# ---- serial_feeder ----
==> config.mk <==
export PLATFORM = sky130hd
export DESIGN_NAME = serial_feeder
export DESIGN_NICKNAME = d
export VERILOG_FILES = /design/src/rtl/serial_feeder.sv
export SDC_FILE = /design/constraint.sdc
export NUM_CORES = 1
export LEC_CHECK = 0
export ABC_AREA = 1
export ABC_CLOCK_PERIOD_IN_PS = 1600
export CAP_MARGIN = 0
export CORE_UTILIZATION = 28
export DETAILED_ROUTE_END_ITERATION = 8
export PLACE_DENSITY = 0.47
export SLEW_MARGIN = 20
export SYNTH_ARGS = -nofsm -noshare
export SYNTH_HDL_FRONTEND = slang
export SYNTH_SLANG_ARGS = --single-unit
==> constraint.sdc <==
create_clock -name clk -period 1.6 [get_ports clk]
set_input_delay 0.4 -clock clk [delete_from_list [all_inputs] [get_ports clk]]
set_output_delay 0.4 -clock clk [all_outputs]
set_load 0.02 [all_outputs]
==> src/rtl/serial_feeder.sv <==
// Parallel-to-serial front end: one-word skid register feeding an MSB-first shifter.
// Define SER_PARITY_EN to append an even-parity bit (with en=1) after every word.
module serial_feeder #(
  parameter int WIDTH = 8,
  parameter int GAP   = 0
) (
  input  logic             clk,
  input  logic             reset,
  input  logic [WIDTH-1:0] in_data,
  input  logic             in_valid,
  output logic             in_ready,
  output logic             dout,
  output logic             en,
  output logic             busy,
  output logic [7:0]       word_cnt
);

  localparam int BW = (WIDTH > 1) ? $clog2(WIDTH) : 1;

`ifdef SER_PARITY_EN
  typedef enum logic [1:0] {ST_IDLE, ST_SHIFT, ST_PAR, ST_GAP} state_t;
`else
  typedef enum logic [1:0] {ST_IDLE, ST_SHIFT, ST_GAP} state_t;
`endif

  state_t           state, state_n;
  logic [WIDTH-1:0] hold_data;
  logic             hold_full;
  logic [WIDTH-1:0] shifter, shifter_n;
  logic [BW-1:0]    bitcnt, bitcnt_n;
  logic [3:0]       gapcnt, gapcnt_n;
  logic [7:0]       cnt_n;
  logic             dout_n, en_n;
  logic             load, retire;
`ifdef SER_PARITY_EN
  logic             par_bit, par_n;
`endif

  assign in_ready = !hold_full;
  assign busy     = (state != ST_IDLE) || hold_full;

  // Next-state logic; "retire" is the END transition, folded into the edge
  // that retires the last presented bit of a word.
  always_comb begin
    state_n   = state;
    shifter_n = shifter;
    bitcnt_n  = bitcnt;
    gapcnt_n  = gapcnt;
    cnt_n     = word_cnt;
    load      = 1'b0;
    retire    = 1'b0;
    dout_n    = 1'b0;
    en_n      = 1'b0;
`ifdef SER_PARITY_EN
    par_n     = par_bit;
`endif

    case (state)
      ST_IDLE: begin
        if (hold_full) load = 1'b1;
      end
      ST_SHIFT: begin
        if (bitcnt != '0) begin
          shifter_n = shifter << 1;
          bitcnt_n  = bitcnt - 1'b1;
        end else begin
`ifdef SER_PARITY_EN
          state_n = ST_PAR;
`else
          retire  = 1'b1;
`endif
        end
      end
`ifdef SER_PARITY_EN
      ST_PAR: begin
        retire = 1'b1;
      end
`endif
      ST_GAP: begin
        if (gapcnt != 4'd0)  gapcnt_n = gapcnt - 4'd1;
        else if (hold_full)  load     = 1'b1;
        else                 state_n  = ST_IDLE;
      end
      default: state_n = ST_IDLE;
    endcase

    if (retire) begin
      cnt_n = word_cnt + 8'd1;
      if (GAP > 0) begin
        state_n  = ST_GAP;
        gapcnt_n = 4'(GAP - 1);
      end else if (hold_full) begin
        load = 1'b1;
      end else begin
        state_n = ST_IDLE;
      end
    end

    if (load) begin
      shifter_n = hold_data;
      bitcnt_n  = BW'(WIDTH - 1);
      state_n   = ST_SHIFT;
`ifdef SER_PARITY_EN
      par_n     = ^hold_data;
`endif
    end

    // Outputs are registered from the next state so they lead the falling-edge sampler.
    if (state_n == ST_SHIFT) begin
      en_n   = 1'b1;
      dout_n = shifter_n[WIDTH-1];
    end
`ifdef SER_PARITY_EN
    if (state_n == ST_PAR) begin
      en_n   = 1'b1;
      dout_n = par_n;
    end
`endif
  end

  always_ff @(posedge clk or posedge reset) begin
    if (reset) begin
      state     <= ST_IDLE;
      shifter   <= '0;
      bitcnt    <= '0;
      gapcnt    <= 4'd0;
      word_cnt  <= 8'd0;
      dout      <= 1'b0;
      en        <= 1'b0;
`ifdef SER_PARITY_EN
      par_bit   <= 1'b0;
`endif
    end else begin
      state     <= state_n;
      shifter   <= shifter_n;
      bitcnt    <= bitcnt_n;
      gapcnt    <= gapcnt_n;
      word_cnt  <= cnt_n;
      dout      <= dout_n;
      en        <= en_n;
`ifdef SER_PARITY_EN
      par_bit   <= par_n;
`endif
    end
  end

  // Skid register: a new accept takes priority over the drain into the shifter.
  always_ff @(posedge clk or posedge reset) begin
    if (reset) begin
      hold_data <= '0;
      hold_full <= 1'b0;
    end else if (in_valid && in_ready) begin
      hold_data <= in_data;
      hold_full <= 1'b1;
    end else if (load) begin
      hold_full <= 1'b0;
    end
  end

endmodule

# ---- uart_tx ----
## src/rtl/uart_pkg.sv

```systemverilog
// rtl/uart_pkg.sv - shared types and helpers for the UART blocks
//
// Contents:
//   UART_DATA_BITS : default number of data bits per frame
//   tx_state_t     : transmitter frame states
//   frame_bits()   : number of bit periods in one frame
// Optional feature macro used by the blocks importing this package:
//   UART_TX_PARITY_EN
package uart_pkg;

    localparam int UART_DATA_BITS = 8;

    typedef enum logic [2:0] {
        IDLE,
        START,
        DATA,
        PARITY,
        STOP
    } tx_state_t;

    // Start bit + data bits + optional parity bit + one stop bit.
    function automatic int frame_bits(input int data_bits, input bit with_parity);
        return data_bits + 2 + (with_parity ? 1 : 0);
    endfunction

endpackage

```

## src/rtl/uart_baud_gen.sv

```systemverilog
// rtl/uart_baud_gen.sv - loadable bit-period down-counter with end-of-bit tick
//
// Ports:
//   clk, rst_n  : clock, asynchronous active-low reset
//   load        : restart the bit timer; captures load_val as the period
//   run         : count while high (a frame is in progress)
//   load_val    : bit period minus one, in clk cycles
//   bit_done    : high on the last cycle of every bit period
//
// The period captured on load is kept internally, so later changes to
// load_val do not affect the bit timing until the next load.
module uart_baud_gen #(
    parameter int DIV_WIDTH = 16
) (
    input  logic                 clk,
    input  logic                 rst_n,
    input  logic                 load,
    input  logic                 run,
    input  logic [DIV_WIDTH-1:0] load_val,
    output logic                 bit_done
);

    logic [DIV_WIDTH-1:0] cnt;
    logic [DIV_WIDTH-1:0] reload;

    always_ff @(posedge clk or negedge rst_n) begin
        if (!rst_n) begin
            cnt    <= '0;
            reload <= '0;
        end else if (load) begin
            cnt    <= load_val;
            reload <= load_val;
        end else if (run) begin
            if (cnt == '0) begin
                cnt <= reload;
            end else begin
                cnt <= cnt - 1'b1;
            end
        end
    end

    // A period of zero means every running cycle ends a bit.
    assign bit_done = run && (cnt == '0);

endmodule

```

## src/rtl/uart_tx.sv

```systemverilog
// rtl/uart_tx.sv - UART transmitter draining a first-word-fallthrough FIFO
//
// Frame: start bit, DATA_BITS data bits LSB first, [parity], one stop bit.
// Optional feature macro: UART_TX_PARITY_EN (adds a parity bit after data;
// parity is XOR of the data bits, inverted when parity_odd is set).
//
// Ports:
//   clk, rst_n  : clock, asynchronous active-low reset
//   tx_en       : frames start only while high
//   baud_div    : bit period minus one, captured at frame start
//   parity_odd  : parity sense, captured at frame start (parity builds only)
//   fifo_empty  : upstream FIFO empty
//   fifo_dout   : upstream FIFO head word, valid while !fifo_empty
//   fifo_rd_en  : registered one-cycle pop strobe, one per frame
//   tx          : serial line, idles high, driven from a flop
//   busy        : high while a frame is in progress
module uart_tx
    import uart_pkg::*;
#(
    parameter int DATA_BITS = UART_DATA_BITS,
    parameter int DIV_WIDTH = 16
) (
    input  logic                 clk,
    input  logic                 rst_n,
    input  logic                 tx_en,
    input  logic [DIV_WIDTH-1:0] baud_div,
    input  logic                 parity_odd,
    input  logic                 fifo_empty,
    input  logic [DATA_BITS-1:0] fifo_dout,
    output logic                 fifo_rd_en,
    output logic                 tx,
    output logic                 busy
);

    localparam int CNT_W = (DATA_BITS > 1) ? $clog2(DATA_BITS) : 1;
    localparam logic [CNT_W-1:0] LAST_BIT = CNT_W'(DATA_BITS - 1);

    tx_state_t            state;
    logic [DATA_BITS-1:0] shreg;
    logic [CNT_W-1:0]     bit_cnt;
    logic                 bit_done;
    logic                 frame_start;
    logic                 run;

`ifdef UART_TX_PARITY_EN
    logic                 par_bit;
`else
    logic                 unused_parity_odd;
    assign unused_parity_odd = parity_odd;
`endif

    assign run = (state != IDLE);

    // A new frame begins either from IDLE or on the final cycle of a stop
    // bit, which gives back-to-back frames with no idle gap.
    assign frame_start = tx_en && !fifo_empty &&
                         ((state == IDLE) || ((state == STOP) && bit_done));

    uart_baud_gen #(
        .DIV_WIDTH (DIV_WIDTH)
    ) u_baud_gen (
        .clk      (clk),
        .rst_n    (rst_n),
        .load     (frame_start),
        .run      (run),
        .load_val (baud_div),
        .bit_done (bit_done)
    );

    always_ff @(posedge clk or negedge rst_n) begin
        if (!rst_n) begin
            state      <= IDLE;
            shreg      <= '0;
            bit_cnt    <= '0;
            tx         <= 1'b1;
            busy       <= 1'b0;
            fifo_rd_en <= 1'b0;
`ifdef UART_TX_PARITY_EN
            par_bit    <= 1'b0;
`endif
        end else begin
            // The head word is captured now; the pop lands next cycle,
            // which is safe because a frame lasts far longer than one cycle.
            fifo_rd_en <= frame_start;

            if (frame_start) begin
                shreg   <= fifo_dout;
                bit_cnt <= '0;
`ifdef UART_TX_PARITY_EN
                par_bit <= (^fifo_dout) ^ parity_odd;
`endif
                tx      <= 1'b0;
                busy    <= 1'b1;
                state   <= START;
            end else begin
                case (state)
                    IDLE: begin
                        tx   <= 1'b1;
                        busy <= 1'b0;
                    end

                    START: begin
                        if (bit_done) begin
                            tx    <= shreg[0];
                            shreg <= shreg >> 1;
                            state <= DATA;
                        end
                    end

                    DATA: begin
                        if (bit_done) begin
                            if (bit_cnt == LAST_BIT) begin
`ifdef UART_TX_PARITY_EN
                                tx    <= par_bit;
                                state <= PARITY;
`else
                                tx    <= 1'b1;
                                state <= STOP;
`endif
                            end else begin
                                tx      <= shreg[0];
                                shreg   <= shreg >> 1;
                                bit_cnt <= bit_cnt + 1'b1;
                            end
                        end
                    end

`ifdef UART_TX_PARITY_EN
                    PARITY: begin
                        if (bit_done) begin
                            tx    <= 1'b1;
                            state <= STOP;
                        end
                    end
`endif

                    STOP: begin
                        if (bit_done) begin
                            tx    <= 1'b1;
                            busy  <= 1'b0;
                            state <= IDLE;
                        end
                    end

                    default: begin
                        tx    <= 1'b1;
                        busy  <= 1'b0;
                        state <= IDLE;
                    end
                endcase
            end
        end
    end

endmodule

```

## config.mk

```make
export PLATFORM = sky130hd
export DESIGN_NAME = uart_tx
export DESIGN_NICKNAME = d
export VERILOG_FILES = /design/src/rtl/uart_pkg.sv /design/src/rtl/uart_baud_gen.sv /design/src/rtl/uart_tx.sv
export SDC_FILE = /design/constraint.sdc
export NUM_CORES = 1
export LEC_CHECK = 0
export CELL_PAD_IN_SITES_DETAIL_PLACEMENT = 0
export CELL_PAD_IN_SITES_GLOBAL_PLACEMENT = 1
export CORE_AREA = 4 4 82 84
export DETAILED_ROUTE_END_ITERATION = 12
export DIE_AREA = 0 0 86 88
export PLACE_DENSITY_LB_ADDON = 0.1
export SETUP_SLACK_MARGIN = 0.05
export SYNTH_ARGS = -nofsm -noshare
export SYNTH_HDL_FRONTEND = slang
export SYNTH_HIERARCHICAL = 1
export SYNTH_SLANG_ARGS = --single-unit
```

## constraint.sdc

```tcl
create_clock -name clk -period 5.63 [get_ports clk]
set_input_delay 0.8445 -clock clk [delete_from_list [all_inputs] [get_ports clk]]
set_output_delay 0.8445 -clock clk [all_outputs]
set_load 0.02 [all_outputs]
```

# ---- uart_tx_fifo ----
**src/rtl/uart_tx_fifo.sv**
```systemverilog
// Buffered 8N1 UART transmitter: a byte FIFO on a valid/ready input feeding a
// start/data/stop serializer that chains frames back-to-back while bytes remain.
module uart_tx_fifo #(
  parameter int DELAY_FRAMES = 234,
  parameter int FIFO_DEPTH   = 16
) (
  input  logic                         clk,
  input  logic                         rst_n,
  input  logic [7:0]                   in_data,
  input  logic                         in_valid,
  output logic                         in_ready,
  output logic                         uart_tx,
  output logic                         busy,
  output logic [$clog2(FIFO_DEPTH):0]  fifo_count
);

  localparam int PW = $clog2(FIFO_DEPTH);
  localparam int CW = $clog2(DELAY_FRAMES);
  localparam logic [CW-1:0] CNT_LAST   = CW'(DELAY_FRAMES - 1);
  localparam logic [PW:0]   COUNT_FULL = (PW+1)'(FIFO_DEPTH);

  typedef enum logic [1:0] {IDLE, START, DATA, STOP} state_t;

  state_t        state, stateNext;
  logic [CW-1:0] cnt, cntNext;
  logic [2:0]    bitIdx, bitIdxNext;
  logic [7:0]    shifter;
  logic          txNext;
  logic          push, pop;
  logic [7:0]    mem [FIFO_DEPTH];
  logic [PW-1:0] wrPtr, rdPtr;

  // Readiness comes from the registered count only, so a full FIFO refuses a
  // push even on the edge where the serializer pops.
  assign in_ready = (fifo_count != COUNT_FULL);
  assign push     = in_valid && in_ready;
  assign busy     = (state != IDLE) || (fifo_count != '0);

  // uart_tx is registered: txNext is the level belonging to the next state.
  always_comb begin
    stateNext  = state;
    cntNext    = cnt;
    bitIdxNext = bitIdx;
    txNext     = uart_tx;
    pop        = 1'b0;
    case (state)
      IDLE: begin
        txNext = 1'b1;
        if (fifo_count != '0) begin
          pop        = 1'b1;
          cntNext    = '0;
          bitIdxNext = '0;
          stateNext  = START;
          txNext     = 1'b0;
        end
      end
      START: begin
        if (cnt == CNT_LAST) begin
          cntNext    = '0;
          bitIdxNext = '0;
          stateNext  = DATA;
          txNext     = shifter[0];
        end else begin
          cntNext = cnt + CW'(1);
        end
      end
      DATA: begin
        if (cnt == CNT_LAST) begin
          cntNext = '0;
          if (bitIdx == 3'd7) begin
            stateNext = STOP;
            txNext    = 1'b1;
          end else begin
            bitIdxNext = bitIdx + 3'd1;
            txNext     = shifter[bitIdxNext];
          end
        end else begin
          cntNext = cnt + CW'(1);
        end
      end
      STOP: begin
        if (cnt == CNT_LAST) begin
          cntNext = '0;
          if (fifo_count != '0) begin
            pop        = 1'b1;
            bitIdxNext = '0;
            stateNext  = START;
            txNext     = 1'b0;
          end else begin
            stateNext = IDLE;
            txNext    = 1'b1;
          end
        end else begin
          cntNext = cnt + CW'(1);
        end
      end
      default: begin
        stateNext = IDLE;
        txNext    = 1'b1;
      end
    endcase
  end

  always_ff @(posedge clk or negedge rst_n) begin
    if (!rst_n) begin
      state      <= IDLE;
      cnt        <= '0;
      bitIdx     <= '0;
      uart_tx    <= 1'b1;
      wrPtr      <= '0;
      rdPtr      <= '0;
      fifo_count <= '0;
    end else begin
      state   <= stateNext;
      cnt     <= cntNext;
      bitIdx  <= bitIdxNext;
      uart_tx <= txNext;
      if (push) wrPtr <= wrPtr + PW'(1);
      if (pop)  rdPtr <= rdPtr + PW'(1);
      case ({push, pop})
        2'b10:   fifo_count <= fifo_count + (PW+1)'(1);
        2'b01:   fifo_count <= fifo_count - (PW+1)'(1);
        default: fifo_count <= fifo_count;
      endcase
    end
  end

  // Storage and shifter carry no reset; the control pointers decide validity.
  always_ff @(posedge clk) begin
    if (push) mem[wrPtr] <= in_data;
    if (pop)  shifter    <= mem[rdPtr];
  end

endmodule
```
**config.mk**
```make
export PLATFORM = sky130hd
export DESIGN_NAME = uart_tx_fifo
export DESIGN_NICKNAME = d
export VERILOG_FILES = /design/src/rtl/uart_tx_fifo.sv
export SDC_FILE = /design/constraint.sdc
export NUM_CORES = 1
export LEC_CHECK = 0
export CAP_MARGIN = 20
export CORE_MARGIN = 2
export CORE_UTILIZATION = 60
export CTS_CLUSTER_SIZE = 30
export DETAILED_ROUTE_END_ITERATION = 10
export HOLD_SLACK_MARGIN = 0.1
export MAX_ROUTING_LAYER = met4
export PLACE_DENSITY = 0.78
export SYNTH_ARGS = -nofsm -noshare
export SYNTH_HDL_FRONTEND = slang
export SYNTH_SLANG_ARGS = --single-unit
export TNS_END_PERCENT = 100
```
**constraint.sdc**
```tcl
create_clock -name clk -period 6.5 [get_ports clk]
set_input_delay 0.65 -clock clk [delete_from_list [all_inputs] [get_ports clk]]
set_output_delay 0.65 -clock clk [all_outputs]
set_load 0.05 [all_outputs]
```

==> notes/layouts.md <==
Pictures saved along the way, in no particular order.

Clock wires, drivers and flops.
(a)
Scale: 3 px per µm.
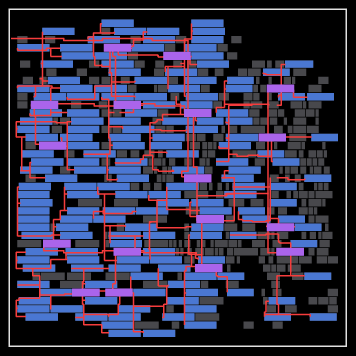
(b)
Scale: 4 px per µm.
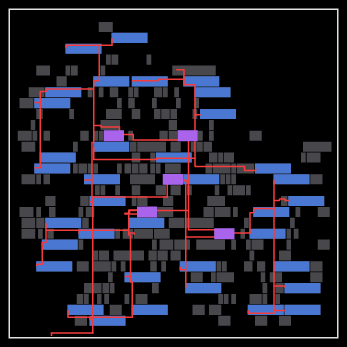
(c)
Scale: 4 px per µm.
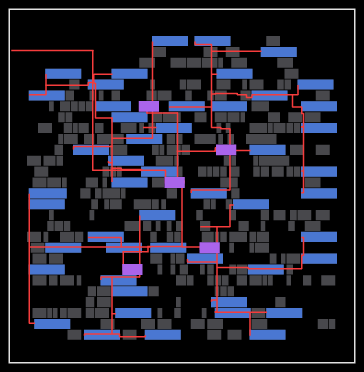
uart_tx_fifo: (a)
uart_tx: (c)
serial_feeder: (b)

==> uart_tx_fifo/congestion.png <==
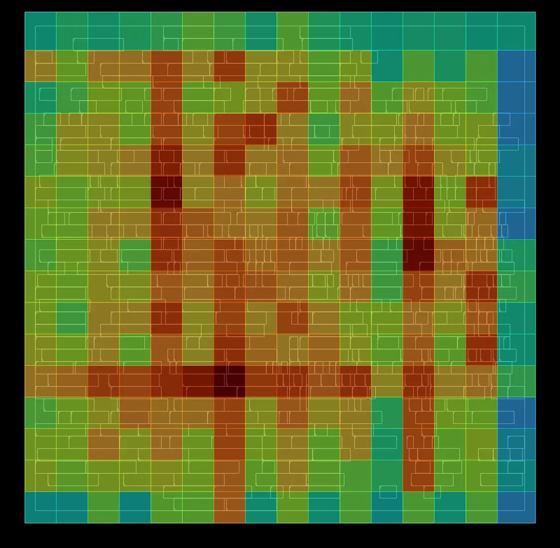
GR peak layer: met2
grt met2 use: 0.400
fin util: 0.687
Total GRT Usage: 0.245

==> results_dict.tcl, uart_tx_fifo <==
# flow metrics
set metrics [dict create \
    syn-num-nets 456 \
    cpLargestDelayFamily "simple AND/OR/NAND/NOR gates" \
    diodes 0 \
    largest_reg_flops 128 \
    clock_sinks 163 \
    ff_type "edfxtp_1" \
    outcome "finished clean" \
    min_from "uart_tx" \
    stdcell_area_um2 7810 \
    drc 0 \
    cts-htree-levels 4 \
    synthAoiAreaFrac 0.0735 \
    wl_per_cell_um 22.7 \
    antenna_found_initial 0 \
    hold_violations 0 \
    holdCritPathClass "reg2reg" \
    r2r_cells 11 \
    yosys_cells 426 \
    common_cells "edfxtp_1, mux2i_1, dfrtp_1" \
    leakage_nw 2.83 \
    core_um2 11400 \
    layout_top_cell "edfxtp_1" \
    nFillCells 736 \
    whs_ns 0.468 \
    adder_share 0.0351 \
    finalCriticalPeriod_ns 3.30 \
    port-buffer-count 18 \
    rows 39 \
    muxShareOfSynthArea 0.111 \
    ys.flops 163 \
    worst_slack_ns 3.20 \
]
==> uart_tx_fifo: power breakdown <==
| group | internal [mW] | leakage, nW | switching (mW) |
|---|---|---|---|
| registers | 1.33 | 1.57 | 0.150 |
| logic | 0.493 | 0.998 | 0.684 |
| clock network | 0.498 | 0.266 | 0.425 |
==> uart_tx_fifo: worst register-to-register path: stages, from the launching register on <==
cell and delay, ns:
dfrtp_1 0.40, inv_1 0.08, ha_1 0.14, and4bb_4 0.29, a31oi_2 0.14, nor3_2 0.68
ha_1 0.42, ha_1 0.31, a21o_1 0.17, a21oi_1 0.17, mux2i_1 0.26, xnor2_1 0.15
==> uart_tx_fifo: per-layer routing <==
layer,vias to the layer above,track usage,part of all wire
met4,0,0.0708,0.016
li1,1729,-,-
met5,-,-,0
met3,23,0.0740,0.063
met1,1983,0.299,0.40
met2,128,0.400,0.52
==> uart_tx_fifo: layout make-up <==
class | count | area [µm²] | area share
repair buffers | 25 | 230 | 0.0295
well taps | 143 | 179 | 0.0229
inverters | 12 | 45.0 | 0.00577
clock inverters | 15 | 124 | 0.0159
multi-input cells | 232 | 2050 | 0.262
flip-flops and latches | 163 | 4760 | 0.610
clock buffers | 17 | 425 | 0.0545
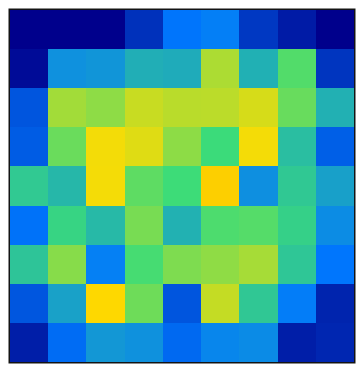
(uart_tx/cell_density.png)
Scale: 4 px per µm. The die is cut into 9 by 9 equal tiles; dark blue is low, red is high, 0 to 100% covered.
tiles over 75% full	2.5%
mean over tiles	39%
densest ninth of the die	middle
nearly empty tiles	4.9%
fullest tile	77%

==> results_dict.tcl, uart_tx <==
# flow metrics
set metrics [dict create \
    outcome "finished clean" \
    nFillCells 562 \
    peakVddDrop_mv 0.0802 \
    seqAreaFraction 0.401 \
    num_tap_cells 75 \
    most_common_cell "dfrtp_1" \
    logic_gate_count 186 \
    postCtsHoldBufs 0 \
    drc 0 \
    pre_cts_slack_ns 1.54 \
    cts_resized 0 \
    final_cell_mix "dfrtp_1, clkdlybuf4s50_1, a21oi_1" \
    rrSetupSlack_ns 1.51 \
    drv_cap 0 \
    power.total_mw 0.582 \
    leakage_nw 1.39 \
    whs_ns 0.491 \
    cts.clk_slew.worst_paths_ns 0.09 \
    postCtsSetupBuffers 0 \
    ys_area_um2 2610 \
    vias 2047 \
    skew_ns 0.00908 \
    slew_headroom 0.230 \
    wl_met3_um 228 \
    log.warning_count 28 \
    rr_endpoint "u_baud_gen/cnt[11]" \
    port-buffer-count 30 \
    use_met2 0.292 \
    startpoint "u_baud_gen/cnt[0]" \
    cp-start-kind "flip-flop" \
    dpl.cell_count 354 \
    layout_top_cell "dfrtp_1" \
    whs_path_depth 1 \
    worstMarginPinSlew_ns 1.15 \
    logic_area_um2 1290 \
    power_density_nw_per_um2 190 \
    hpwl_um 3940 \
    root_buffer "clkbuf_8" \
    gp_congestion 0.781 \
    worst-path-buf-inv 6 \
]
## uart_tx: cells by family after synthesis
logic type,after synthesis
simple gates,84
compound gates,75
flops,49
buf+inv,21
mux,14
xor+xnor,9
fa+ha+maj,4
## uart_tx: how the worst min path moves through the flow
stage	start	slack [ns]	endpoint
finish	u_baud_gen/reload[6]	0.49	u_baud_gen/reload[6]
CTS	u_baud_gen/reload[6]	0.50	u_baud_gen/reload[6]
floorplan	u_baud_gen/reload[6]	0.45	u_baud_gen/reload[6]
global route	u_baud_gen/reload[6]	0.53	u_baud_gen/reload[6]
detailed placement	u_baud_gen/reload[6]	0.48	u_baud_gen/reload[6]
global placement	u_baud_gen/reload[6]	0.47	u_baud_gen/reload[6]
## uart_tx: where the power goes
part	switching, mW	total (mW)	internal (mW)
sequential	0	0.352	0.352
combinational	0.0107	0.0275	0.0168
clock	0.115	0.203	0.0881
## uart_tx: state kept, by name, summed over array words and instances (netlist names)
| name | count |
|---|---|
| u_baud_gen/cnt | 16 |
| u_baud_gen/reload | 16 |
| shreg | 8 |
| bit_cnt | 3 |
| state | 3 |
| busy | 1 |
| fifo_rd_en | 1 |
| tx | 1 |
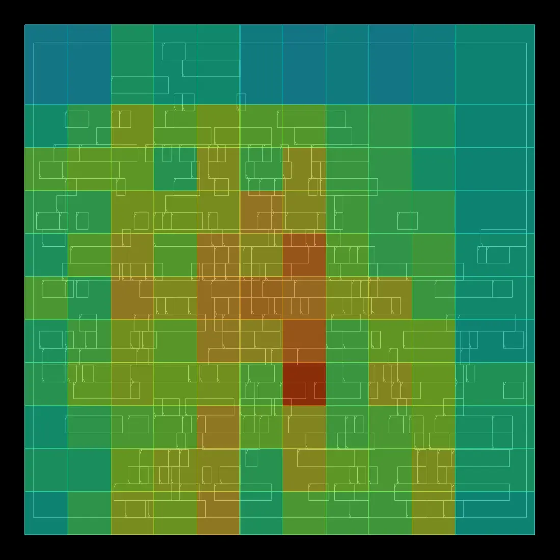
(serial_feeder/congestion.png)
WL/cell: 10.5 µm
routing usage on met1: 0.142

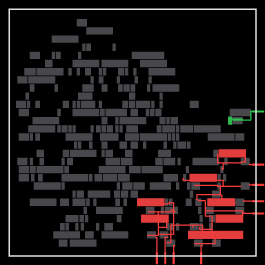
(serial_feeder/io_fan.png)
Scale: 3 px per µm.
colour	port	bits	direction	edge	end cells	buffers	wire
red	`word_cnt`	8	output	4 bottom, 4 right	8	8	225 µm
green	`reset`	1	input	right	1	1	14.6 µm

==> results_dict.tcl, serial_feeder <==
# flow metrics
set metrics [dict create \
    cts.clk_slew.worst_paths_ns 0.07 \
    path_cells "inv_2 -> dlygate4sd2_1" \
    syn_area_per_cell_um2 9.33 \
    worst-path-buf-inv 2 \
    critPathMaxStageDelay_ns 0.39 \
    yosysSeqAreaShare 0.506 \
    r2r_cells 10 \
    antenna_found_initial 0 \
    first_pass_iters 4 \
    log.warning_count 28 \
    seqPwrFrac 0.350 \
    area_leaders "dfrtp_1, nand2_1, inv_1" \
    cp-start-kind "flip-flop" \
    enable_flop_cells 0 \
    fin_tns_setup_ns 0 \
    layout-drive-gt1-share 0.229 \
    drc 0 \
    leakage_nw 1.21 \
    finalNetCount 251 \
    rrSetupSlack_ns 0.13 \
    hold_violations 0 \
    stdcell_area_um2 2350 \
    drv_cap 0 \
    clock_latency_ns 0.29 \
    skew_ns 0.00348 \
    outcome "finished clean" \
    power_density_nw_per_um2 1730 \
    m1WireLength_um 1610 \
    cts-htree-levels 2 \
    worstPathRequired_ns 1.20 \
    most_common_cell "nand2_1" \
    cts_resized 13 \
    nFillCells 629 \
    adder_share 0.0351 \
    wl_met3_um 111 \
]
-- serial_feeder: power by group through the flow --
stage | registers, mW | clock network (mW) | logic [mW]
after CTS | 1.42 | 0.909 | 1.68
after detailed placement | 1.44 | 0 | 1.74
after global routing | 1.47 | 0.949 | 1.99
after global placement | 1.44 | 0 | 1.73
after floorplan | 1.51 | 0 | 1.12
final | 1.42 | 0.891 | 1.75
-- serial_feeder: area by class of cell --
| class | instances | area (µm²) | share of cell area |
|---|---|---|---|
| clock inverter | 1 | 30.0 | 0.0128 |
| inverter | 29 | 111 | 0.0473 |
| tap | 75 | 93.8 | 0.0399 |
| timing repair buffer | 38 | 359 | 0.153 |
| sequential | 36 | 901 | 0.383 |
| multi-input combinational | 125 | 761 | 0.323 |
| clock buffer | 7 | 96.3 | 0.0410 |
-- serial_feeder: state kept, by name, indices dropped and copies added, names as in the netlist --
| signal | cells |
|---|---|
| state | 2 |
| hold_full | 1 |
| word_cnt | 8 |
| en | 1 |
| hold_data | 8 |
| bitcnt | 3 |
| gapcnt | 4 |
| dout | 1 |
| shifter | 8 |

# ---- multicycle_ctrl_flat ----
==> multicycle_ctrl_flat/clk_routes.png <==
Scale: 6 px per µm.
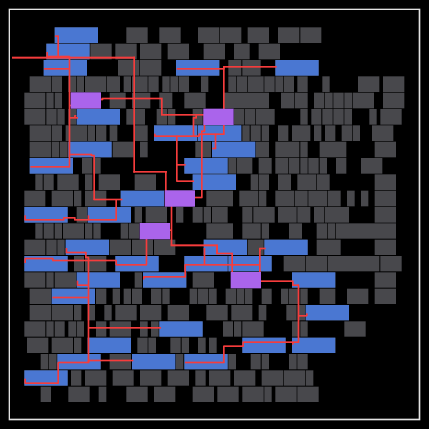

`src/rtl/multicycle_ctrl_if.sv`:
```
// Signal bundle between the multicycle sequencer and the instruction memory, data memory and LEGv8 datapath.
// The master modport is the sequencer; the slave modport is the datapath/memory side.
interface multicycle_ctrl_if;
    logic [31:0] instr;
    logic        alu_zero;
    logic        flag_n;
    logic        flag_z;
    logic        flag_v;
    logic        flag_c;
    logic        dmem_ready;

    logic [31:0] ir;
    logic        ir_load;
    logic        pc_write;
    logic        BrTaken;
    logic        UncondBr;
    logic        Reg2Loc;
    logic        ALUSrc;
    logic        MemToReg;
    logic        RegWrite;
    logic [2:0]  ALUOp;
    logic        flag_write;
    logic        dmem_req;
    logic        MemWrite;
    logic        halted;

    modport master (
        input  instr, alu_zero, flag_n, flag_z, flag_v, flag_c, dmem_ready,
        output ir, ir_load, pc_write, BrTaken, UncondBr, Reg2Loc, ALUSrc,
               MemToReg, RegWrite, ALUOp, flag_write, dmem_req, MemWrite, halted
    );

    modport slave (
        output instr, alu_zero, flag_n, flag_z, flag_v, flag_c, dmem_ready,
        input  ir, ir_load, pc_write, BrTaken, UncondBr, Reg2Loc, ALUSrc,
               MemToReg, RegWrite, ALUOp, flag_write, dmem_req, MemWrite, halted
    );
endinterface

```
`src/rtl/multicycle_ctrl.sv`:
```
// Multicycle FETCH/DECODE/EXEC/MEM/WB sequencer for the LEGv8-subset datapath.
// Strobes decode from the registered state and ir; only BrTaken (EXEC) and the STUR completion follow inputs.
module multicycle_ctrl (
    input  logic              clk,
    input  logic              reset,
    multicycle_ctrl_if.master bus
);
    typedef enum logic [2:0] {FETCH, DECODE, EXEC, MEM, WB, HALT} state_t;
    typedef enum logic [3:0] {
        OP_ILLEGAL, OP_ADDI, OP_ADDS, OP_SUBS, OP_AND, OP_EOR,
        OP_LDUR, OP_STUR, OP_B, OP_BCOND, OP_CBZ
    } op_t;

    localparam logic [2:0] ALU_PASS_B = 3'b000;
    localparam logic [2:0] ALU_ADD    = 3'b010;
    localparam logic [2:0] ALU_SUB    = 3'b011;
    localparam logic [2:0] ALU_AND    = 3'b100;
    localparam logic [2:0] ALU_XOR    = 3'b110;

    state_t      state;
    logic [31:0] ir;
    logic        reset_q;
    logic        active;
    op_t         op;
    logic        is_rtype;
    logic        is_mem;
    logic        is_branch;
    logic        uses_imm;
    logic        cond_taken;
    logic [2:0]  alu_op;
    logic        unused;

    // The carry flag feeds none of the supported branch conditions.
    assign unused = bus.flag_c;

    // Strobes stay quiet while reset is high and for one cycle after it drops.
    assign active = !reset && !reset_q;
    assign bus.ir = ir;

    // NOTE: every combinational output gets a default before the case so no latch is inferred.
    always_comb begin
        op = OP_ILLEGAL;
        casez (ir[31:21])
            11'b1001000100?: op = OP_ADDI;
            11'b10101011000: op = OP_ADDS;
            11'b11101011000: op = OP_SUBS;
            11'b10001010000: op = OP_AND;
            11'b11001010000: op = OP_EOR;
            11'b11111000010: op = OP_LDUR;
            11'b11111000000: op = OP_STUR;
            11'b000101?????: op = OP_B;
            11'b01010100???: op = OP_BCOND;
            11'b10110100???: op = OP_CBZ;
            default:         op = OP_ILLEGAL;
        endcase
    end

    assign is_rtype  = op inside {OP_ADDS, OP_SUBS, OP_AND, OP_EOR};
    assign is_mem    = op inside {OP_LDUR, OP_STUR};
    assign is_branch = op inside {OP_B, OP_BCOND, OP_CBZ};
    assign uses_imm  = op inside {OP_ADDI, OP_LDUR, OP_STUR};

    always_comb begin
        alu_op = ALU_PASS_B;
        case (op)
            OP_ADDI, OP_ADDS, OP_LDUR, OP_STUR: alu_op = ALU_ADD;
            OP_SUBS:                            alu_op = ALU_SUB;
            OP_AND:                             alu_op = ALU_AND;
            OP_EOR:                             alu_op = ALU_XOR;
            default:                            alu_op = ALU_PASS_B;
        endcase
    end

    always_comb begin
        cond_taken = 1'b0;
        case (ir[4:0])
            5'h00:   cond_taken = bus.flag_z;
            5'h01:   cond_taken = !bus.flag_z;
            5'h0A:   cond_taken = (bus.flag_n == bus.flag_v);
            5'h0B:   cond_taken = (bus.flag_n != bus.flag_v);
            5'h0C:   cond_taken = !bus.flag_z && (bus.flag_n == bus.flag_v);
            5'h0D:   cond_taken = bus.flag_z || (bus.flag_n != bus.flag_v);
            default: cond_taken = 1'b0;
        endcase
    end

    // NOTE: sequential state uses non-blocking assignments so every register samples pre-edge values.
    always_ff @(posedge clk) begin
        if (reset) begin
            state   <= FETCH;
            ir      <= '0;
            reset_q <= 1'b1;
        end else begin
            reset_q <= 1'b0;
            case (state)
                FETCH: begin
                    if (!reset_q) begin
                        ir    <= bus.instr;
                        state <= DECODE;
                    end
                end
                DECODE:  state <= (op == OP_ILLEGAL) ? HALT : EXEC;
                EXEC: begin
                    if (is_branch)   state <= FETCH;
                    else if (is_mem) state <= MEM;
                    else             state <= WB;
                end
                MEM: begin
                    if (bus.dmem_ready) state <= (op == OP_STUR) ? FETCH : WB;
                end
                WB:      state <= FETCH;
                HALT:    state <= HALT;
                default: state <= FETCH;
            endcase
        end
    end

    always_comb begin
        bus.ir_load    = 1'b0;
        bus.pc_write   = 1'b0;
        bus.BrTaken    = 1'b0;
        bus.UncondBr   = 1'b0;
        bus.Reg2Loc    = 1'b0;
        bus.ALUSrc     = 1'b0;
        bus.MemToReg   = 1'b0;
        bus.RegWrite   = 1'b0;
        bus.ALUOp      = ALU_PASS_B;
        bus.flag_write = 1'b0;
        bus.dmem_req   = 1'b0;
        bus.MemWrite   = 1'b0;
        bus.halted     = 1'b0;
        if (active) begin
            case (state)
                FETCH:  bus.ir_load = 1'b1;
                DECODE: bus.Reg2Loc = is_rtype;
                EXEC: begin
                    bus.ALUSrc     = uses_imm;
                    bus.ALUOp      = alu_op;
                    bus.flag_write = op inside {OP_ADDS, OP_SUBS};
                    if (is_branch) begin
                        bus.pc_write = 1'b1;
                        bus.UncondBr = (op == OP_B);
                        bus.BrTaken  = (op == OP_B)
                                    || (op == OP_CBZ && bus.alu_zero)
                                    || (op == OP_BCOND && cond_taken);
                    end
                end
                MEM: begin
                    bus.ALUSrc   = uses_imm;
                    bus.ALUOp    = alu_op;
                    bus.dmem_req = 1'b1;
                    bus.MemWrite = (op == OP_STUR);
                    bus.pc_write = (op == OP_STUR) && bus.dmem_ready;
                end
                WB: begin
                    bus.ALUSrc   = uses_imm;
                    bus.ALUOp    = alu_op;
                    bus.RegWrite = 1'b1;
                    bus.pc_write = 1'b1;
                    bus.MemToReg = (op == OP_LDUR);
                end
                HALT:    bus.halted = 1'b1;
                default: ;
            endcase
        end
    end
endmodule

```
`src/flat_wrapper.sv`:
```
// flat-port wrapper written by rule: the top's interface ports become plain ports
module multicycle_ctrl_flat 
  (clk, reset, bus_instr, bus_alu_zero, bus_flag_n, bus_flag_z, bus_flag_v, bus_flag_c, bus_dmem_ready, bus_ir, bus_ir_load, bus_pc_write, bus_BrTaken, bus_UncondBr, bus_Reg2Loc, bus_ALUSrc, bus_MemToReg, bus_RegWrite, bus_ALUOp, bus_flag_write, bus_dmem_req, bus_MemWrite, bus_halted);
  multicycle_ctrl_if bus_i ();
  input  logic clk;
  input  logic reset;
  input wire logic [$bits(bus_i.instr)-1:0] bus_instr;
  input wire logic [$bits(bus_i.alu_zero)-1:0] bus_alu_zero;
  input wire logic [$bits(bus_i.flag_n)-1:0] bus_flag_n;
  input wire logic [$bits(bus_i.flag_z)-1:0] bus_flag_z;
  input wire logic [$bits(bus_i.flag_v)-1:0] bus_flag_v;
  input wire logic [$bits(bus_i.flag_c)-1:0] bus_flag_c;
  input wire logic [$bits(bus_i.dmem_ready)-1:0] bus_dmem_ready;
  output wire logic [$bits(bus_i.ir)-1:0] bus_ir;
  output wire logic [$bits(bus_i.ir_load)-1:0] bus_ir_load;
  output wire logic [$bits(bus_i.pc_write)-1:0] bus_pc_write;
  output wire logic [$bits(bus_i.BrTaken)-1:0] bus_BrTaken;
  output wire logic [$bits(bus_i.UncondBr)-1:0] bus_UncondBr;
  output wire logic [$bits(bus_i.Reg2Loc)-1:0] bus_Reg2Loc;
  output wire logic [$bits(bus_i.ALUSrc)-1:0] bus_ALUSrc;
  output wire logic [$bits(bus_i.MemToReg)-1:0] bus_MemToReg;
  output wire logic [$bits(bus_i.RegWrite)-1:0] bus_RegWrite;
  output wire logic [$bits(bus_i.ALUOp)-1:0] bus_ALUOp;
  output wire logic [$bits(bus_i.flag_write)-1:0] bus_flag_write;
  output wire logic [$bits(bus_i.dmem_req)-1:0] bus_dmem_req;
  output wire logic [$bits(bus_i.MemWrite)-1:0] bus_MemWrite;
  output wire logic [$bits(bus_i.halted)-1:0] bus_halted;
  assign bus_i.instr = bus_instr;
  assign bus_i.alu_zero = bus_alu_zero;
  assign bus_i.flag_n = bus_flag_n;
  assign bus_i.flag_z = bus_flag_z;
  assign bus_i.flag_v = bus_flag_v;
  assign bus_i.flag_c = bus_flag_c;
  assign bus_i.dmem_ready = bus_dmem_ready;
  assign bus_ir = bus_i.ir;
  assign bus_ir_load = bus_i.ir_load;
  assign bus_pc_write = bus_i.pc_write;
  assign bus_BrTaken = bus_i.BrTaken;
  assign bus_UncondBr = bus_i.UncondBr;
  assign bus_Reg2Loc = bus_i.Reg2Loc;
  assign bus_ALUSrc = bus_i.ALUSrc;
  assign bus_MemToReg = bus_i.MemToReg;
  assign bus_RegWrite = bus_i.RegWrite;
  assign bus_ALUOp = bus_i.ALUOp;
  assign bus_flag_write = bus_i.flag_write;
  assign bus_dmem_req = bus_i.dmem_req;
  assign bus_MemWrite = bus_i.MemWrite;
  assign bus_halted = bus_i.halted;
  multicycle_ctrl u_core (.clk(clk), .reset(reset), .bus(bus_i));
endmodule
```
`config.mk`:
```
export PLATFORM = sky130hd
export DESIGN_NAME = multicycle_ctrl_flat
export DESIGN_NICKNAME = d
export VERILOG_FILES = /design/src/rtl/multicycle_ctrl_if.sv /design/src/rtl/multicycle_ctrl.sv /design/src/flat_wrapper.sv
export SDC_FILE = /design/constraint.sdc
export NUM_CORES = 1
export LEC_CHECK = 0
export CORE_MARGIN = 2
export CORE_UTILIZATION = 44
export DETAILED_ROUTE_END_ITERATION = 8
export MAX_ROUTING_LAYER = met4
export PLACE_DENSITY = 0.92
export SYNTH_ARGS = -nofsm -noshare
export SYNTH_HDL_FRONTEND = slang
export SYNTH_SLANG_ARGS = --single-unit
```
`constraint.sdc`:
```
create_clock -name clk -period 3.6 [get_ports clk]
set_input_delay 0.72 -clock clk [delete_from_list [all_inputs] [get_ports clk]]
set_output_delay 0.72 -clock clk [all_outputs]
set_load 0.01 [all_outputs]
```
# ---- sar_adc_control ----
### src/rtl/sar_adc_control.sv
// rtl/sar_adc_control.sv - successive-approximation ADC controller driving an 8-bit R2R DAC
module sar_adc_control #(
  parameter int DIV_DEFAULT = 9,
  parameter int DIV_MIN     = 2
) (
  input  logic       clk,
  input  logic       rst,
  input  logic       start,
  input  logic       cont,
  input  logic       comp_in,
  input  logic       load_divider,
  input  logic [7:0] data,
  output logic [7:0] dac_out,
  output logic [7:0] result,
  output logic       valid,
  output logic       busy
);

  localparam logic [7:0] C_DIV_DEFAULT = 8'(DIV_DEFAULT);
  localparam logic [7:0] C_DIV_MIN     = 8'(DIV_MIN);

  typedef enum logic [1:0] {
    IDLE   = 2'd0,
    SETTLE = 2'd1,
    DONE   = 2'd2
  } state_t;

  state_t     r_state;
  state_t     w_state_next;

  logic       r_sync1;
  logic       r_comp_s;
  logic [7:0] r_div;
  logic [7:0] r_cnt;
  logic [2:0] r_bit;
  logic [7:0] r_trial;
  logic [7:0] r_result;
  logic       r_valid;

  logic       w_begin;
  logic       w_resolve;
  logic       w_last_bit;
  logic       w_load_ok;
  logic [7:0] w_div_load;
  logic [7:0] w_div_first;
  logic [7:0] w_bit_mask;
  logic [7:0] w_code;

  // Divider writes are only honoured between conversions, and are clamped
  // so a bit never gets fewer cycles than the comparator path needs.
  assign w_div_load  = (data < C_DIV_MIN) ? C_DIV_MIN : data;
  assign w_load_ok   = load_divider && (r_state != SETTLE);
  // A load in the same cycle as a start already governs that conversion.
  assign w_div_first = w_load_ok ? w_div_load : r_div;

  assign w_resolve   = (r_state == SETTLE) && (r_cnt == 8'd0);
  assign w_last_bit  = (r_bit == 3'd0);
  assign w_bit_mask  = 8'd1 << r_bit;
  // Keep the trial bit when Vin >= DAC, otherwise clear it.
  assign w_code      = r_comp_s ? r_trial : (r_trial & ~w_bit_mask);

  // Two-flop synchronizer for the asynchronous comparator output
  always_ff @(posedge clk) begin
    if (rst) begin
      r_sync1  <= 1'b0;
      r_comp_s <= 1'b0;
    end else begin
      r_sync1  <= comp_in;
      r_comp_s <= r_sync1;
    end
  end

  // FSM state register
  always_ff @(posedge clk) begin
    if (rst) begin
      r_state <= IDLE;
    end else begin
      r_state <= w_state_next;
    end
  end

  // FSM next-state logic; start during SETTLE is deliberately not looked at
  always_comb begin
    w_state_next = r_state;
    w_begin      = 1'b0;
    case (r_state)
      IDLE: begin
        if (start) begin
          w_state_next = SETTLE;
          w_begin      = 1'b1;
        end
      end
      SETTLE: begin
        if (w_resolve && w_last_bit) begin
          w_state_next = DONE;
        end
      end
      DONE: begin
        if (cont || start) begin
          w_state_next = SETTLE;
          w_begin      = 1'b1;
        end else begin
          w_state_next = IDLE;
        end
      end
      default: begin
        w_state_next = IDLE;
      end
    endcase
  end

  // Conversion datapath: divider, settle counter, bit index, trial code, result
  always_ff @(posedge clk) begin
    if (rst) begin
      r_div    <= C_DIV_DEFAULT;
      r_cnt    <= 8'd0;
      r_bit    <= 3'd0;
      r_trial  <= 8'd0;
      r_result <= 8'd0;
      r_valid  <= 1'b0;
    end else begin
      r_valid <= 1'b0;
      if (w_load_ok) begin
        r_div <= w_div_load;
      end
      if (w_begin) begin
        r_trial <= 8'h80;
        r_bit   <= 3'd7;
        r_cnt   <= w_div_first;
      end else if (r_state == SETTLE) begin
        if (r_cnt != 8'd0) begin
          r_cnt <= r_cnt - 8'd1;
        end else if (!w_last_bit) begin
          r_trial <= w_code | (w_bit_mask >> 1);
          r_bit   <= r_bit - 3'd1;
          r_cnt   <= r_div;
        end else begin
          r_trial  <= w_code;
          r_result <= w_code;
          r_valid  <= 1'b1;
        end
      end
    end
  end

  // Outside a conversion the DAC parks on the last result
  assign dac_out = (r_state == SETTLE) ? r_trial : r_result;
  assign result  = r_result;
  assign valid   = r_valid;
  assign busy    = (r_state == SETTLE);

endmodule

### config.mk
export PLATFORM = sky130hd
export DESIGN_NAME = sar_adc_control
export DESIGN_NICKNAME = d
export VERILOG_FILES = /design/src/rtl/sar_adc_control.sv
export SDC_FILE = /design/constraint.sdc
export NUM_CORES = 1
export LEC_CHECK = 0
export CORE_UTILIZATION = 30
export CTS_CLUSTER_SIZE = 16
export DETAILED_ROUTE_END_ITERATION = 7
export MAX_ROUTING_LAYER = met4
export REMOVE_ABC_BUFFERS = 1
export SYNTH_ARGS = -nofsm -noshare
export SYNTH_HDL_FRONTEND = slang
export SYNTH_SLANG_ARGS = --single-unit
### constraint.sdc
create_clock -name clk -period 6.3 [get_ports clk]
set_clock_uncertainty 0.2 [all_clocks]
set_input_delay 0.945 -clock clk [delete_from_list [all_inputs] [get_ports clk]]
set_output_delay 0.945 -clock clk [all_outputs]
set_load 0.01 [all_outputs]
==> multicycle_ctrl_flat/cell_density.png <==
Scale: 6 px per µm. The die is cut into 7 by 7 equal tiles; dark blue is low, red is high, 0 to 100% covered.
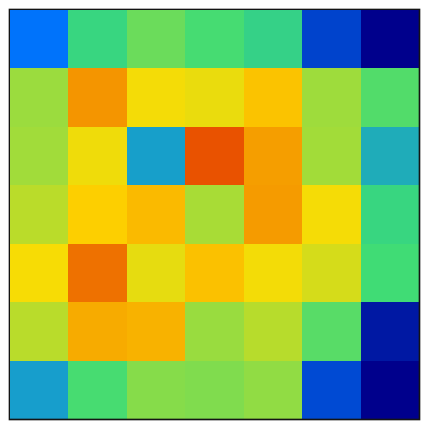
fullest tile	91%
mean over tiles	58%
tiles over 75% full	22%
nearly empty tiles	4.1%
emptiest ninth of the die	bottom right

## Picture notes: multicycle_ctrl_flat/clk_routes.png
[purple] clock drivers | count: 5
[red] clock wires | length: 430 µm
[blue] flip-flops | count: 36
routed clock nets	6

==> results_dict.tcl, multicycle_ctrl_flat <==
# flow metrics
set metrics [dict create \
    cp-start-kind "primary input" \
    ys.flops 36 \
    endpoint_kind "primary output" \
    comb_power_share 0.241 \
    hpwl_um 3600 \
    power_density_nw_per_um2 348 \
    grt_first_pass_wirelength_um 8050 \
    synth_top_area_share 0.398 \
    min_from "u_core.bus.ir[6]" \
    pre_cts_slack_ns 0.292 \
    rr_endpoint "u_core.bus.ir[3]" \
    ff_type "dfxtp_1" \
    postCtsHoldBufs 0 \
    outcome "finished clean" \
    dieArea_um2 4640 \
    hold_violations 0 \
    top_register "u_core.bus.ir" \
    gp_congestion 0.951 \
    cts_buffers 5 \
    cts_tree "built" \
    synth_top_cell_by_area "dfxtp_1" \
    common_cells "nand2_1, a21oi_1, dfxtp_1" \
    pg_clk_mw 0.263 \
    maxPowerGroup "registers" \
    seqPwrFrac 0.486 \
    critPathCapture "bus_BrTaken" \
    ys_top_logic_family "simple AND/OR/NAND/NOR gates" \
    finalNetCount 360 \
    r2r_cells 5 \
    grt_overflow 0 \
    startpoint "bus_flag_z" \
    whs_ns 0.454 \
    post_drt_via_cell_ratio 5.33 \
    synthArstFlopShare 0 \
    powerComb_mw 0.232 \
    stdcell_area_um2 2770 \
    ys_area_um2 1810 \
    largest_class "logic gates" \
    crit_arrival_ns 2.59 \
    final-setup-viol-count 0 \
    wl_um 4850 \
    antenna_found_initial 0 \
    ys_sh_xor 0.00968 \
    swShare 0.284 \
    syn-num-nets 279 \
    largest_reg_flops 32 \
    grt_usage 0.232 \
    synthAoiAreaFrac 0.189 \
    drv_cap 0 \
    peakVddDrop_mv 0.221 \
    final.period_utilization 0.919 \
    log.warning_count 27 \
    nFillCells 353 \
    postCtsSetupBuffers 0 \
    simple_gate_area_frac 0.349 \
    holdCritPathClass "reg2reg" \
    skew_ns 0.00756 \
    fmax_ghz 0.302 \
    yosysSeqAreaShare 0.398 \
]
==> multicycle_ctrl_flat: placed cells by master, fill, tap and decap left out, types with 2 or more instances in the layout <==
cell type / instances
nor3_1: 7
a21oi_1: 36
xnor2_1: 2
o22ai_1: 2
and3_1: 4
and3b_1: 2
nor4bb_1: 2
a211oi_1: 2
clkbuf_8: 5
nand4_1: 4
clkdlybuf4s50_1: 85
buf_4: 3
nor2b_1: 2
inv_1: 7
nor2_1: 13
nand2_1: 68
o21ai_0: 5
dfxtp_1: 36
nand3b_1: 2
nand3_1: 6
nor4b_1: 2
==> multicycle_ctrl_flat: metal layers <==
layer	GRT usage	wire length (µm)	part of all wire
met2	0.368	2330	0.48
met5	-	0	0
met3	0.0740	388	0.080
met4	0.0700	32	0.0066
met1	0.282	2100	0.43
==> multicycle_ctrl_flat: critical path: stages <==
cell and delay, ns:
clkdlybuf4s50_1 0.52, nor2b_1 0.15, a211oi_1 0.06, a311oi_1 0.25, nand4_1 0.15, a21oi_1 0.18
clkdlybuf4s50_1 0.56
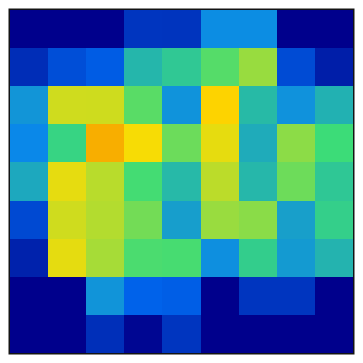
(sar_adc_control/cell_density.png)
Scale: 4 px per µm. The die is cut into 9 by 9 equal tiles; dark blue is low, red is high, 0 to 100% covered.
tiles over 75% full	2.5%
emptiest ninth of the die	bottom right
fullest tile	80%
mean over tiles	34%
nearly empty tiles	20%

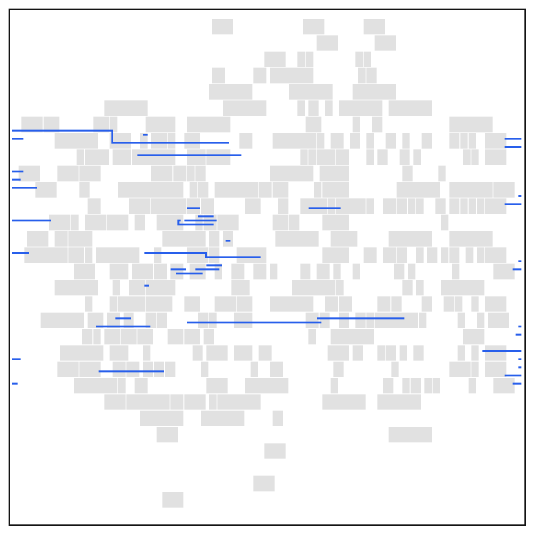
(sar_adc_control/layer_met3.png)
Scale: 6 px per µm. Cells faint in the background.
nets with wire on the layer	36
share of all routed wire	3.9%

==> results_dict.tcl, sar_adc_control <==
# flow metrics
set metrics [dict create \
    outcome "finished clean" \
    adder_share 0.0416 \
    fin_util 0.383 \
    slew_headroom 0.456 \
    antenna_found_initial 0 \
    yosysWarnings 0 \
    grt_first_pass_wirelength_um 9010 \
    worst_slack_ns 2.45 \
    cts_tree "built" \
    grt_usage 0.158 \
    simple_gate_area_frac 0.304 \
    drc 0 \
    yosys_cells 267 \
    post_drt_via_cell_ratio 5.06 \
    whs_ns 0.238 \
    peakVddDrop_mv 0.141 \
    postCtsSetupBuffers 0 \
]
==> sar_adc_control: worst max-delay path: cells and delay by family, from the launching register on <==
| family | cells | cell delay, ns |
|---|---|---|
| buffers and inverters | 2 | 1.18 |
| and+or+nand+nor | 3 | 0.90 |
| DFF | 1 | 0.33 |
==> sar_adc_control: power by group through the flow <==
stage / Clock, mW / Combinational (mW) / Sequential, mW
finish: 0.207 / 0.259 / 0.299
global route: 0.224 / 0.289 / 0.302
CTS: 0.216 / 0.258 / 0.298
detailed placement: 0 / 0.256 / 0.304
global placement: 0 / 0.255 / 0.303
floorplan: 0 / 0.188 / 0.298
==> sar_adc_control: area by class of cell <==
cell class / count / area share
multi-input cells: 206 / 0.470
flip-flops and latches: 40 / 0.308
repair buffers: 33 / 0.125
well taps: 96 / 0.0462
clock buffers: 6 / 0.0279
clock inverters: 2 / 0.0135
inverters: 6 / 0.00867
==> sar_adc_control: metal layers <==
layer  GRT usage  vias to the layer above  part of all wire
li1            -                      999                 -
met1       0.200                      907              0.48
met2       0.259                       59              0.47
met3      0.0260                        5             0.039
met4      0.0455                        0            0.0077
met5           -                        -                 0

# ---- avalon_reg_bridge ----
==> avalon_reg_bridge/io_fan.png <==
Scale: 3 px per µm.
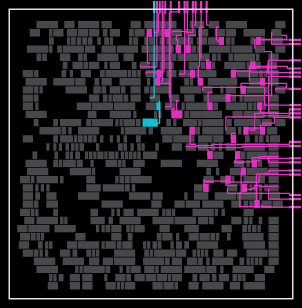

**config.mk**
```make
export PLATFORM = sky130hd
export DESIGN_NAME = avalon_reg_bridge
export DESIGN_NICKNAME = d
export VERILOG_FILES = /design/src/rtl/gpio_bus_pkg.sv /design/src/rtl/avalon_reg_bridge.sv
export SDC_FILE = /design/constraint.sdc
export NUM_CORES = 1
export LEC_CHECK = 0
export ABC_AREA = 1
export CAP_MARGIN = 20
export CORE_AREA = 2 2 92 94
export DETAILED_ROUTE_END_ITERATION = 10
export DIE_AREA = 0 0 94 96
export PLACE_DENSITY_LB_ADDON = 0.3
export SLEW_MARGIN = 15
export SYNTH_ARGS = -nofsm -noshare
export SYNTH_HDL_FRONTEND = slang
export SYNTH_SLANG_ARGS = --single-unit
```
**constraint.sdc**
```tcl
create_clock -name reg_clk -period 3.2 [get_ports reg_clk]
set_input_delay 0.48 -clock reg_clk [delete_from_list [all_inputs] [get_ports reg_clk]]
set_output_delay 0.48 -clock reg_clk [all_outputs]
set_load 0.01 [all_outputs]
```
**src/rtl/gpio_bus_pkg.sv**
```systemverilog
// Shared GPIO register-bus definitions: bridge FSM states, default timing,
// and the decoder's register map (byte addresses).
package gpio_bus_pkg;

  typedef enum logic [2:0] {
    IDLE      = 3'd0,
    WR_STROBE = 3'd1,
    WR_HOLD   = 3'd2,
    RD_STROBE = 3'd3,
    RD_WAIT   = 3'd4,
    DONE      = 3'd5
  } bridge_state_t;

  localparam int DEF_READ_LATENCY = 5;
  localparam int DEF_WRITE_HOLD   = 4;

  // Wide enough for any latency/hold setting up to 15.
  localparam int CNT_WIDTH = $clog2(16);

  localparam logic [15:0] ADDR_ADC     = 16'h0300;
  localparam logic [15:0] ADDR_TOUCH   = 16'h0308;
  localparam logic [15:0] ADDR_IO      = 16'h1000;
  localparam logic [15:0] ADDR_DDR     = 16'h1100;
  localparam logic [15:0] ADDR_PORTNUM = 16'h1120;
  localparam logic [15:0] ADDR_OD      = 16'h1300;

endpackage

```
**src/rtl/avalon_reg_bridge.sv**
```systemverilog
// Avalon-MM slave that turns lightweight-bridge transfers into one-cycle
// read_reg/write_reg strobes and stalls until the decoder pipeline settles.
module avalon_reg_bridge
  import gpio_bus_pkg::*;
#(
  parameter int AddrWidth   = 16,
  parameter int BusWidth    = 32,
  parameter int ReadLatency = DEF_READ_LATENCY,
  parameter int WriteHold   = DEF_WRITE_HOLD
) (
  input  logic                 reg_clk,
  input  logic                 reset_in,
  input  logic [AddrWidth-3:0] avs_address,
  input  logic                 avs_read,
  input  logic                 avs_write,
  input  logic [BusWidth-1:0]  avs_writedata,
  output logic [BusWidth-1:0]  avs_readdata,
  output logic                 avs_waitrequest,
  output logic                 chip_sel,
  output logic                 read_reg,
  output logic                 write_reg,
  output logic [AddrWidth-3:0] busaddress,
  output logic [BusWidth-1:0]  busdata_in,
  input  logic [BusWidth-1:0]  busdata_to_cpu,
  output logic                 protocol_err
);

  localparam logic [CNT_WIDTH-1:0] CNT_ZERO = {CNT_WIDTH{1'b0}};
  localparam logic [CNT_WIDTH-1:0] CNT_ONE  = CNT_WIDTH'(1);
  localparam logic [CNT_WIDTH-1:0] RD_LOAD  = CNT_WIDTH'(ReadLatency - 1);
  localparam logic [CNT_WIDTH-1:0] WR_LOAD  = CNT_WIDTH'(WriteHold - 1);

  bridge_state_t          state_r;
  bridge_state_t          state_next_s;
  logic [CNT_WIDTH-1:0]   cnt_r;
  logic                   accept_wr_s;
  logic                   accept_rd_s;
  logic                   capture_s;

  // Next-state decode; a write wins when both requests arrive together.
  always_comb begin
    state_next_s = state_r;
    accept_wr_s  = 1'b0;
    accept_rd_s  = 1'b0;
    capture_s    = 1'b0;
    case (state_r)
      IDLE: begin
        if (avs_write) begin
          state_next_s = WR_STROBE;
          accept_wr_s  = 1'b1;
        end else if (avs_read) begin
          state_next_s = RD_STROBE;
          accept_rd_s  = 1'b1;
        end else begin
          state_next_s = IDLE;
        end
      end
      WR_STROBE: state_next_s = WR_HOLD;
      WR_HOLD: begin
        if (cnt_r == CNT_ZERO) begin
          state_next_s = DONE;
        end else begin
          state_next_s = WR_HOLD;
        end
      end
      RD_STROBE: state_next_s = RD_WAIT;
      RD_WAIT: begin
        if (cnt_r == CNT_ZERO) begin
          state_next_s = DONE;
          capture_s    = 1'b1;
        end else begin
          state_next_s = RD_WAIT;
        end
      end
      DONE:    state_next_s = IDLE;
      default: state_next_s = IDLE;
    endcase
  end

  // State register and wait/hold down-counter.
  always_ff @(posedge reg_clk) begin
    if (reset_in) begin
      state_r <= IDLE;
      cnt_r   <= CNT_ZERO;
    end else begin
      state_r <= state_next_s;
      case (state_r)
        WR_STROBE: cnt_r <= WR_LOAD;
        RD_STROBE: cnt_r <= RD_LOAD;
        WR_HOLD, RD_WAIT: begin
          if (cnt_r != CNT_ZERO) begin
            cnt_r <= cnt_r - CNT_ONE;
          end else begin
            cnt_r <= cnt_r;
          end
        end
        default: cnt_r <= cnt_r;
      endcase
    end
  end

  // Outputs are registered from the next state so they line up with state_r.
  always_ff @(posedge reg_clk) begin
    if (reset_in) begin
      avs_waitrequest <= 1'b1;
      chip_sel        <= 1'b0;
      read_reg        <= 1'b0;
      write_reg       <= 1'b0;
      protocol_err    <= 1'b0;
      busaddress      <= {(AddrWidth-2){1'b0}};
      busdata_in      <= {BusWidth{1'b0}};
      avs_readdata    <= {BusWidth{1'b0}};
    end else begin
      avs_waitrequest <= (state_next_s != DONE);
      chip_sel        <= (state_next_s inside {WR_STROBE, WR_HOLD, RD_STROBE, RD_WAIT});
      read_reg        <= accept_rd_s;
      write_reg       <= accept_wr_s;
      protocol_err    <= accept_wr_s & avs_read;
      if (accept_wr_s | accept_rd_s) begin
        busaddress <= avs_address;
      end
      if (accept_wr_s) begin
        busdata_in <= avs_writedata;
      end
      if (capture_s) begin
        avs_readdata <= busdata_to_cpu;
      end
    end
  end

endmodule

```
# ---- mem_access_stage_flat ----
--- config.mk ---
export PLATFORM = sky130hd
export DESIGN_NAME = mem_access_stage_flat
export DESIGN_NICKNAME = d
export VERILOG_FILES = /design/src/rtl/mem_access_stage_if.sv /design/src/rtl/mem_access_stage.sv /design/src/flat_wrapper.sv
export SDC_FILE = /design/constraint.sdc
export NUM_CORES = 1
export LEC_CHECK = 0
export CAP_MARGIN = 25
export CORE_ASPECT_RATIO = 0.9
export CORE_MARGIN = 2
export CORE_UTILIZATION = 48
export DETAILED_ROUTE_END_ITERATION = 16
export GPL_TIMING_DRIVEN = 0
export PLACE_DENSITY = 0.85
export RECOVER_POWER = 25
export SYNTH_ARGS = -nofsm -noshare
export SYNTH_HDL_FRONTEND = slang
export SYNTH_SLANG_ARGS = --single-unit
--- constraint.sdc ---
create_clock -name clk -period 3.2 [get_ports clk]
set_input_delay 0.64 -clock clk [delete_from_list [all_inputs] [get_ports clk]]
set_output_delay 0.64 -clock clk [all_outputs]
set_load 0.005 [all_outputs]
--- src/rtl/mem_access_stage_if.sv ---
// Data-memory bus between the MEM stage (master) and the data memory (slave).
interface mem_access_stage_if #(
    parameter int unsigned XLEN = 32
);
    localparam int unsigned MASK_W = XLEN / 8;

    logic              dmem_read;
    logic              dmem_write;
    logic [XLEN-1:0]   dmem_addr;
    logic [MASK_W-1:0] dmem_wmask;
    logic [XLEN-1:0]   dmem_wdata;
    logic [XLEN-1:0]   dmem_rdata;
    logic              dmem_resp;

    modport master (
        output dmem_read, dmem_write, dmem_addr, dmem_wmask, dmem_wdata,
        input  dmem_rdata, dmem_resp
    );

    modport slave (
        input  dmem_read, dmem_write, dmem_addr, dmem_wmask, dmem_wdata,
        output dmem_rdata, dmem_resp
    );
endinterface

--- src/rtl/mem_access_stage.sv ---
// RV32I MEM stage: issues data-memory accesses, stalls until dmem_resp, formats loads into MEM/WB.
// Optional MEM_MISALIGN_TRAP_EN: misaligned half/word accesses are not issued and flag wb_misalign.
module mem_access_stage #(
    parameter int unsigned XLEN = 32
) (
    input  logic                clk,
    input  logic                rst,
    input  logic                ex_valid,
    input  logic                ex_load,
    input  logic                ex_store,
    input  logic                ex_reg_we,
    input  logic [2:0]          ex_funct3,
    input  logic [4:0]          ex_rd,
    input  logic [XLEN-1:0]     ex_alu_out,
    input  logic [XLEN-1:0]     ex_rs2_data,
    mem_access_stage_if.master  dmem,
    output logic                mem_stall,
    output logic                wb_valid,
    output logic                wb_reg_we,
    output logic [4:0]          wb_rd,
    output logic [XLEN-1:0]     wb_data,
    output logic                wb_misalign
);
    localparam int unsigned MASK_W = XLEN / 8;

    typedef enum logic {IDLE, BUSY} state_t;

    state_t            state_q, state_d;
    logic [XLEN-1:0]   req_addr_q;
    logic [MASK_W-1:0] req_wmask_q;
    logic [XLEN-1:0]   req_wdata_q;
    logic [2:0]        req_funct3_q;
    logic [4:0]        req_rd_q;
    logic              req_reg_we_q;
    logic              req_load_q;

    logic              is_mem_c;
    logic              misalign_c;
    logic              issue_c;
    logic [MASK_W-1:0] st_wmask_c;
    logic [XLEN-1:0]   st_wdata_c;
    logic [7:0]        ld_byte_c;
    logic [15:0]       ld_half_c;
    logic [XLEN-1:0]   ld_data_c;
    logic              wb_valid_d, wb_reg_we_d, wb_misalign_d;
    logic [4:0]        wb_rd_d;
    logic [XLEN-1:0]   wb_data_d;

    assign is_mem_c = ex_load | ex_store;

`ifdef MEM_MISALIGN_TRAP_EN
    // Half needs a[0]==0, word needs a[1:0]==0; a load+store combo is judged as a load.
    always_comb begin : misalign_check
        misalign_c = 1'b0;
        if (is_mem_c) begin
            if (ex_funct3 == 3'b001 || (ex_load && ex_funct3 == 3'b101))
                misalign_c = ex_alu_out[0];
            else if (ex_funct3 == 3'b010)
                misalign_c = |ex_alu_out[1:0];
        end
    end
`else
    assign misalign_c = 1'b0;
`endif

    // Store lane placement; loads never write any byte.
    always_comb begin : store_lanes
        st_wmask_c = '0;
        st_wdata_c = ex_rs2_data;
        if (!ex_load) begin
            case (ex_funct3)
                3'b000: begin
                    st_wmask_c = MASK_W'(1) << ex_alu_out[1:0];
                    st_wdata_c = {4{ex_rs2_data[7:0]}};
                end
                3'b001: begin
                    st_wmask_c = MASK_W'(3) << {ex_alu_out[1], 1'b0};
                    st_wdata_c = {2{ex_rs2_data[15:0]}};
                end
                3'b010:  st_wmask_c = '1;
                default: st_wmask_c = '0;
            endcase
        end
    end

    // Load lane selection and extension from the latched address.
    always_comb begin : load_format
        case (req_addr_q[1:0])
            2'd0:    ld_byte_c = dmem.dmem_rdata[7:0];
            2'd1:    ld_byte_c = dmem.dmem_rdata[15:8];
            2'd2:    ld_byte_c = dmem.dmem_rdata[23:16];
            default: ld_byte_c = dmem.dmem_rdata[31:24];
        endcase
        ld_half_c = req_addr_q[1] ? dmem.dmem_rdata[31:16] : dmem.dmem_rdata[15:0];
        case (req_funct3_q)
            3'b000:  ld_data_c = {{(XLEN-8){ld_byte_c[7]}}, ld_byte_c};
            3'b100:  ld_data_c = {{(XLEN-8){1'b0}}, ld_byte_c};
            3'b001:  ld_data_c = {{(XLEN-16){ld_half_c[15]}}, ld_half_c};
            3'b101:  ld_data_c = {{(XLEN-16){1'b0}}, ld_half_c};
            default: ld_data_c = dmem.dmem_rdata;
        endcase
    end

    always_comb begin : fsm_next
        state_d       = state_q;
        mem_stall     = 1'b0;
        issue_c       = 1'b0;
        wb_valid_d    = 1'b0;
        wb_reg_we_d   = 1'b0;
        wb_rd_d       = wb_rd;
        wb_data_d     = wb_data;
        wb_misalign_d = 1'b0;
        case (state_q)
            IDLE: begin
                if (ex_valid) begin
                    if (is_mem_c && !misalign_c) begin
                        issue_c   = 1'b1;
                        mem_stall = 1'b1;
                        state_d   = BUSY;
                    end else begin
                        wb_valid_d    = 1'b1;
                        wb_reg_we_d   = ex_reg_we & ~is_mem_c;
                        wb_rd_d       = ex_rd;
                        wb_data_d     = ex_alu_out;
                        wb_misalign_d = misalign_c;
                    end
                end
            end
            BUSY: begin
                mem_stall = ~dmem.dmem_resp;
                if (dmem.dmem_resp) begin
                    state_d     = IDLE;
                    wb_valid_d  = 1'b1;
                    wb_reg_we_d = req_reg_we_q;
                    wb_rd_d     = req_rd_q;
                    wb_data_d   = ld_data_c;
                end
            end
            default: state_d = IDLE;
        endcase
    end

    always_ff @(posedge clk) begin : regs
        if (rst) begin
            state_q      <= IDLE;
            req_addr_q   <= '0;
            req_wmask_q  <= '0;
            req_wdata_q  <= '0;
            req_funct3_q <= '0;
            req_rd_q     <= '0;
            req_reg_we_q <= 1'b0;
            req_load_q   <= 1'b0;
            wb_valid     <= 1'b0;
            wb_reg_we    <= 1'b0;
            wb_rd        <= '0;
            wb_data      <= '0;
            wb_misalign  <= 1'b0;
        end else begin
            state_q <= state_d;
            if (issue_c) begin
                req_addr_q   <= ex_alu_out;
                req_wmask_q  <= st_wmask_c;
                req_wdata_q  <= st_wdata_c;
                req_funct3_q <= ex_funct3;
                req_rd_q     <= ex_rd;
                req_reg_we_q <= ex_reg_we & ex_load;
                req_load_q   <= ex_load;
            end
            wb_valid    <= wb_valid_d;
            wb_reg_we   <= wb_reg_we_d;
            wb_rd       <= wb_rd_d;
            wb_data     <= wb_data_d;
            wb_misalign <= wb_misalign_d;
        end
    end

    assign dmem.dmem_read  = (state_q == BUSY) &&  req_load_q;
    assign dmem.dmem_write = (state_q == BUSY) && !req_load_q;
    assign dmem.dmem_addr  = {req_addr_q[XLEN-1:2], 2'b00};
    assign dmem.dmem_wmask = req_wmask_q;
    assign dmem.dmem_wdata = req_wdata_q;
endmodule

--- src/flat_wrapper.sv ---
// flat-port wrapper written by rule: the top's interface ports become plain ports
module mem_access_stage_flat 
#(
    parameter int unsigned XLEN = 32
)
  (clk, rst, ex_valid, ex_load, ex_store, ex_reg_we, ex_funct3, ex_rd, ex_alu_out, ex_rs2_data, mem_stall, wb_valid, wb_reg_we, wb_rd, wb_data, wb_misalign, dmem_dmem_read, dmem_dmem_write, dmem_dmem_addr, dmem_dmem_wmask, dmem_dmem_wdata, dmem_dmem_rdata, dmem_dmem_resp);
  mem_access_stage_if #(.XLEN(XLEN)) dmem_i ();
  input  logic clk;
  input  logic rst;
  input  logic ex_valid;
  input  logic ex_load;
  input  logic ex_store;
  input  logic ex_reg_we;
  input  logic [2:0] ex_funct3;
  input  logic [4:0] ex_rd;
  input  logic [XLEN-1:0] ex_alu_out;
  input  logic [XLEN-1:0] ex_rs2_data;
  output logic mem_stall;
  output logic wb_valid;
  output logic wb_reg_we;
  output logic [4:0] wb_rd;
  output logic [XLEN-1:0] wb_data;
  output logic wb_misalign;
  output wire logic [$bits(dmem_i.dmem_read)-1:0] dmem_dmem_read;
  output wire logic [$bits(dmem_i.dmem_write)-1:0] dmem_dmem_write;
  output wire logic [$bits(dmem_i.dmem_addr)-1:0] dmem_dmem_addr;
  output wire logic [$bits(dmem_i.dmem_wmask)-1:0] dmem_dmem_wmask;
  output wire logic [$bits(dmem_i.dmem_wdata)-1:0] dmem_dmem_wdata;
  input wire logic [$bits(dmem_i.dmem_rdata)-1:0] dmem_dmem_rdata;
  input wire logic [$bits(dmem_i.dmem_resp)-1:0] dmem_dmem_resp;
  assign dmem_dmem_read = dmem_i.dmem_read;
  assign dmem_dmem_write = dmem_i.dmem_write;
  assign dmem_dmem_addr = dmem_i.dmem_addr;
  assign dmem_dmem_wmask = dmem_i.dmem_wmask;
  assign dmem_dmem_wdata = dmem_i.dmem_wdata;
  assign dmem_i.dmem_rdata = dmem_dmem_rdata;
  assign dmem_i.dmem_resp = dmem_dmem_resp;
  mem_access_stage #(.XLEN(XLEN)) u_core (.clk(clk), .rst(rst), .ex_valid(ex_valid), .ex_load(ex_load), .ex_store(ex_store), .ex_reg_we(ex_reg_we), .ex_funct3(ex_funct3), .ex_rd(ex_rd), .ex_alu_out(ex_alu_out), .ex_rs2_data(ex_rs2_data), .dmem(dmem_i), .mem_stall(mem_stall), .wb_valid(wb_valid), .wb_reg_we(wb_reg_we), .wb_rd(wb_rd), .wb_data(wb_data), .wb_misalign(wb_misalign));
endmodule
# ---- dds_accum_multi ----
**src/rtl/dds_accum_multi.sv**
```systemverilog
// Multi-channel DDS phase accumulator with slew-limited increments and one-shot phase adjust.
// Latency: cur_inc reaches phase one cycle after it updates; an accepted adjust lands on the following edge.
// Backpressure: phase_adj_ready drops for the single APPLY cycle after each accept.
module dds_accum_multi #(
  parameter int                   N_CH           = 2,
  parameter int                   ACC_WIDTH      = 32,
  parameter int                   SLEW_DIV_WIDTH = 16,
  parameter logic [ACC_WIDTH-1:0] DEFAULT_INC    = 32'h33333333,
  parameter int                   CH_W           = (N_CH > 1) ? $clog2(N_CH) : 1
) (
  input  logic                       clk_ref,
  input  logic                       reset_in,
  input  logic [N_CH*ACC_WIDTH-1:0]  target_inc,
  input  logic [ACC_WIDTH-1:0]       slew_step,
  input  logic [SLEW_DIV_WIDTH-1:0]  slew_div,
  input  logic                       phase_adj_valid,
  output logic                       phase_adj_ready,
  input  logic [CH_W-1:0]            phase_adj_ch,
  input  logic [ACC_WIDTH-1:0]       phase_adj_value,
  output logic [N_CH-1:0]            dds_out,
  output logic [N_CH*ACC_WIDTH-1:0]  phase,
  output logic [N_CH*ACC_WIDTH-1:0]  cur_inc,
  output logic [N_CH-1:0]            slewing
);

  typedef logic [ACC_WIDTH-1:0] acc_t;
  typedef enum logic {ST_IDLE, ST_APPLY} adj_state_e;

  acc_t                      phase_q   [N_CH];
  acc_t                      phase_d   [N_CH];
  acc_t                      cur_inc_q [N_CH];
  acc_t                      cur_inc_d [N_CH];
  logic [N_CH-1:0]           slewing_q, slewing_d;
  logic [N_CH-1:0]           adj_hit;
  logic [SLEW_DIV_WIDTH-1:0] tick_cnt_q, tick_cnt_d;
  logic                      tick;
  adj_state_e                state_q, state_d;
  logic                      ready_q, ready_d;
  logic [CH_W-1:0]           adj_ch_q, adj_ch_d;
  acc_t                      adj_val_q, adj_val_d;

  // Slew tick divider; compares against the live slew_div each cycle.
  always_comb begin
    tick       = (tick_cnt_q >= slew_div);
    tick_cnt_d = tick ? '0 : tick_cnt_q + SLEW_DIV_WIDTH'(1);
  end

  // Per-channel increment slewing toward target, clamped so it never overshoots.
  // slewing compares the increment in use this cycle, so it stays up through the
  // edge that lands on target and drops one edge later.
  always_comb begin : slew_calc
    acc_t tgt;
    acc_t diff;
    for (int i = 0; i < N_CH; i++) begin
      tgt          = target_inc[i*ACC_WIDTH +: ACC_WIDTH];
      diff         = (tgt >= cur_inc_q[i]) ? (tgt - cur_inc_q[i]) : (cur_inc_q[i] - tgt);
      cur_inc_d[i] = cur_inc_q[i];
      if (tick) begin
        if ((slew_step == '0) || (diff <= slew_step)) begin
          cur_inc_d[i] = tgt;
        end else if (tgt > cur_inc_q[i]) begin
          cur_inc_d[i] = cur_inc_q[i] + slew_step;
        end else begin
          cur_inc_d[i] = cur_inc_q[i] - slew_step;
        end
      end
      slewing_d[i] = (cur_inc_q[i] != tgt);
    end
  end

  // Accumulator next value: old increment plus any one-shot adjust, wrapping.
  always_comb begin
    for (int i = 0; i < N_CH; i++) begin
      adj_hit[i] = (state_q == ST_APPLY) && (adj_ch_q == CH_W'(i));
      phase_d[i] = phase_q[i] + cur_inc_q[i] + (adj_hit[i] ? adj_val_q : '0);
    end
  end

  // Phase-adjust handshake next-state; out-of-range channels simply hit nothing.
  always_comb begin
    state_d   = state_q;
    ready_d   = ready_q;
    adj_ch_d  = adj_ch_q;
    adj_val_d = adj_val_q;
    case (state_q)
      ST_IDLE: begin
        if (phase_adj_valid && ready_q) begin
          adj_ch_d  = phase_adj_ch;
          adj_val_d = phase_adj_value;
          state_d   = ST_APPLY;
          ready_d   = 1'b0;
        end
      end
      ST_APPLY: begin
        state_d = ST_IDLE;
        ready_d = 1'b1;
      end
      default: begin
        state_d = ST_IDLE;
        ready_d = 1'b1;
      end
    endcase
  end

  // Phase-adjust FSM state and registered ready.
  always_ff @(posedge clk_ref or posedge reset_in) begin
    if (reset_in) begin
      state_q   <= ST_IDLE;
      ready_q   <= 1'b1;
      adj_ch_q  <= '0;
      adj_val_q <= '0;
    end else begin
      state_q   <= state_d;
      ready_q   <= ready_d;
      adj_ch_q  <= adj_ch_d;
      adj_val_q <= adj_val_d;
    end
  end

  // Accumulators, increments, slewing flags and tick counter.
  always_ff @(posedge clk_ref or posedge reset_in) begin
    if (reset_in) begin
      for (int i = 0; i < N_CH; i++) begin
        phase_q[i]   <= '0;
        cur_inc_q[i] <= DEFAULT_INC;
      end
      slewing_q  <= '0;
      tick_cnt_q <= '0;
    end else begin
      for (int i = 0; i < N_CH; i++) begin
        phase_q[i]   <= phase_d[i];
        cur_inc_q[i] <= cur_inc_d[i];
      end
      slewing_q  <= slewing_d;
      tick_cnt_q <= tick_cnt_d;
    end
  end

  // Pack per-channel registers onto the flat output buses.
  always_comb begin
    phase   = '0;
    cur_inc = '0;
    dds_out = '0;
    for (int i = 0; i < N_CH; i++) begin
      phase[i*ACC_WIDTH +: ACC_WIDTH]   = phase_q[i];
      cur_inc[i*ACC_WIDTH +: ACC_WIDTH] = cur_inc_q[i];
      dds_out[i]                        = phase_q[i][ACC_WIDTH-1];
    end
  end

  assign slewing         = slewing_q;
  assign phase_adj_ready = ready_q;

endmodule

```
**config.mk**
```make
export PLATFORM = sky130hd
export DESIGN_NAME = dds_accum_multi
export DESIGN_NICKNAME = d
export VERILOG_FILES = /design/src/rtl/dds_accum_multi.sv
export SDC_FILE = /design/constraint.sdc
export NUM_CORES = 1
export LEC_CHECK = 0
export CAP_MARGIN = 15
export CORE_ASPECT_RATIO = 1.1
export CORE_UTILIZATION = 60
export CTS_CLUSTER_DIAMETER = 200
export CTS_CLUSTER_SIZE = 25
export DETAILED_ROUTE_END_ITERATION = 12
export HOLD_SLACK_MARGIN = 0.12
export PLACE_DENSITY = 0.95
export SKIP_CTS_REPAIR_TIMING = 1
export SLEW_MARGIN = 5
export SYNTH_ARGS = -nofsm -noshare
export SYNTH_HDL_FRONTEND = slang
export SYNTH_SLANG_ARGS = --single-unit
```
**constraint.sdc**
```tcl
create_clock -name clk_ref -period 8.5 [get_ports clk_ref]
set_input_delay 1.275 -clock clk_ref [delete_from_list [all_inputs] [get_ports clk_ref]]
set_output_delay 1.275 -clock clk_ref [all_outputs]
set_load 0.01 [all_outputs]
```
==> dds_accum_multi/congestion.png <==
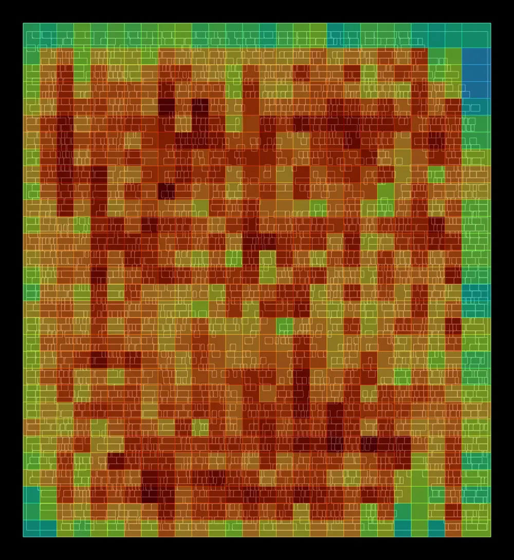
met3 usage: 0.0861
fin util: 0.712
Total GRT Usage: 0.410

==> results_dict.tcl, dds_accum_multi <==
# flow metrics
set metrics [dict create \
    cts.clk_slew.worst_paths_ns 0.07 \
    finalNetCount 3699 \
    worstMarginPinSlew_ns 0.929 \
    fp.dieH_um 210 \
    cts-htree-levels 4 \
    first_pass_iters 6 \
    clock_area_frac 0.0223 \
    endpoint_kind "flip-flop" \
    vias 23200 \
    clock_latency_ns 0.50 \
    fin_tns_setup_ns 0 \
    r2r-start "cur_inc[1]" \
    crit_top_cell "a21o_1" \
    dpl.cell_count 3632 \
    final_max_slew_viol_count 0 \
    layout-drive-gt1-share 0.0417 \
    rsz0062_at_grt "false" \
    yosysWarnings 0 \
    critPathMaxStageDelay_ns 0.57 \
    enable_flop_cells 0 \
    skew_ns 0.0198 \
    path_depth 29 \
    gp_congestion 1.03 \
    worst_slack_ns 0.887 \
    logic_gate_count 2392 \
    pre_cts_slack_ns 0.564 \
    final.period_utilization 0.896 \
    outcome "finished clean" \
]
[dds_accum_multi: how the worst min path moves through the flow]
stage                     cells after the start  slack, ns           from            end
after global routing                          2       0.52  adj_val_q[19]  adj_val_q[19]
after CTS                                     2       0.50  adj_val_q[19]  adj_val_q[19]
after global placement                        2       0.47  adj_val_q[18]  adj_val_q[18]
after detailed placement                      2       0.48  adj_val_q[23]  adj_val_q[23]
final                                         2       0.50  adj_val_q[21]  adj_val_q[21]
after floorplan                               2       0.45  adj_val_q[10]  adj_val_q[10]
[dds_accum_multi: kinds of logic after synthesis]
group / after synthesis
AND/OR/NAND/NOR: 855
AND-OR/OR-AND: 845
adder cells (fa/ha/maj): 400
buffers and inverters: 362
XOR/XNOR: 240
flip-flops: 181
multiplexers: 52
[dds_accum_multi: flip-flops by register name, indices dropped and copies added (netlist names)]
register / flops
cur_inc: 64
phase: 62
adj_val_q: 32
tick_cnt_q: 16
dds_out: 2
slewing: 2
adj_ch_q: 1
phase_adj_ready: 1
state_q: 1
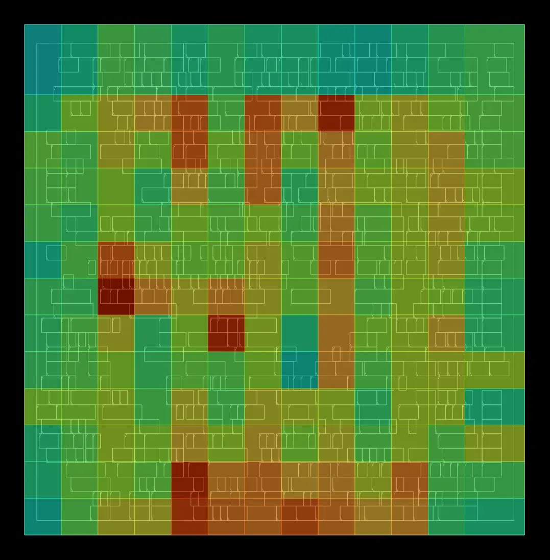
(avalon_reg_bridge/congestion.png)
WL/cell: 12.7 µm
met3 usage: 0.0337
Total GRT Usage: 0.186
routing usage on met1: 0.220

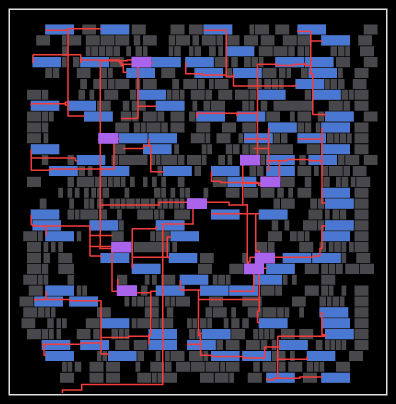
(avalon_reg_bridge/clk_routes.png)
Scale: 4 px per µm.
[blue] flip-flops | count: 90
[purple] clock drivers | count: 9
[red] clock wires | length: 1000 µm
routed clock nets	10
flops lie	widely spread

## Picture notes: avalon_reg_bridge/io_fan.png
colour	port	bits	direction	edge	end cells	buffers	wire
magenta	`avs_writedata`	32	input	20 right, 12 top	32	32	873 µm
cyan	`avs_write`	1	input	top	3	1	41.2 µm

==> results_dict.tcl, avalon_reg_bridge <==
# flow metrics
set metrics [dict create \
    cts_resized 0 \
    r2r_cells 4 \
    clock_latency_ns 0.36 \
    crit_path_max_fanout 29 \
    cpLargestDelayFamily "simple AND/OR/NAND/NOR gates" \
    area_leaders "dfxtp_1, nor2_1, o21ai_0" \
    endpoint_kind "flip-flop" \
    hold_violations 0 \
    critPathMaxStageDelay_ns 0.62 \
    outcome "finished clean" \
    most_common_cell "dfxtp_1" \
    fp-utilization 0.430 \
    wl_met3_um 530 \
    drv_cap 0 \
    fmax_ghz 0.493 \
    root_buffer "clkbuf_8" \
    yosysSeqAreaShare 0.520 \
    synthArstFlopShare 0 \
]
==> avalon_reg_bridge: path summary, 6_finish.rpt <==
check,startpoint,to
hold / removal,busaddress[11],busaddress[11]
setup / recovery,avs_write,busaddress[1]
hold reg to reg,busaddress[11],busaddress[11]
setup reg to reg,state_r[1],busaddress[1]
==> avalon_reg_bridge: tightest hold or removal path, delay by kind of cell (launching register included) <==
kind            cells  cell delay [ns]
buf+inv             1             0.04
compound gates      1             0.05
flops               1             0.31
==> avalon_reg_bridge: cell type report <==
class,instances,area (µm²)
clock inverter,6,71.3
timing repair buffer,166,1690
clock buffer,10,138
multi-input combinational,250,1190
sequential,90,1800
inverter,62,243
tap,105,131
fill,709,2790
==> avalon_reg_bridge: cells by family after synthesis <==
group | Yosys count | synth area share
compound gates | 131 | 0.189
simple gates | 117 | 0.147
flops | 90 | 0.520
buf+inv | 87 | 0.136
fa+ha+maj | 2 | 0.00723
==> avalon_reg_bridge: metal layers <==
metal	global-route usage	up-vias
li1	-	1659
met1	0.220	1420
met2	0.324	103
met3	0.0337	16
met4	0.0942	0
met5	0	-
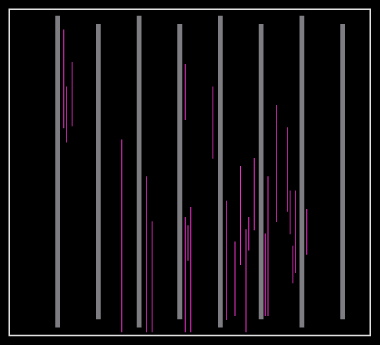
(mem_access_stage_flat/layer_met4.png)
Scale: 3 px per µm. Supply wires on this layer in grey.
wire length on this layer	732 µm
main direction	vertical
share of all routed wire	3.8%
nets with wire on the layer	24
longest straight run	63.9 µm

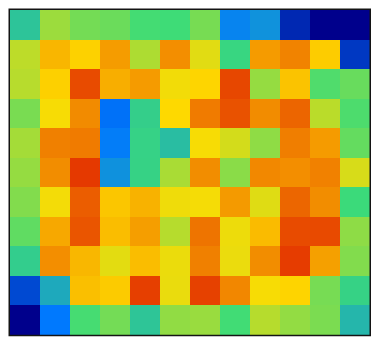
(mem_access_stage_flat/cell_density.png)
Scale: 3 px per µm. The die is cut into 12 by 11 equal tiles; dark blue is low, red is high, 0 to 100% covered.
emptiest ninth of the die	top right
nearly empty tiles	2.3%
tiles over 75% full	43%
mean over tiles	66%
fullest tile	94%

==> results_dict.tcl, mem_access_stage_flat <==
# flow metrics
set metrics [dict create \
    layout_top_cell "clkdlybuf4s50_1" \
    final-setup-viol-count 0 \
    comb_share 0.327 \
    slew_headroom 0.531 \
    syn_inst 678 \
    wl_met3_um 1670 \
    final_max_slew_viol_count 0 \
    areaGrowthSynthToFinish_pct 51.6 \
    critPathCapture "dmem_dmem_read" \
    path_class "reg2out" \
    first_pass_iters 5 \
    cts_resized 0 \
    yosys_cells 678 \
    highest_layer "met4" \
    port-buffer-count 216 \
    root_buffer "clkbuf_16" \
    layout-drive-gt1-share 0.145 \
    seqAreaFraction 0.269 \
    n_all_inverters 5 \
    nFillCells 916 \
    ff_type "dfxtp_1" \
    nNonClkBuffers 305 \
    ys_types 49 \
    startpoint "u_core.state_q" \
    grt_usage 0.295 \
    ys_area_um2 5800 \
    rr_endpoint "u_core.wb_data[12]" \
    drt_iter0_drc 480 \
    use_met1 0.368 \
    worst_slack_ns 0.171 \
    fin_tns_setup_ns 0 \
    io_pins 222 \
    yosysWarnings 0 \
    holdCritPathClass "reg2reg" \
    dpl.cell_count 1056 \
    rows 38 \
    logic_gate_count 468 \
    gp_congestion 0.919 \
    ant_nets 0 \
    core_um2 11900 \
    synthArstFlopShare 0 \
    outcome "finished clean" \
    log.warning_count 26 \
    postCtsHoldBufs 0 \
]
## mem_access_stage_flat: cell usage after synthesis (all sizes together), types with 4 or more instances
library cell / instances / area [µm²]
nor2: 51 / 215
nand2: 160 / 601
dfxtp: 118 / 2360
inv: 5 / 18.8
mux2i: 29 / 319
nand2b: 5 / 33.8
a21oi: 78 / 402
a221oi: 28 / 352
o21ai: 11 / 58.8
o22ai: 5 / 31.3
nor2b: 6 / 45.0
a22oi: 4 / 30.0
o31ai: 19 / 193
o221ai: 7 / 61.3
a221o: 4 / 40.0
a211oi: 18 / 148
o211ai: 17 / 128
nor3: 5 / 41.3
clkbuf: 26 / 97.6
buf: 63 / 443
## mem_access_stage_flat: cell families (layout without fill, tap and decap cells)
kind of cell | Yosys count | after routing | synth area share
buffers and inverters | 94 | 342 | 0.0964
other | 1 | 3 | 0.000647
AOI/OAI and AO/OA | 200 | 200 | 0.263
muxes | 32 | 32 | 0.0608
DFF | 118 | 118 | 0.407
and+or+nand+nor | 233 | 233 | 0.172
## mem_access_stage_flat: worst max-delay path, stage by stage, from the launching register on
cell and delay, ns:
dfxtp_1 0.33, buf_6 0.15, buf_2 0.23, buf_1 0.49, and2_1 0.26, clkdlybuf4s50_1 0.51

# ---- mul_cdb_buffer_flat ----
==> mul_cdb_buffer_flat/clk_routes.png <==
Scale: 2 px per µm.
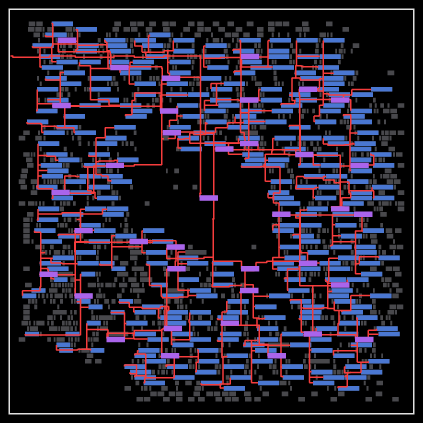

--- src/rtl/mul_cdb_buffer_pkg.sv ---
// mul_cdb_buffer_pkg
// Shared definitions for the multiply completion buffer: the machine
// widths (XLEN, PRF_LEN, ROB_LEN) and the MUL_CDB_ENTRY record that is
// stored per FIFO slot and presented on the CDB. This is the slice of
// sys_defs that the buffer depends on, kept next to RS_MUL_PACKET there.
// No ports (package).
package mul_cdb_buffer_pkg;

    localparam int XLEN    = 32;
    localparam int PRF_LEN = 6;
    localparam int ROB_LEN = 5;

    typedef struct packed {
        logic [XLEN-1:0]    value;
        logic [PRF_LEN-1:0] prf_idx;
        logic [ROB_LEN-1:0] rob_idx;
        logic [XLEN-1:0]    PC;
    } MUL_CDB_ENTRY;

    localparam int ENTRY_W = $bits(MUL_CDB_ENTRY);

endpackage

--- src/rtl/mul_cdb_buffer_if.sv ---
// mul_cdb_buffer_if
// Bundles the multiplier result port, RS credit, squash and the CDB
// request/grant handshake of the completion buffer.
// Modports:
//   slave  - the buffer: takes mul_*, squash, cdb_grant; drives cdb_*,
//            mul_issue_ok and buf_count.
//   master - the surrounding pipeline (RS, multiplier, CDB arbiter).
interface mul_cdb_buffer_if
    import mul_cdb_buffer_pkg::*;
#(
    parameter int DEPTH = 4
);
    logic                         mul_issue;
    logic                         mul_valid;
    logic [XLEN-1:0]              mul_value;
    logic [PRF_LEN-1:0]           mul_prf_idx;
    logic [ROB_LEN-1:0]           mul_rob_idx;
    logic [XLEN-1:0]              mul_PC;
    logic                         squash;
    logic                         cdb_grant;
    logic                         cdb_req;
    logic [XLEN-1:0]              cdb_value;
    logic [PRF_LEN-1:0]           cdb_prf_idx;
    logic [ROB_LEN-1:0]           cdb_rob_idx;
    logic [XLEN-1:0]              cdb_PC;
    logic                         mul_issue_ok;
    logic [$clog2(DEPTH+1)-1:0]   buf_count;

    modport slave (
        input  mul_issue, mul_valid, mul_value, mul_prf_idx, mul_rob_idx,
               mul_PC, squash, cdb_grant,
        output cdb_req, cdb_value, cdb_prf_idx, cdb_rob_idx, cdb_PC,
               mul_issue_ok, buf_count
    );

    modport master (
        output mul_issue, mul_valid, mul_value, mul_prf_idx, mul_rob_idx,
               mul_PC, squash, cdb_grant,
        input  cdb_req, cdb_value, cdb_prf_idx, cdb_rob_idx, cdb_PC,
               mul_issue_ok, buf_count
    );

endinterface

--- src/rtl/mul_cdb_buffer_fifo.sv ---
// mul_cdb_buffer_fifo
// Generic in-order storage array with head/tail pointers and occupancy.
// Read is asynchronous from the head slot so the head entry is visible
// the cycle after it is written. The caller must not push while full
// without popping, nor pop while empty.
// Ports:
//   clock, reset (synchronous, active-low: clears pointers and all slots)
//   clear  - drop all entries (pointers/count to 0, slot data kept)
//   push, wdata - write at tail;  pop - advance head
//   rdata  - head slot contents;  count - occupied slots
module mul_cdb_buffer_fifo #(
    parameter int DEPTH = 4,
    parameter int WIDTH = 8
) (
    input  logic                       clock,
    input  logic                       reset,
    input  logic                       clear,
    input  logic                       push,
    input  logic                       pop,
    input  logic [WIDTH-1:0]           wdata,
    output logic [WIDTH-1:0]           rdata,
    output logic [$clog2(DEPTH+1)-1:0] count
);
    localparam int PTR_W = $clog2(DEPTH);
    localparam int CNT_W = $clog2(DEPTH+1);

    logic [WIDTH-1:0] mem_reg [DEPTH];
    logic [PTR_W-1:0] head_reg;
    logic [PTR_W-1:0] tail_reg;
    logic [CNT_W-1:0] count_reg;
    logic [DEPTH-1:0] write_en;

    // Explicit wrap so non-power-of-two depths work.
    function automatic logic [PTR_W-1:0] ptr_inc(input logic [PTR_W-1:0] p);
        return (p == PTR_W'(DEPTH-1)) ? '0 : p + PTR_W'(1);
    endfunction

    genvar gi;
    generate
        for (gi = 0; gi < DEPTH; gi++) begin : g_we
            assign write_en[gi] = push && !clear && (tail_reg == PTR_W'(gi));
        end
    endgenerate

    always_ff @(posedge clock) begin
        if (!reset) begin
            for (int i = 0; i < DEPTH; i++) begin
                mem_reg[i] <= '0;
            end
        end else begin
            for (int i = 0; i < DEPTH; i++) begin
                if (write_en[i]) begin
                    mem_reg[i] <= wdata;
                end
            end
        end
    end

    always_ff @(posedge clock) begin
        if (!reset || clear) begin
            head_reg  <= '0;
            tail_reg  <= '0;
            count_reg <= '0;
        end else begin
            if (push) begin
                tail_reg <= ptr_inc(tail_reg);
            end
            if (pop) begin
                head_reg <= ptr_inc(head_reg);
            end
            count_reg <= count_reg + CNT_W'(push) - CNT_W'(pop);
        end
    end

    assign rdata = mem_reg[head_reg];
    assign count = count_reg;

endmodule

--- src/rtl/mul_cdb_buffer.sv ---
// mul_cdb_buffer
// Completion buffer between the stall-free pipelined multiplier and the
// CDB arbiter. Every result is captured in an in-order FIFO and offered
// to the CDB with request/grant. A credit (mul_issue_ok) keeps buffered
// plus in-flight results within DEPTH, and results already inside the
// multiplier when a squash hits are counted off and discarded.
// Ports:
//   clock  - rising-edge clock
//   reset  - synchronous, active-low
//   bus    - mul_cdb_buffer_if.slave (multiplier result, issue strobe,
//            squash, CDB request/grant, credit and occupancy)
module mul_cdb_buffer
    import mul_cdb_buffer_pkg::*;
#(
    parameter int DEPTH   = 4,
    parameter int MUL_LAT = 8
) (
    input  logic            clock,
    input  logic            reset,
    mul_cdb_buffer_if.slave bus
);
    localparam int CNT_W = $clog2(DEPTH+1);
    localparam int LAT_W = $clog2(MUL_LAT+1);

    logic [LAT_W-1:0] inflight_reg;
    logic [LAT_W-1:0] inflight_next;
    logic [LAT_W-1:0] drop_cnt_reg;
    logic [LAT_W-1:0] drop_cnt_next;
    logic [CNT_W-1:0] fifo_count;
    logic             push;
    logic             pop;
    logic             cdb_req;
    MUL_CDB_ENTRY     wr_entry;
    MUL_CDB_ENTRY     head_entry;

    // Tracks the multiplier pipe occupancy regardless of squash, so the
    // drop count always matches what will still come out of the pipe.
    assign inflight_next = inflight_reg + LAT_W'(bus.mul_issue) - LAT_W'(bus.mul_valid);

    assign cdb_req = (fifo_count != '0);
    assign push    = bus.mul_valid && !bus.squash && (drop_cnt_reg == '0);
    assign pop     = bus.cdb_grant && cdb_req && !bus.squash;

    always_comb begin
        drop_cnt_next = drop_cnt_reg;
        if (bus.squash) begin
            // Includes a multiply issued in the squash cycle and excludes
            // the result retiring from the pipe in the same cycle.
            drop_cnt_next = inflight_next;
        end else if (bus.mul_valid && (drop_cnt_reg != '0)) begin
            drop_cnt_next = drop_cnt_reg - LAT_W'(1);
        end
    end

    always_ff @(posedge clock) begin
        if (!reset) begin
            inflight_reg <= '0;
            drop_cnt_reg <= '0;
        end else begin
            inflight_reg <= inflight_next;
            drop_cnt_reg <= drop_cnt_next;
        end
    end

    assign wr_entry = '{value:   bus.mul_value,
                        prf_idx: bus.mul_prf_idx,
                        rob_idx: bus.mul_rob_idx,
                        PC:      bus.mul_PC};

    mul_cdb_buffer_fifo #(
        .DEPTH (DEPTH),
        .WIDTH (ENTRY_W)
    ) u_fifo (
        .clock (clock),
        .reset (reset),
        .clear (bus.squash),
        .push  (push),
        .pop   (pop),
        .wdata (wr_entry),
        .rdata (head_entry),
        .count (fifo_count)
    );

    // Credit is registered-state only; a grant this cycle shows up as
    // extra credit next cycle, which keeps this off the arbiter path.
    assign bus.mul_issue_ok = (int'(fifo_count) + int'(inflight_reg)) < DEPTH;

    assign bus.cdb_req     = cdb_req;
    assign bus.cdb_value   = head_entry.value;
    assign bus.cdb_prf_idx = head_entry.prf_idx;
    assign bus.cdb_rob_idx = head_entry.rob_idx;
    assign bus.cdb_PC      = head_entry.PC;
    assign bus.buf_count   = fifo_count;

endmodule

--- src/flat_wrapper.sv ---
// flat-port wrapper written by rule: the top's interface ports become plain ports
module mul_cdb_buffer_flat import mul_cdb_buffer_pkg::*;
#(
    parameter int DEPTH   = 4,
    parameter int MUL_LAT = 8
)
  (clock, reset, bus_mul_issue, bus_mul_valid, bus_mul_value, bus_mul_prf_idx, bus_mul_rob_idx, bus_mul_PC, bus_squash, bus_cdb_grant, bus_cdb_req, bus_cdb_value, bus_cdb_prf_idx, bus_cdb_rob_idx, bus_cdb_PC, bus_mul_issue_ok, bus_buf_count);
  mul_cdb_buffer_if #(.DEPTH(DEPTH)) bus_i ();
  input  logic clock;
  input  logic reset;
  input wire logic [$bits(bus_i.mul_issue)-1:0] bus_mul_issue;
  input wire logic [$bits(bus_i.mul_valid)-1:0] bus_mul_valid;
  input wire logic [$bits(bus_i.mul_value)-1:0] bus_mul_value;
  input wire logic [$bits(bus_i.mul_prf_idx)-1:0] bus_mul_prf_idx;
  input wire logic [$bits(bus_i.mul_rob_idx)-1:0] bus_mul_rob_idx;
  input wire logic [$bits(bus_i.mul_PC)-1:0] bus_mul_PC;
  input wire logic [$bits(bus_i.squash)-1:0] bus_squash;
  input wire logic [$bits(bus_i.cdb_grant)-1:0] bus_cdb_grant;
  output wire logic [$bits(bus_i.cdb_req)-1:0] bus_cdb_req;
  output wire logic [$bits(bus_i.cdb_value)-1:0] bus_cdb_value;
  output wire logic [$bits(bus_i.cdb_prf_idx)-1:0] bus_cdb_prf_idx;
  output wire logic [$bits(bus_i.cdb_rob_idx)-1:0] bus_cdb_rob_idx;
  output wire logic [$bits(bus_i.cdb_PC)-1:0] bus_cdb_PC;
  output wire logic [$bits(bus_i.mul_issue_ok)-1:0] bus_mul_issue_ok;
  output wire logic [$bits(bus_i.buf_count)-1:0] bus_buf_count;
  assign bus_i.mul_issue = bus_mul_issue;
  assign bus_i.mul_valid = bus_mul_valid;
  assign bus_i.mul_value = bus_mul_value;
  assign bus_i.mul_prf_idx = bus_mul_prf_idx;
  assign bus_i.mul_rob_idx = bus_mul_rob_idx;
  assign bus_i.mul_PC = bus_mul_PC;
  assign bus_i.squash = bus_squash;
  assign bus_i.cdb_grant = bus_cdb_grant;
  assign bus_cdb_req = bus_i.cdb_req;
  assign bus_cdb_value = bus_i.cdb_value;
  assign bus_cdb_prf_idx = bus_i.cdb_prf_idx;
  assign bus_cdb_rob_idx = bus_i.cdb_rob_idx;
  assign bus_cdb_PC = bus_i.cdb_PC;
  assign bus_mul_issue_ok = bus_i.mul_issue_ok;
  assign bus_buf_count = bus_i.buf_count;
  mul_cdb_buffer #(.DEPTH(DEPTH), .MUL_LAT(MUL_LAT)) u_core (.clock(clock), .reset(reset), .bus(bus_i));
endmodule
--- config.mk ---
export PLATFORM = sky130hd
export DESIGN_NAME = mul_cdb_buffer_flat
export DESIGN_NICKNAME = d
export VERILOG_FILES = /design/src/rtl/mul_cdb_buffer_pkg.sv /design/src/rtl/mul_cdb_buffer_if.sv /design/src/rtl/mul_cdb_buffer_fifo.sv /design/src/rtl/mul_cdb_buffer.sv /design/src/flat_wrapper.sv
export SDC_FILE = /design/constraint.sdc
export NUM_CORES = 1
export LEC_CHECK = 0
export ABC_AREA = 1
export ABC_CLOCK_PERIOD_IN_PS = 13200
export CORE_MARGIN = 4
export CORE_UTILIZATION = 37
export DETAILED_ROUTE_END_ITERATION = 6
export HOLD_SLACK_MARGIN = 0.1
export PLACE_DENSITY = 0.57
export SLEW_MARGIN = 20
export SYNTH_ARGS = -nofsm -noshare
export SYNTH_HDL_FRONTEND = slang
export SYNTH_SLANG_ARGS = --single-unit
--- constraint.sdc ---
create_clock -name clock -period 13.2 [get_ports clock]
set_clock_uncertainty 0.1 [all_clocks]
set_input_delay 2.64 -clock clock [delete_from_list [all_inputs] [get_ports clock]]
set_output_delay 2.64 -clock clock [all_outputs]
set_load 0.05 [all_outputs]
# ---- vga_scan_timing_flat ----
<file path="src/rtl/vga_timing_pkg.sv">
// Raster timing constants shared by the VGA scan path: the default
// 800x600@72 set, a 640x480@60 alternative and the total-length helper.
package vga_timing_pkg;

  // 800x600 @ 72 Hz, 50 MHz pixel rate
  localparam int unsigned SVGA_HSW = 120;
  localparam int unsigned SVGA_HBP = 64;
  localparam int unsigned SVGA_HEN = 800;
  localparam int unsigned SVGA_HFP = 56;
  localparam int unsigned SVGA_VSW = 6;
  localparam int unsigned SVGA_VBP = 23;
  localparam int unsigned SVGA_VEN = 600;
  localparam int unsigned SVGA_VFP = 37;

  // 640x480 @ 60 Hz
  localparam int unsigned VGA_HSW = 96;
  localparam int unsigned VGA_HBP = 48;
  localparam int unsigned VGA_HEN = 640;
  localparam int unsigned VGA_HFP = 16;
  localparam int unsigned VGA_VSW = 2;
  localparam int unsigned VGA_VBP = 33;
  localparam int unsigned VGA_VEN = 480;
  localparam int unsigned VGA_VFP = 10;

  // Length of one line (in pixels) or one frame (in lines)
  function automatic int unsigned scan_total(input int unsigned sw, input int unsigned bp,
                                             input int unsigned en, input int unsigned fp);
    return sw + bp + en + fp;
  endfunction

  localparam int unsigned SVGA_HTOTAL = scan_total(SVGA_HSW, SVGA_HBP, SVGA_HEN, SVGA_HFP);
  localparam int unsigned SVGA_VTOTAL = scan_total(SVGA_VSW, SVGA_VBP, SVGA_VEN, SVGA_VFP);
  localparam int unsigned VGA_HTOTAL  = scan_total(VGA_HSW, VGA_HBP, VGA_HEN, VGA_HFP);
  localparam int unsigned VGA_VTOTAL  = scan_total(VGA_VSW, VGA_VBP, VGA_VEN, VGA_VFP);

endpackage

</file>
<file path="src/rtl/vga_scan_timing_if.sv">
// Raster timing bus: pixel tick in, sync/enable/coordinate/pulse outputs.
interface vga_scan_timing_if #(
  parameter int unsigned CW = 12
);
  logic          pix_en;
  logic          hs;
  logic          vs;
  logic          hen;
  logic          ven;
  logic [CW-1:0] x;
  logic [CW-1:0] y;
  logic          line_end;
  logic          frame_start;

  modport master (
    input  pix_en,
    output hs, vs, hen, ven, x, y, line_end, frame_start
  );

  modport slave (
    output pix_en,
    input  hs, vs, hen, ven, x, y, line_end, frame_start
  );
endinterface

</file>
<file path="src/rtl/scan_counter.sv">
// Wrap counter 0..MAX-1. Exposes the value it will hold after this edge so
// the parent can register a decode that is aligned with the count.
module scan_counter #(
  parameter int unsigned MAX = 1040,
  parameter int unsigned CW  = 12
) (
  input  logic          clk,
  input  logic          rstn,
  input  logic          i_inc,
  output logic [CW-1:0] o_cnt_nxt,
  output logic          o_wrap
);

  localparam logic [CW-1:0] LAST = CW'(MAX - 1);

  logic [CW-1:0] r_cnt;

  // Next count and wrap flag; wrap only asserts on an advancing edge
  always_comb begin
    o_wrap    = 1'b0;
    o_cnt_nxt = r_cnt;
    if (i_inc) begin
      if (r_cnt == LAST) begin
        o_wrap    = 1'b1;
        o_cnt_nxt = '0;
      end else begin
        o_cnt_nxt = r_cnt + CW'(1);
      end
    end else begin
      o_cnt_nxt = r_cnt;
    end
  end

  // Count register
  always_ff @(posedge clk or negedge rstn) begin
    if (!rstn) begin
      r_cnt <= '0;
    end else begin
      r_cnt <= o_cnt_nxt;
    end
  end

endmodule

</file>
<file path="src/rtl/vga_scan_timing.sv">
// Raster timing generator: horizontal and vertical wrap counters with a
// registered decode of the *next* counts, so every output matches the
// counters with no pipeline lag.
module vga_scan_timing
  import vga_timing_pkg::*;
#(
  parameter int unsigned HSW   = SVGA_HSW,
  parameter int unsigned HBP   = SVGA_HBP,
  parameter int unsigned HEN   = SVGA_HEN,
  parameter int unsigned HFP   = SVGA_HFP,
  parameter int unsigned VSW   = SVGA_VSW,
  parameter int unsigned VBP   = SVGA_VBP,
  parameter int unsigned VEN   = SVGA_VEN,
  parameter int unsigned VFP   = SVGA_VFP,
  parameter bit          HSPOL = 1'b1,
  parameter bit          VSPOL = 1'b1,
  parameter int unsigned CW    = 12
) (
  input  logic              clk,
  input  logic              rstn,
  vga_scan_timing_if.master bus
);

  localparam int unsigned HTOTAL = scan_total(HSW, HBP, HEN, HFP);
  localparam int unsigned VTOTAL = scan_total(VSW, VBP, VEN, VFP);

  localparam logic [CW-1:0] H_SYNC_END  = CW'(HSW);
  localparam logic [CW-1:0] H_ACT_START = CW'(HSW + HBP);
  localparam logic [CW-1:0] H_ACT_END   = CW'(HSW + HBP + HEN);
  localparam logic [CW-1:0] V_SYNC_END  = CW'(VSW);
  localparam logic [CW-1:0] V_ACT_START = CW'(VSW + VBP);
  localparam logic [CW-1:0] V_ACT_END   = CW'(VSW + VBP + VEN);

  logic [CW-1:0] w_hnxt;
  logic [CW-1:0] w_vnxt;
  logic          w_hwrap;
  logic          w_vwrap;
  logic          w_vinc;
  logic          w_hs;
  logic          w_vs;
  logic          w_hen;
  logic          w_ven;
  logic [CW-1:0] w_x;
  logic [CW-1:0] w_y;

  logic          r_hs;
  logic          r_vs;
  logic          r_hen;
  logic          r_ven;
  logic [CW-1:0] r_x;
  logic [CW-1:0] r_y;
  logic          r_line_end;
  logic          r_frame_start;

  // A line is finished only on a pixel tick that wraps the column counter
  assign w_vinc = bus.pix_en & w_hwrap;

  scan_counter #(.MAX(HTOTAL), .CW(CW)) u_hcnt (
    .clk       (clk),
    .rstn      (rstn),
    .i_inc     (bus.pix_en),
    .o_cnt_nxt (w_hnxt),
    .o_wrap    (w_hwrap)
  );

  scan_counter #(.MAX(VTOTAL), .CW(CW)) u_vcnt (
    .clk       (clk),
    .rstn      (rstn),
    .i_inc     (w_vinc),
    .o_cnt_nxt (w_vnxt),
    .o_wrap    (w_vwrap)
  );

  // Decode sync levels, active windows and active-area coordinates from next counts
  always_comb begin
    w_hs  = HSPOL;
    w_vs  = VSPOL;
    w_hen = 1'b0;
    w_ven = 1'b0;
    w_x   = '0;
    w_y   = '0;
    if (w_hnxt < H_SYNC_END) begin
      w_hs = HSPOL;
    end else begin
      w_hs = ~HSPOL;
    end
    if (w_vnxt < V_SYNC_END) begin
      w_vs = VSPOL;
    end else begin
      w_vs = ~VSPOL;
    end
    if ((w_hnxt >= H_ACT_START) && (w_hnxt < H_ACT_END)) begin
      w_hen = 1'b1;
      w_x   = w_hnxt - H_ACT_START;
    end else begin
      w_hen = 1'b0;
      w_x   = '0;
    end
    if ((w_vnxt >= V_ACT_START) && (w_vnxt < V_ACT_END)) begin
      w_ven = 1'b1;
      w_y   = w_vnxt - V_ACT_START;
    end else begin
      w_ven = 1'b0;
      w_y   = '0;
    end
  end

  // Output registers: load on pixel ticks, pulses drop on any non-tick clk
  always_ff @(posedge clk or negedge rstn) begin
    if (!rstn) begin
      r_hs          <= HSPOL;
      r_vs          <= VSPOL;
      r_hen         <= 1'b0;
      r_ven         <= 1'b0;
      r_x           <= '0;
      r_y           <= '0;
      r_line_end    <= 1'b0;
      r_frame_start <= 1'b0;
    end else if (bus.pix_en) begin
      r_hs          <= w_hs;
      r_vs          <= w_vs;
      r_hen         <= w_hen;
      r_ven         <= w_ven;
      r_x           <= w_x;
      r_y           <= w_y;
      r_line_end    <= w_hwrap;
      r_frame_start <= w_hwrap & w_vwrap;
    end else begin
      r_line_end    <= 1'b0;
      r_frame_start <= 1'b0;
    end
  end

  assign bus.hs          = r_hs;
  assign bus.vs          = r_vs;
  assign bus.hen         = r_hen;
  assign bus.ven         = r_ven;
  assign bus.x           = r_x;
  assign bus.y           = r_y;
  assign bus.line_end    = r_line_end;
  assign bus.frame_start = r_frame_start;

endmodule
</file>
<file path="src/flat_wrapper.sv">
// flat-port wrapper written by rule: the top's interface ports become plain ports
module vga_scan_timing_flat import vga_timing_pkg::*;
#(
  parameter int unsigned HSW   = SVGA_HSW,
  parameter int unsigned HBP   = SVGA_HBP,
  parameter int unsigned HEN   = SVGA_HEN,
  parameter int unsigned HFP   = SVGA_HFP,
  parameter int unsigned VSW   = SVGA_VSW,
  parameter int unsigned VBP   = SVGA_VBP,
  parameter int unsigned VEN   = SVGA_VEN,
  parameter int unsigned VFP   = SVGA_VFP,
  parameter bit          HSPOL = 1'b1,
  parameter bit          VSPOL = 1'b1,
  parameter int unsigned CW    = 12
)
  (clk, rstn, bus_pix_en, bus_hs, bus_vs, bus_hen, bus_ven, bus_x, bus_y, bus_line_end, bus_frame_start);
  vga_scan_timing_if #(.CW(CW)) bus_i ();
  input  logic clk;
  input  logic rstn;
  input wire logic [$bits(bus_i.pix_en)-1:0] bus_pix_en;
  output wire logic [$bits(bus_i.hs)-1:0] bus_hs;
  output wire logic [$bits(bus_i.vs)-1:0] bus_vs;
  output wire logic [$bits(bus_i.hen)-1:0] bus_hen;
  output wire logic [$bits(bus_i.ven)-1:0] bus_ven;
  output wire logic [$bits(bus_i.x)-1:0] bus_x;
  output wire logic [$bits(bus_i.y)-1:0] bus_y;
  output wire logic [$bits(bus_i.line_end)-1:0] bus_line_end;
  output wire logic [$bits(bus_i.frame_start)-1:0] bus_frame_start;
  assign bus_i.pix_en = bus_pix_en;
  assign bus_hs = bus_i.hs;
  assign bus_vs = bus_i.vs;
  assign bus_hen = bus_i.hen;
  assign bus_ven = bus_i.ven;
  assign bus_x = bus_i.x;
  assign bus_y = bus_i.y;
  assign bus_line_end = bus_i.line_end;
  assign bus_frame_start = bus_i.frame_start;
  vga_scan_timing #(.HSW(HSW), .HBP(HBP), .HEN(HEN), .HFP(HFP), .VSW(VSW), .VBP(VBP), .VEN(VEN), .VFP(VFP), .HSPOL(HSPOL), .VSPOL(VSPOL), .CW(CW)) u_core (.clk(clk), .rstn(rstn), .bus(bus_i));
endmodule
</file>
<file path="config.mk">
export PLATFORM = sky130hd
export DESIGN_NAME = vga_scan_timing_flat
export DESIGN_NICKNAME = d
export VERILOG_FILES = /design/src/rtl/vga_timing_pkg.sv /design/src/rtl/vga_scan_timing_if.sv /design/src/rtl/scan_counter.sv /design/src/rtl/vga_scan_timing.sv /design/src/flat_wrapper.sv
export SDC_FILE = /design/constraint.sdc
export NUM_CORES = 1
export LEC_CHECK = 0
export CAP_MARGIN = 20
export CORE_ASPECT_RATIO = 1.2
export CORE_MARGIN = 1
export CORE_UTILIZATION = 45
export DETAILED_ROUTE_END_ITERATION = 8
export PLACE_DENSITY = 0.77
export SLEW_MARGIN = 10
export SYNTH_ARGS = -nofsm -noshare
export SYNTH_HDL_FRONTEND = slang
export SYNTH_SLANG_ARGS = --single-unit
</file>
<file path="constraint.sdc">
create_clock -name clk -period 5.1 [get_ports clk]
set_clock_uncertainty 0.1 [all_clocks]
set_input_delay 0.765 -clock clk [delete_from_list [all_inputs] [get_ports clk]]
set_output_delay 0.765 -clock clk [all_outputs]
set_load 0.01 [all_outputs]
</file>
==> vga_scan_timing_flat/io_fan.png <==
Scale: 3 px per µm.
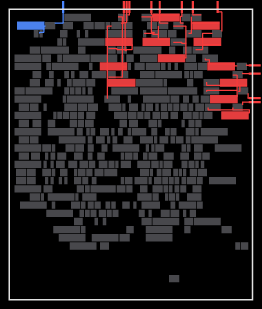
colour	port	bits	direction	edge	end cells	buffers	wire
red	`bus_y`	12	output	8 top, 4 right	12	12	280 µm
blue	`bus_hen`	1	output	top	1	1	11.1 µm

==> results_dict.tcl, vga_scan_timing_flat <==
# flow metrics
set metrics [dict create \
    endpoint_kind "flip-flop" \
    diodes 0 \
    grt_pass1_vias 2652 \
    worst-path-buf-inv 0 \
    outcome "finished clean" \
    clock_latency_ns 0.31 \
    hold_violations 0 \
    cts-htree-levels 2 \
    vias 2704 \
    critPathMaxStageDelay_ns 0.68 \
    io_pins 33 \
    log.warning_count 28 \
    ant_nets 0 \
    ys_sh_xor 0.0682 \
    drc 0 \
    p_seq_mw 0.500 \
    post_dp_cell_area_um2 3710 \
    fp-utilization 0.461 \
    port-buffer-count 32 \
    rows 34 \
    cellInternalPower_mw 0.646 \
    holdCritPathClass "reg2reg" \
    comb_power_share 0.197 \
    stdcell_count 458 \
    final.period_utilization 0.809 \
    common_cells "dfrtp_1, nand2_1, clkbuf_1, inv_1, nor2_1" \
    gp_congestion 0.895 \
    hpwl_um 5500 \
    finalNetCount 376 \
]
## vga_scan_timing_flat: area by class of cell
type	instances	area (µm²)
inverter	19	71.3
clock inverter	2	16.3
fill	668	3420
tap	90	113
sequential	54	1350
multi-input combinational	247	1800
timing repair buffer	40	375
clock buffer	6	82.6
## vga_scan_timing_flat: routing by layer
metal / track usage / vias up / part of all wire
met3: 0.0360 / 25 / 0.036
met2: 0.371 / 78 / 0.51
li1: - / 1316 / -
met5: 0 / - / 0
met1: 0.251 / 1285 / 0.41
met4: 0.101 / 0 / 0.040
## vga_scan_timing_flat: worst max-delay path by stage
stage / startpoint / end / slack, ns / cells after the start
after floorplan: bus_pix_en / u_core.bus.y[8] / 1.23 / 16
after global placement: bus_pix_en / u_core.bus.y[11] / 0.83 / 16
after detailed placement: bus_pix_en / u_core.bus.y[11] / 0.72 / 16
after CTS: u_core.u_vcnt.r_cnt[5] / u_core.bus.y[11] / 0.98 / 12
after global routing: u_core.u_vcnt.r_cnt[5] / u_core.bus.y[11] / 0.70 / 12
final: u_core.u_vcnt.r_cnt[5] / u_core.bus.y[11] / 0.98 / 12
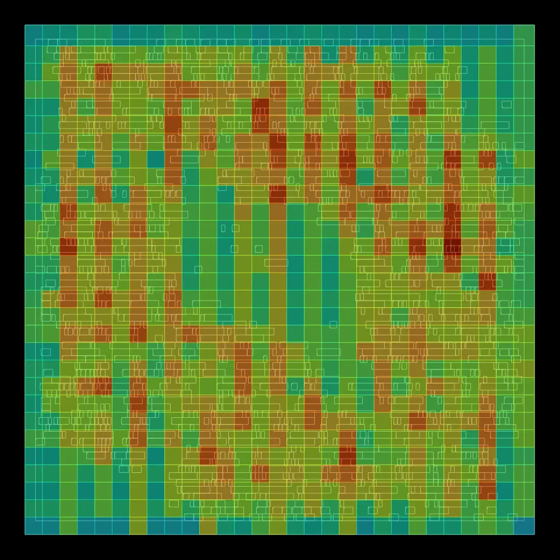
(mul_cdb_buffer_flat/congestion.png)
grt met2 use: 0.295
met3 usage: 0.0290
Total GRT Usage: 0.170
GR peak layer: met2
WL/cell: 18.6 µm

Notes on mul_cdb_buffer_flat/clk_routes.png above:
[purple] clock drivers | count: 37
[red] clock wires | length: 4010 µm
[blue] flip-flops | count: 317
routed clock nets	38
flops lie	widely spread

==> results_dict.tcl, mul_cdb_buffer_flat <==
# flow metrics
set metrics [dict create \
    seqAreaFraction 0.553 \
    post_drt_via_cell_ratio 5.02 \
    drv_cap 0 \
    ys.flops 317 \
    fp-utilization 0.376 \
    cts_tree "built" \
    first_pass_iters 5 \
    postCtsSetupBuffers 0 \
    largest_class "registers" \
    final.period_utilization 0.491 \
    syn-num-nets 1369 \
    logic_area_um2 3670 \
    clock_latency_ns 0.51 \
    core_um2 36800 \
    postCtsHoldBufs 0 \
    r2r-start "u_core.drop_cnt_reg[0]" \
    dieArea_um2 40600 \
    nFillCells 3478 \
    endpoint_kind "primary output" \
    die_x_um 201 \
    grt_first_pass_wirelength_um 55100 \
    cts.clk_slew.worst_paths_ns 0.06 \
    ys_area_um2 13800 \
    power_density_nw_per_um2 150 \
    antenna_found_initial 0 \
    whs_ns 0.413 \
    critPathMaxStageDelay_ns 0.86 \
    worstPathRequired_ns 10.46 \
    flops 317 \
    outcome "finished clean" \
    diodes 0 \
    final-nonclk-buf-share 0.100 \
    grt_start_max_net_pins 103 \
    path_cells "inv_4 -> buf_4 -> o21ai_0 -> o22ai_1 -> clkdlybuf4s50_1" \
    common_cells "nor2_1, edfxtp_1, o21ai_0" \
    wl_um 35400 \
    critPathSlowestCell "clkdlybuf4s50_1" \
    synth_top_cell_by_area "edfxtp_1" \
    hold_violations 0 \
    yosys_cells 1272 \
    port-buffer-count 160 \
    nNonClkBuffers 173 \
    gp_congestion 0.743 \
    cts_resized 0 \
]
## mul_cdb_buffer_flat: cell families (layout without fill, tap and decap cells)
kind of cell,count (synthesis),in the layout,synth area share
flops,317,317,0.675
buf+inv,185,343,0.0644
compound gates,253,253,0.0994
xor+xnor,2,2,0.00127
fa+ha+maj,16,16,0.0155
simple gates,499,499,0.144
## mul_cdb_buffer_flat: layer usage
layer	vias to the layer above	GRT usage	part of all wire	wire, µm
met5	-	0	0	0
li1	4589	-	-	-
met1	4693	0.227	0.45	15800
met2	218	0.295	0.49	17400
met3	35	0.0290	0.049	1730
met4	0	0.0315	0.011	398
## mul_cdb_buffer_flat: final timing paths
| path | end | slack (ns) | cells after the start |
|---|---|---|---|
| min reg2reg | u_core.drop_cnt_reg[1] | 0.41 | 2 |
| min | u_core.drop_cnt_reg[1] | 0.41 | 2 |
| max reg2reg | u_core.u_fifo.mem_reg[2][16] | 10.38 | 7 |
| max | bus_cdb_value[15] | 6.72 | 5 |
## mul_cdb_buffer_flat: where the power goes
part           total, mW  internal (mW)  switching, mW
sequential          1.18           1.16         0.0181
clock               1.02          0.619          0.396
combinational      0.342          0.109          0.233


## Gallery

Clock wires, drivers and flops.
panel A
Scale: 2 px per µm.
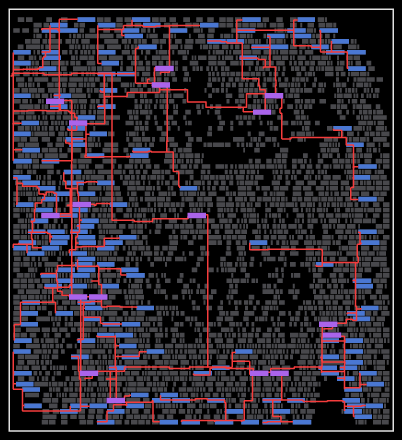
panel B
Scale: 3 px per µm.
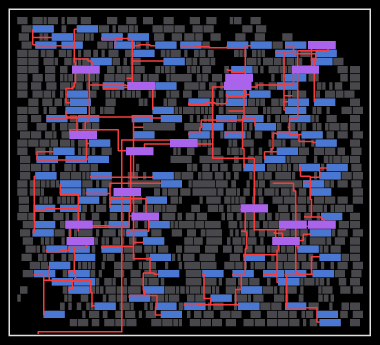
panel C
Scale: 4 px per µm.
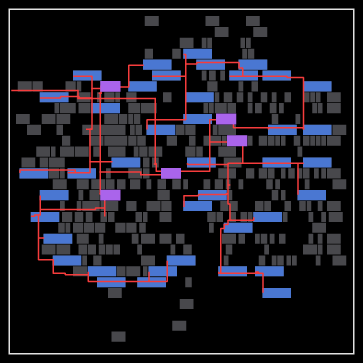
panel D
Scale: 4 px per µm.
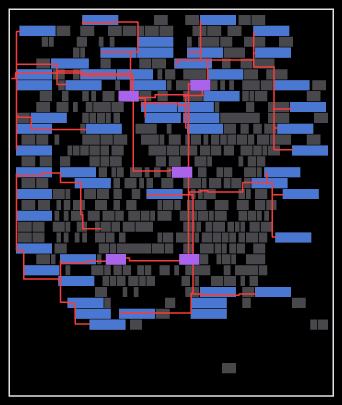
dds_accum_multi -> panel A
mem_access_stage_flat -> panel B
sar_adc_control -> panel C
vga_scan_timing_flat -> panel D

Key to panel C:
[purple] clock drivers | count: 5
[red] clock wires | length: 530 µm
[blue] flip-flops | count: 40
routed clock nets	6


==> notes/layouts.md <==
Pictures saved along the way, in no particular order.

Local utilization.
image #1
Scale: 2 px per µm. The die is cut into 19 by 21 equal tiles; dark blue is low, red is high, 0 to 100% covered.
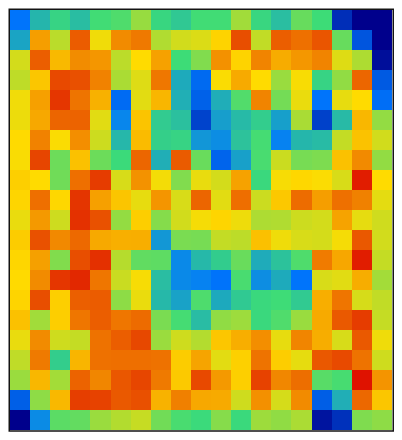
image #2
Scale: 4 px per µm. The die is cut into 9 by 10 equal tiles; dark blue is low, red is high, 0 to 100% covered.
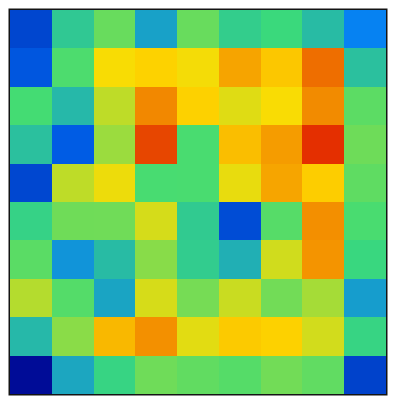
image #3
Scale: 4 px per µm. The die is cut into 8 by 10 equal tiles; dark blue is low, red is high, 0 to 100% covered.
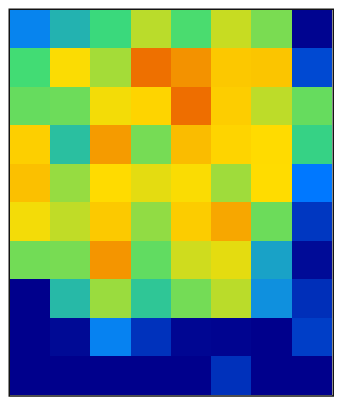
image #4
Scale: 4 px per µm. The die is cut into 8 by 8 equal tiles; dark blue is low, red is high, 0 to 100% covered.
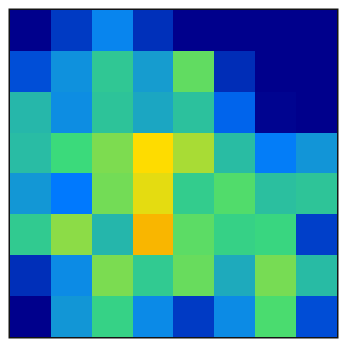
image #5
Scale: 3 px per µm. The die is cut into 11 by 11 equal tiles; dark blue is low, red is high, 0 to 100% covered.
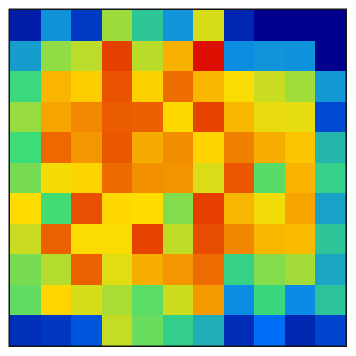
image #6
Scale: 2 px per µm. The die is cut into 20 by 20 equal tiles; dark blue is low, red is high, 0 to 100% covered.
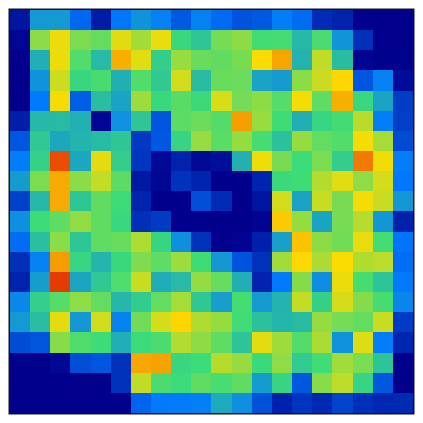
- mul_cdb_buffer_flat = image #6
- uart_tx_fifo = image #5
- avalon_reg_bridge = image #2
- serial_feeder = image #4
- dds_accum_multi = image #1
- vga_scan_timing_flat = image #3

No activity file was given, so power comes from the tool's default toggle rates.
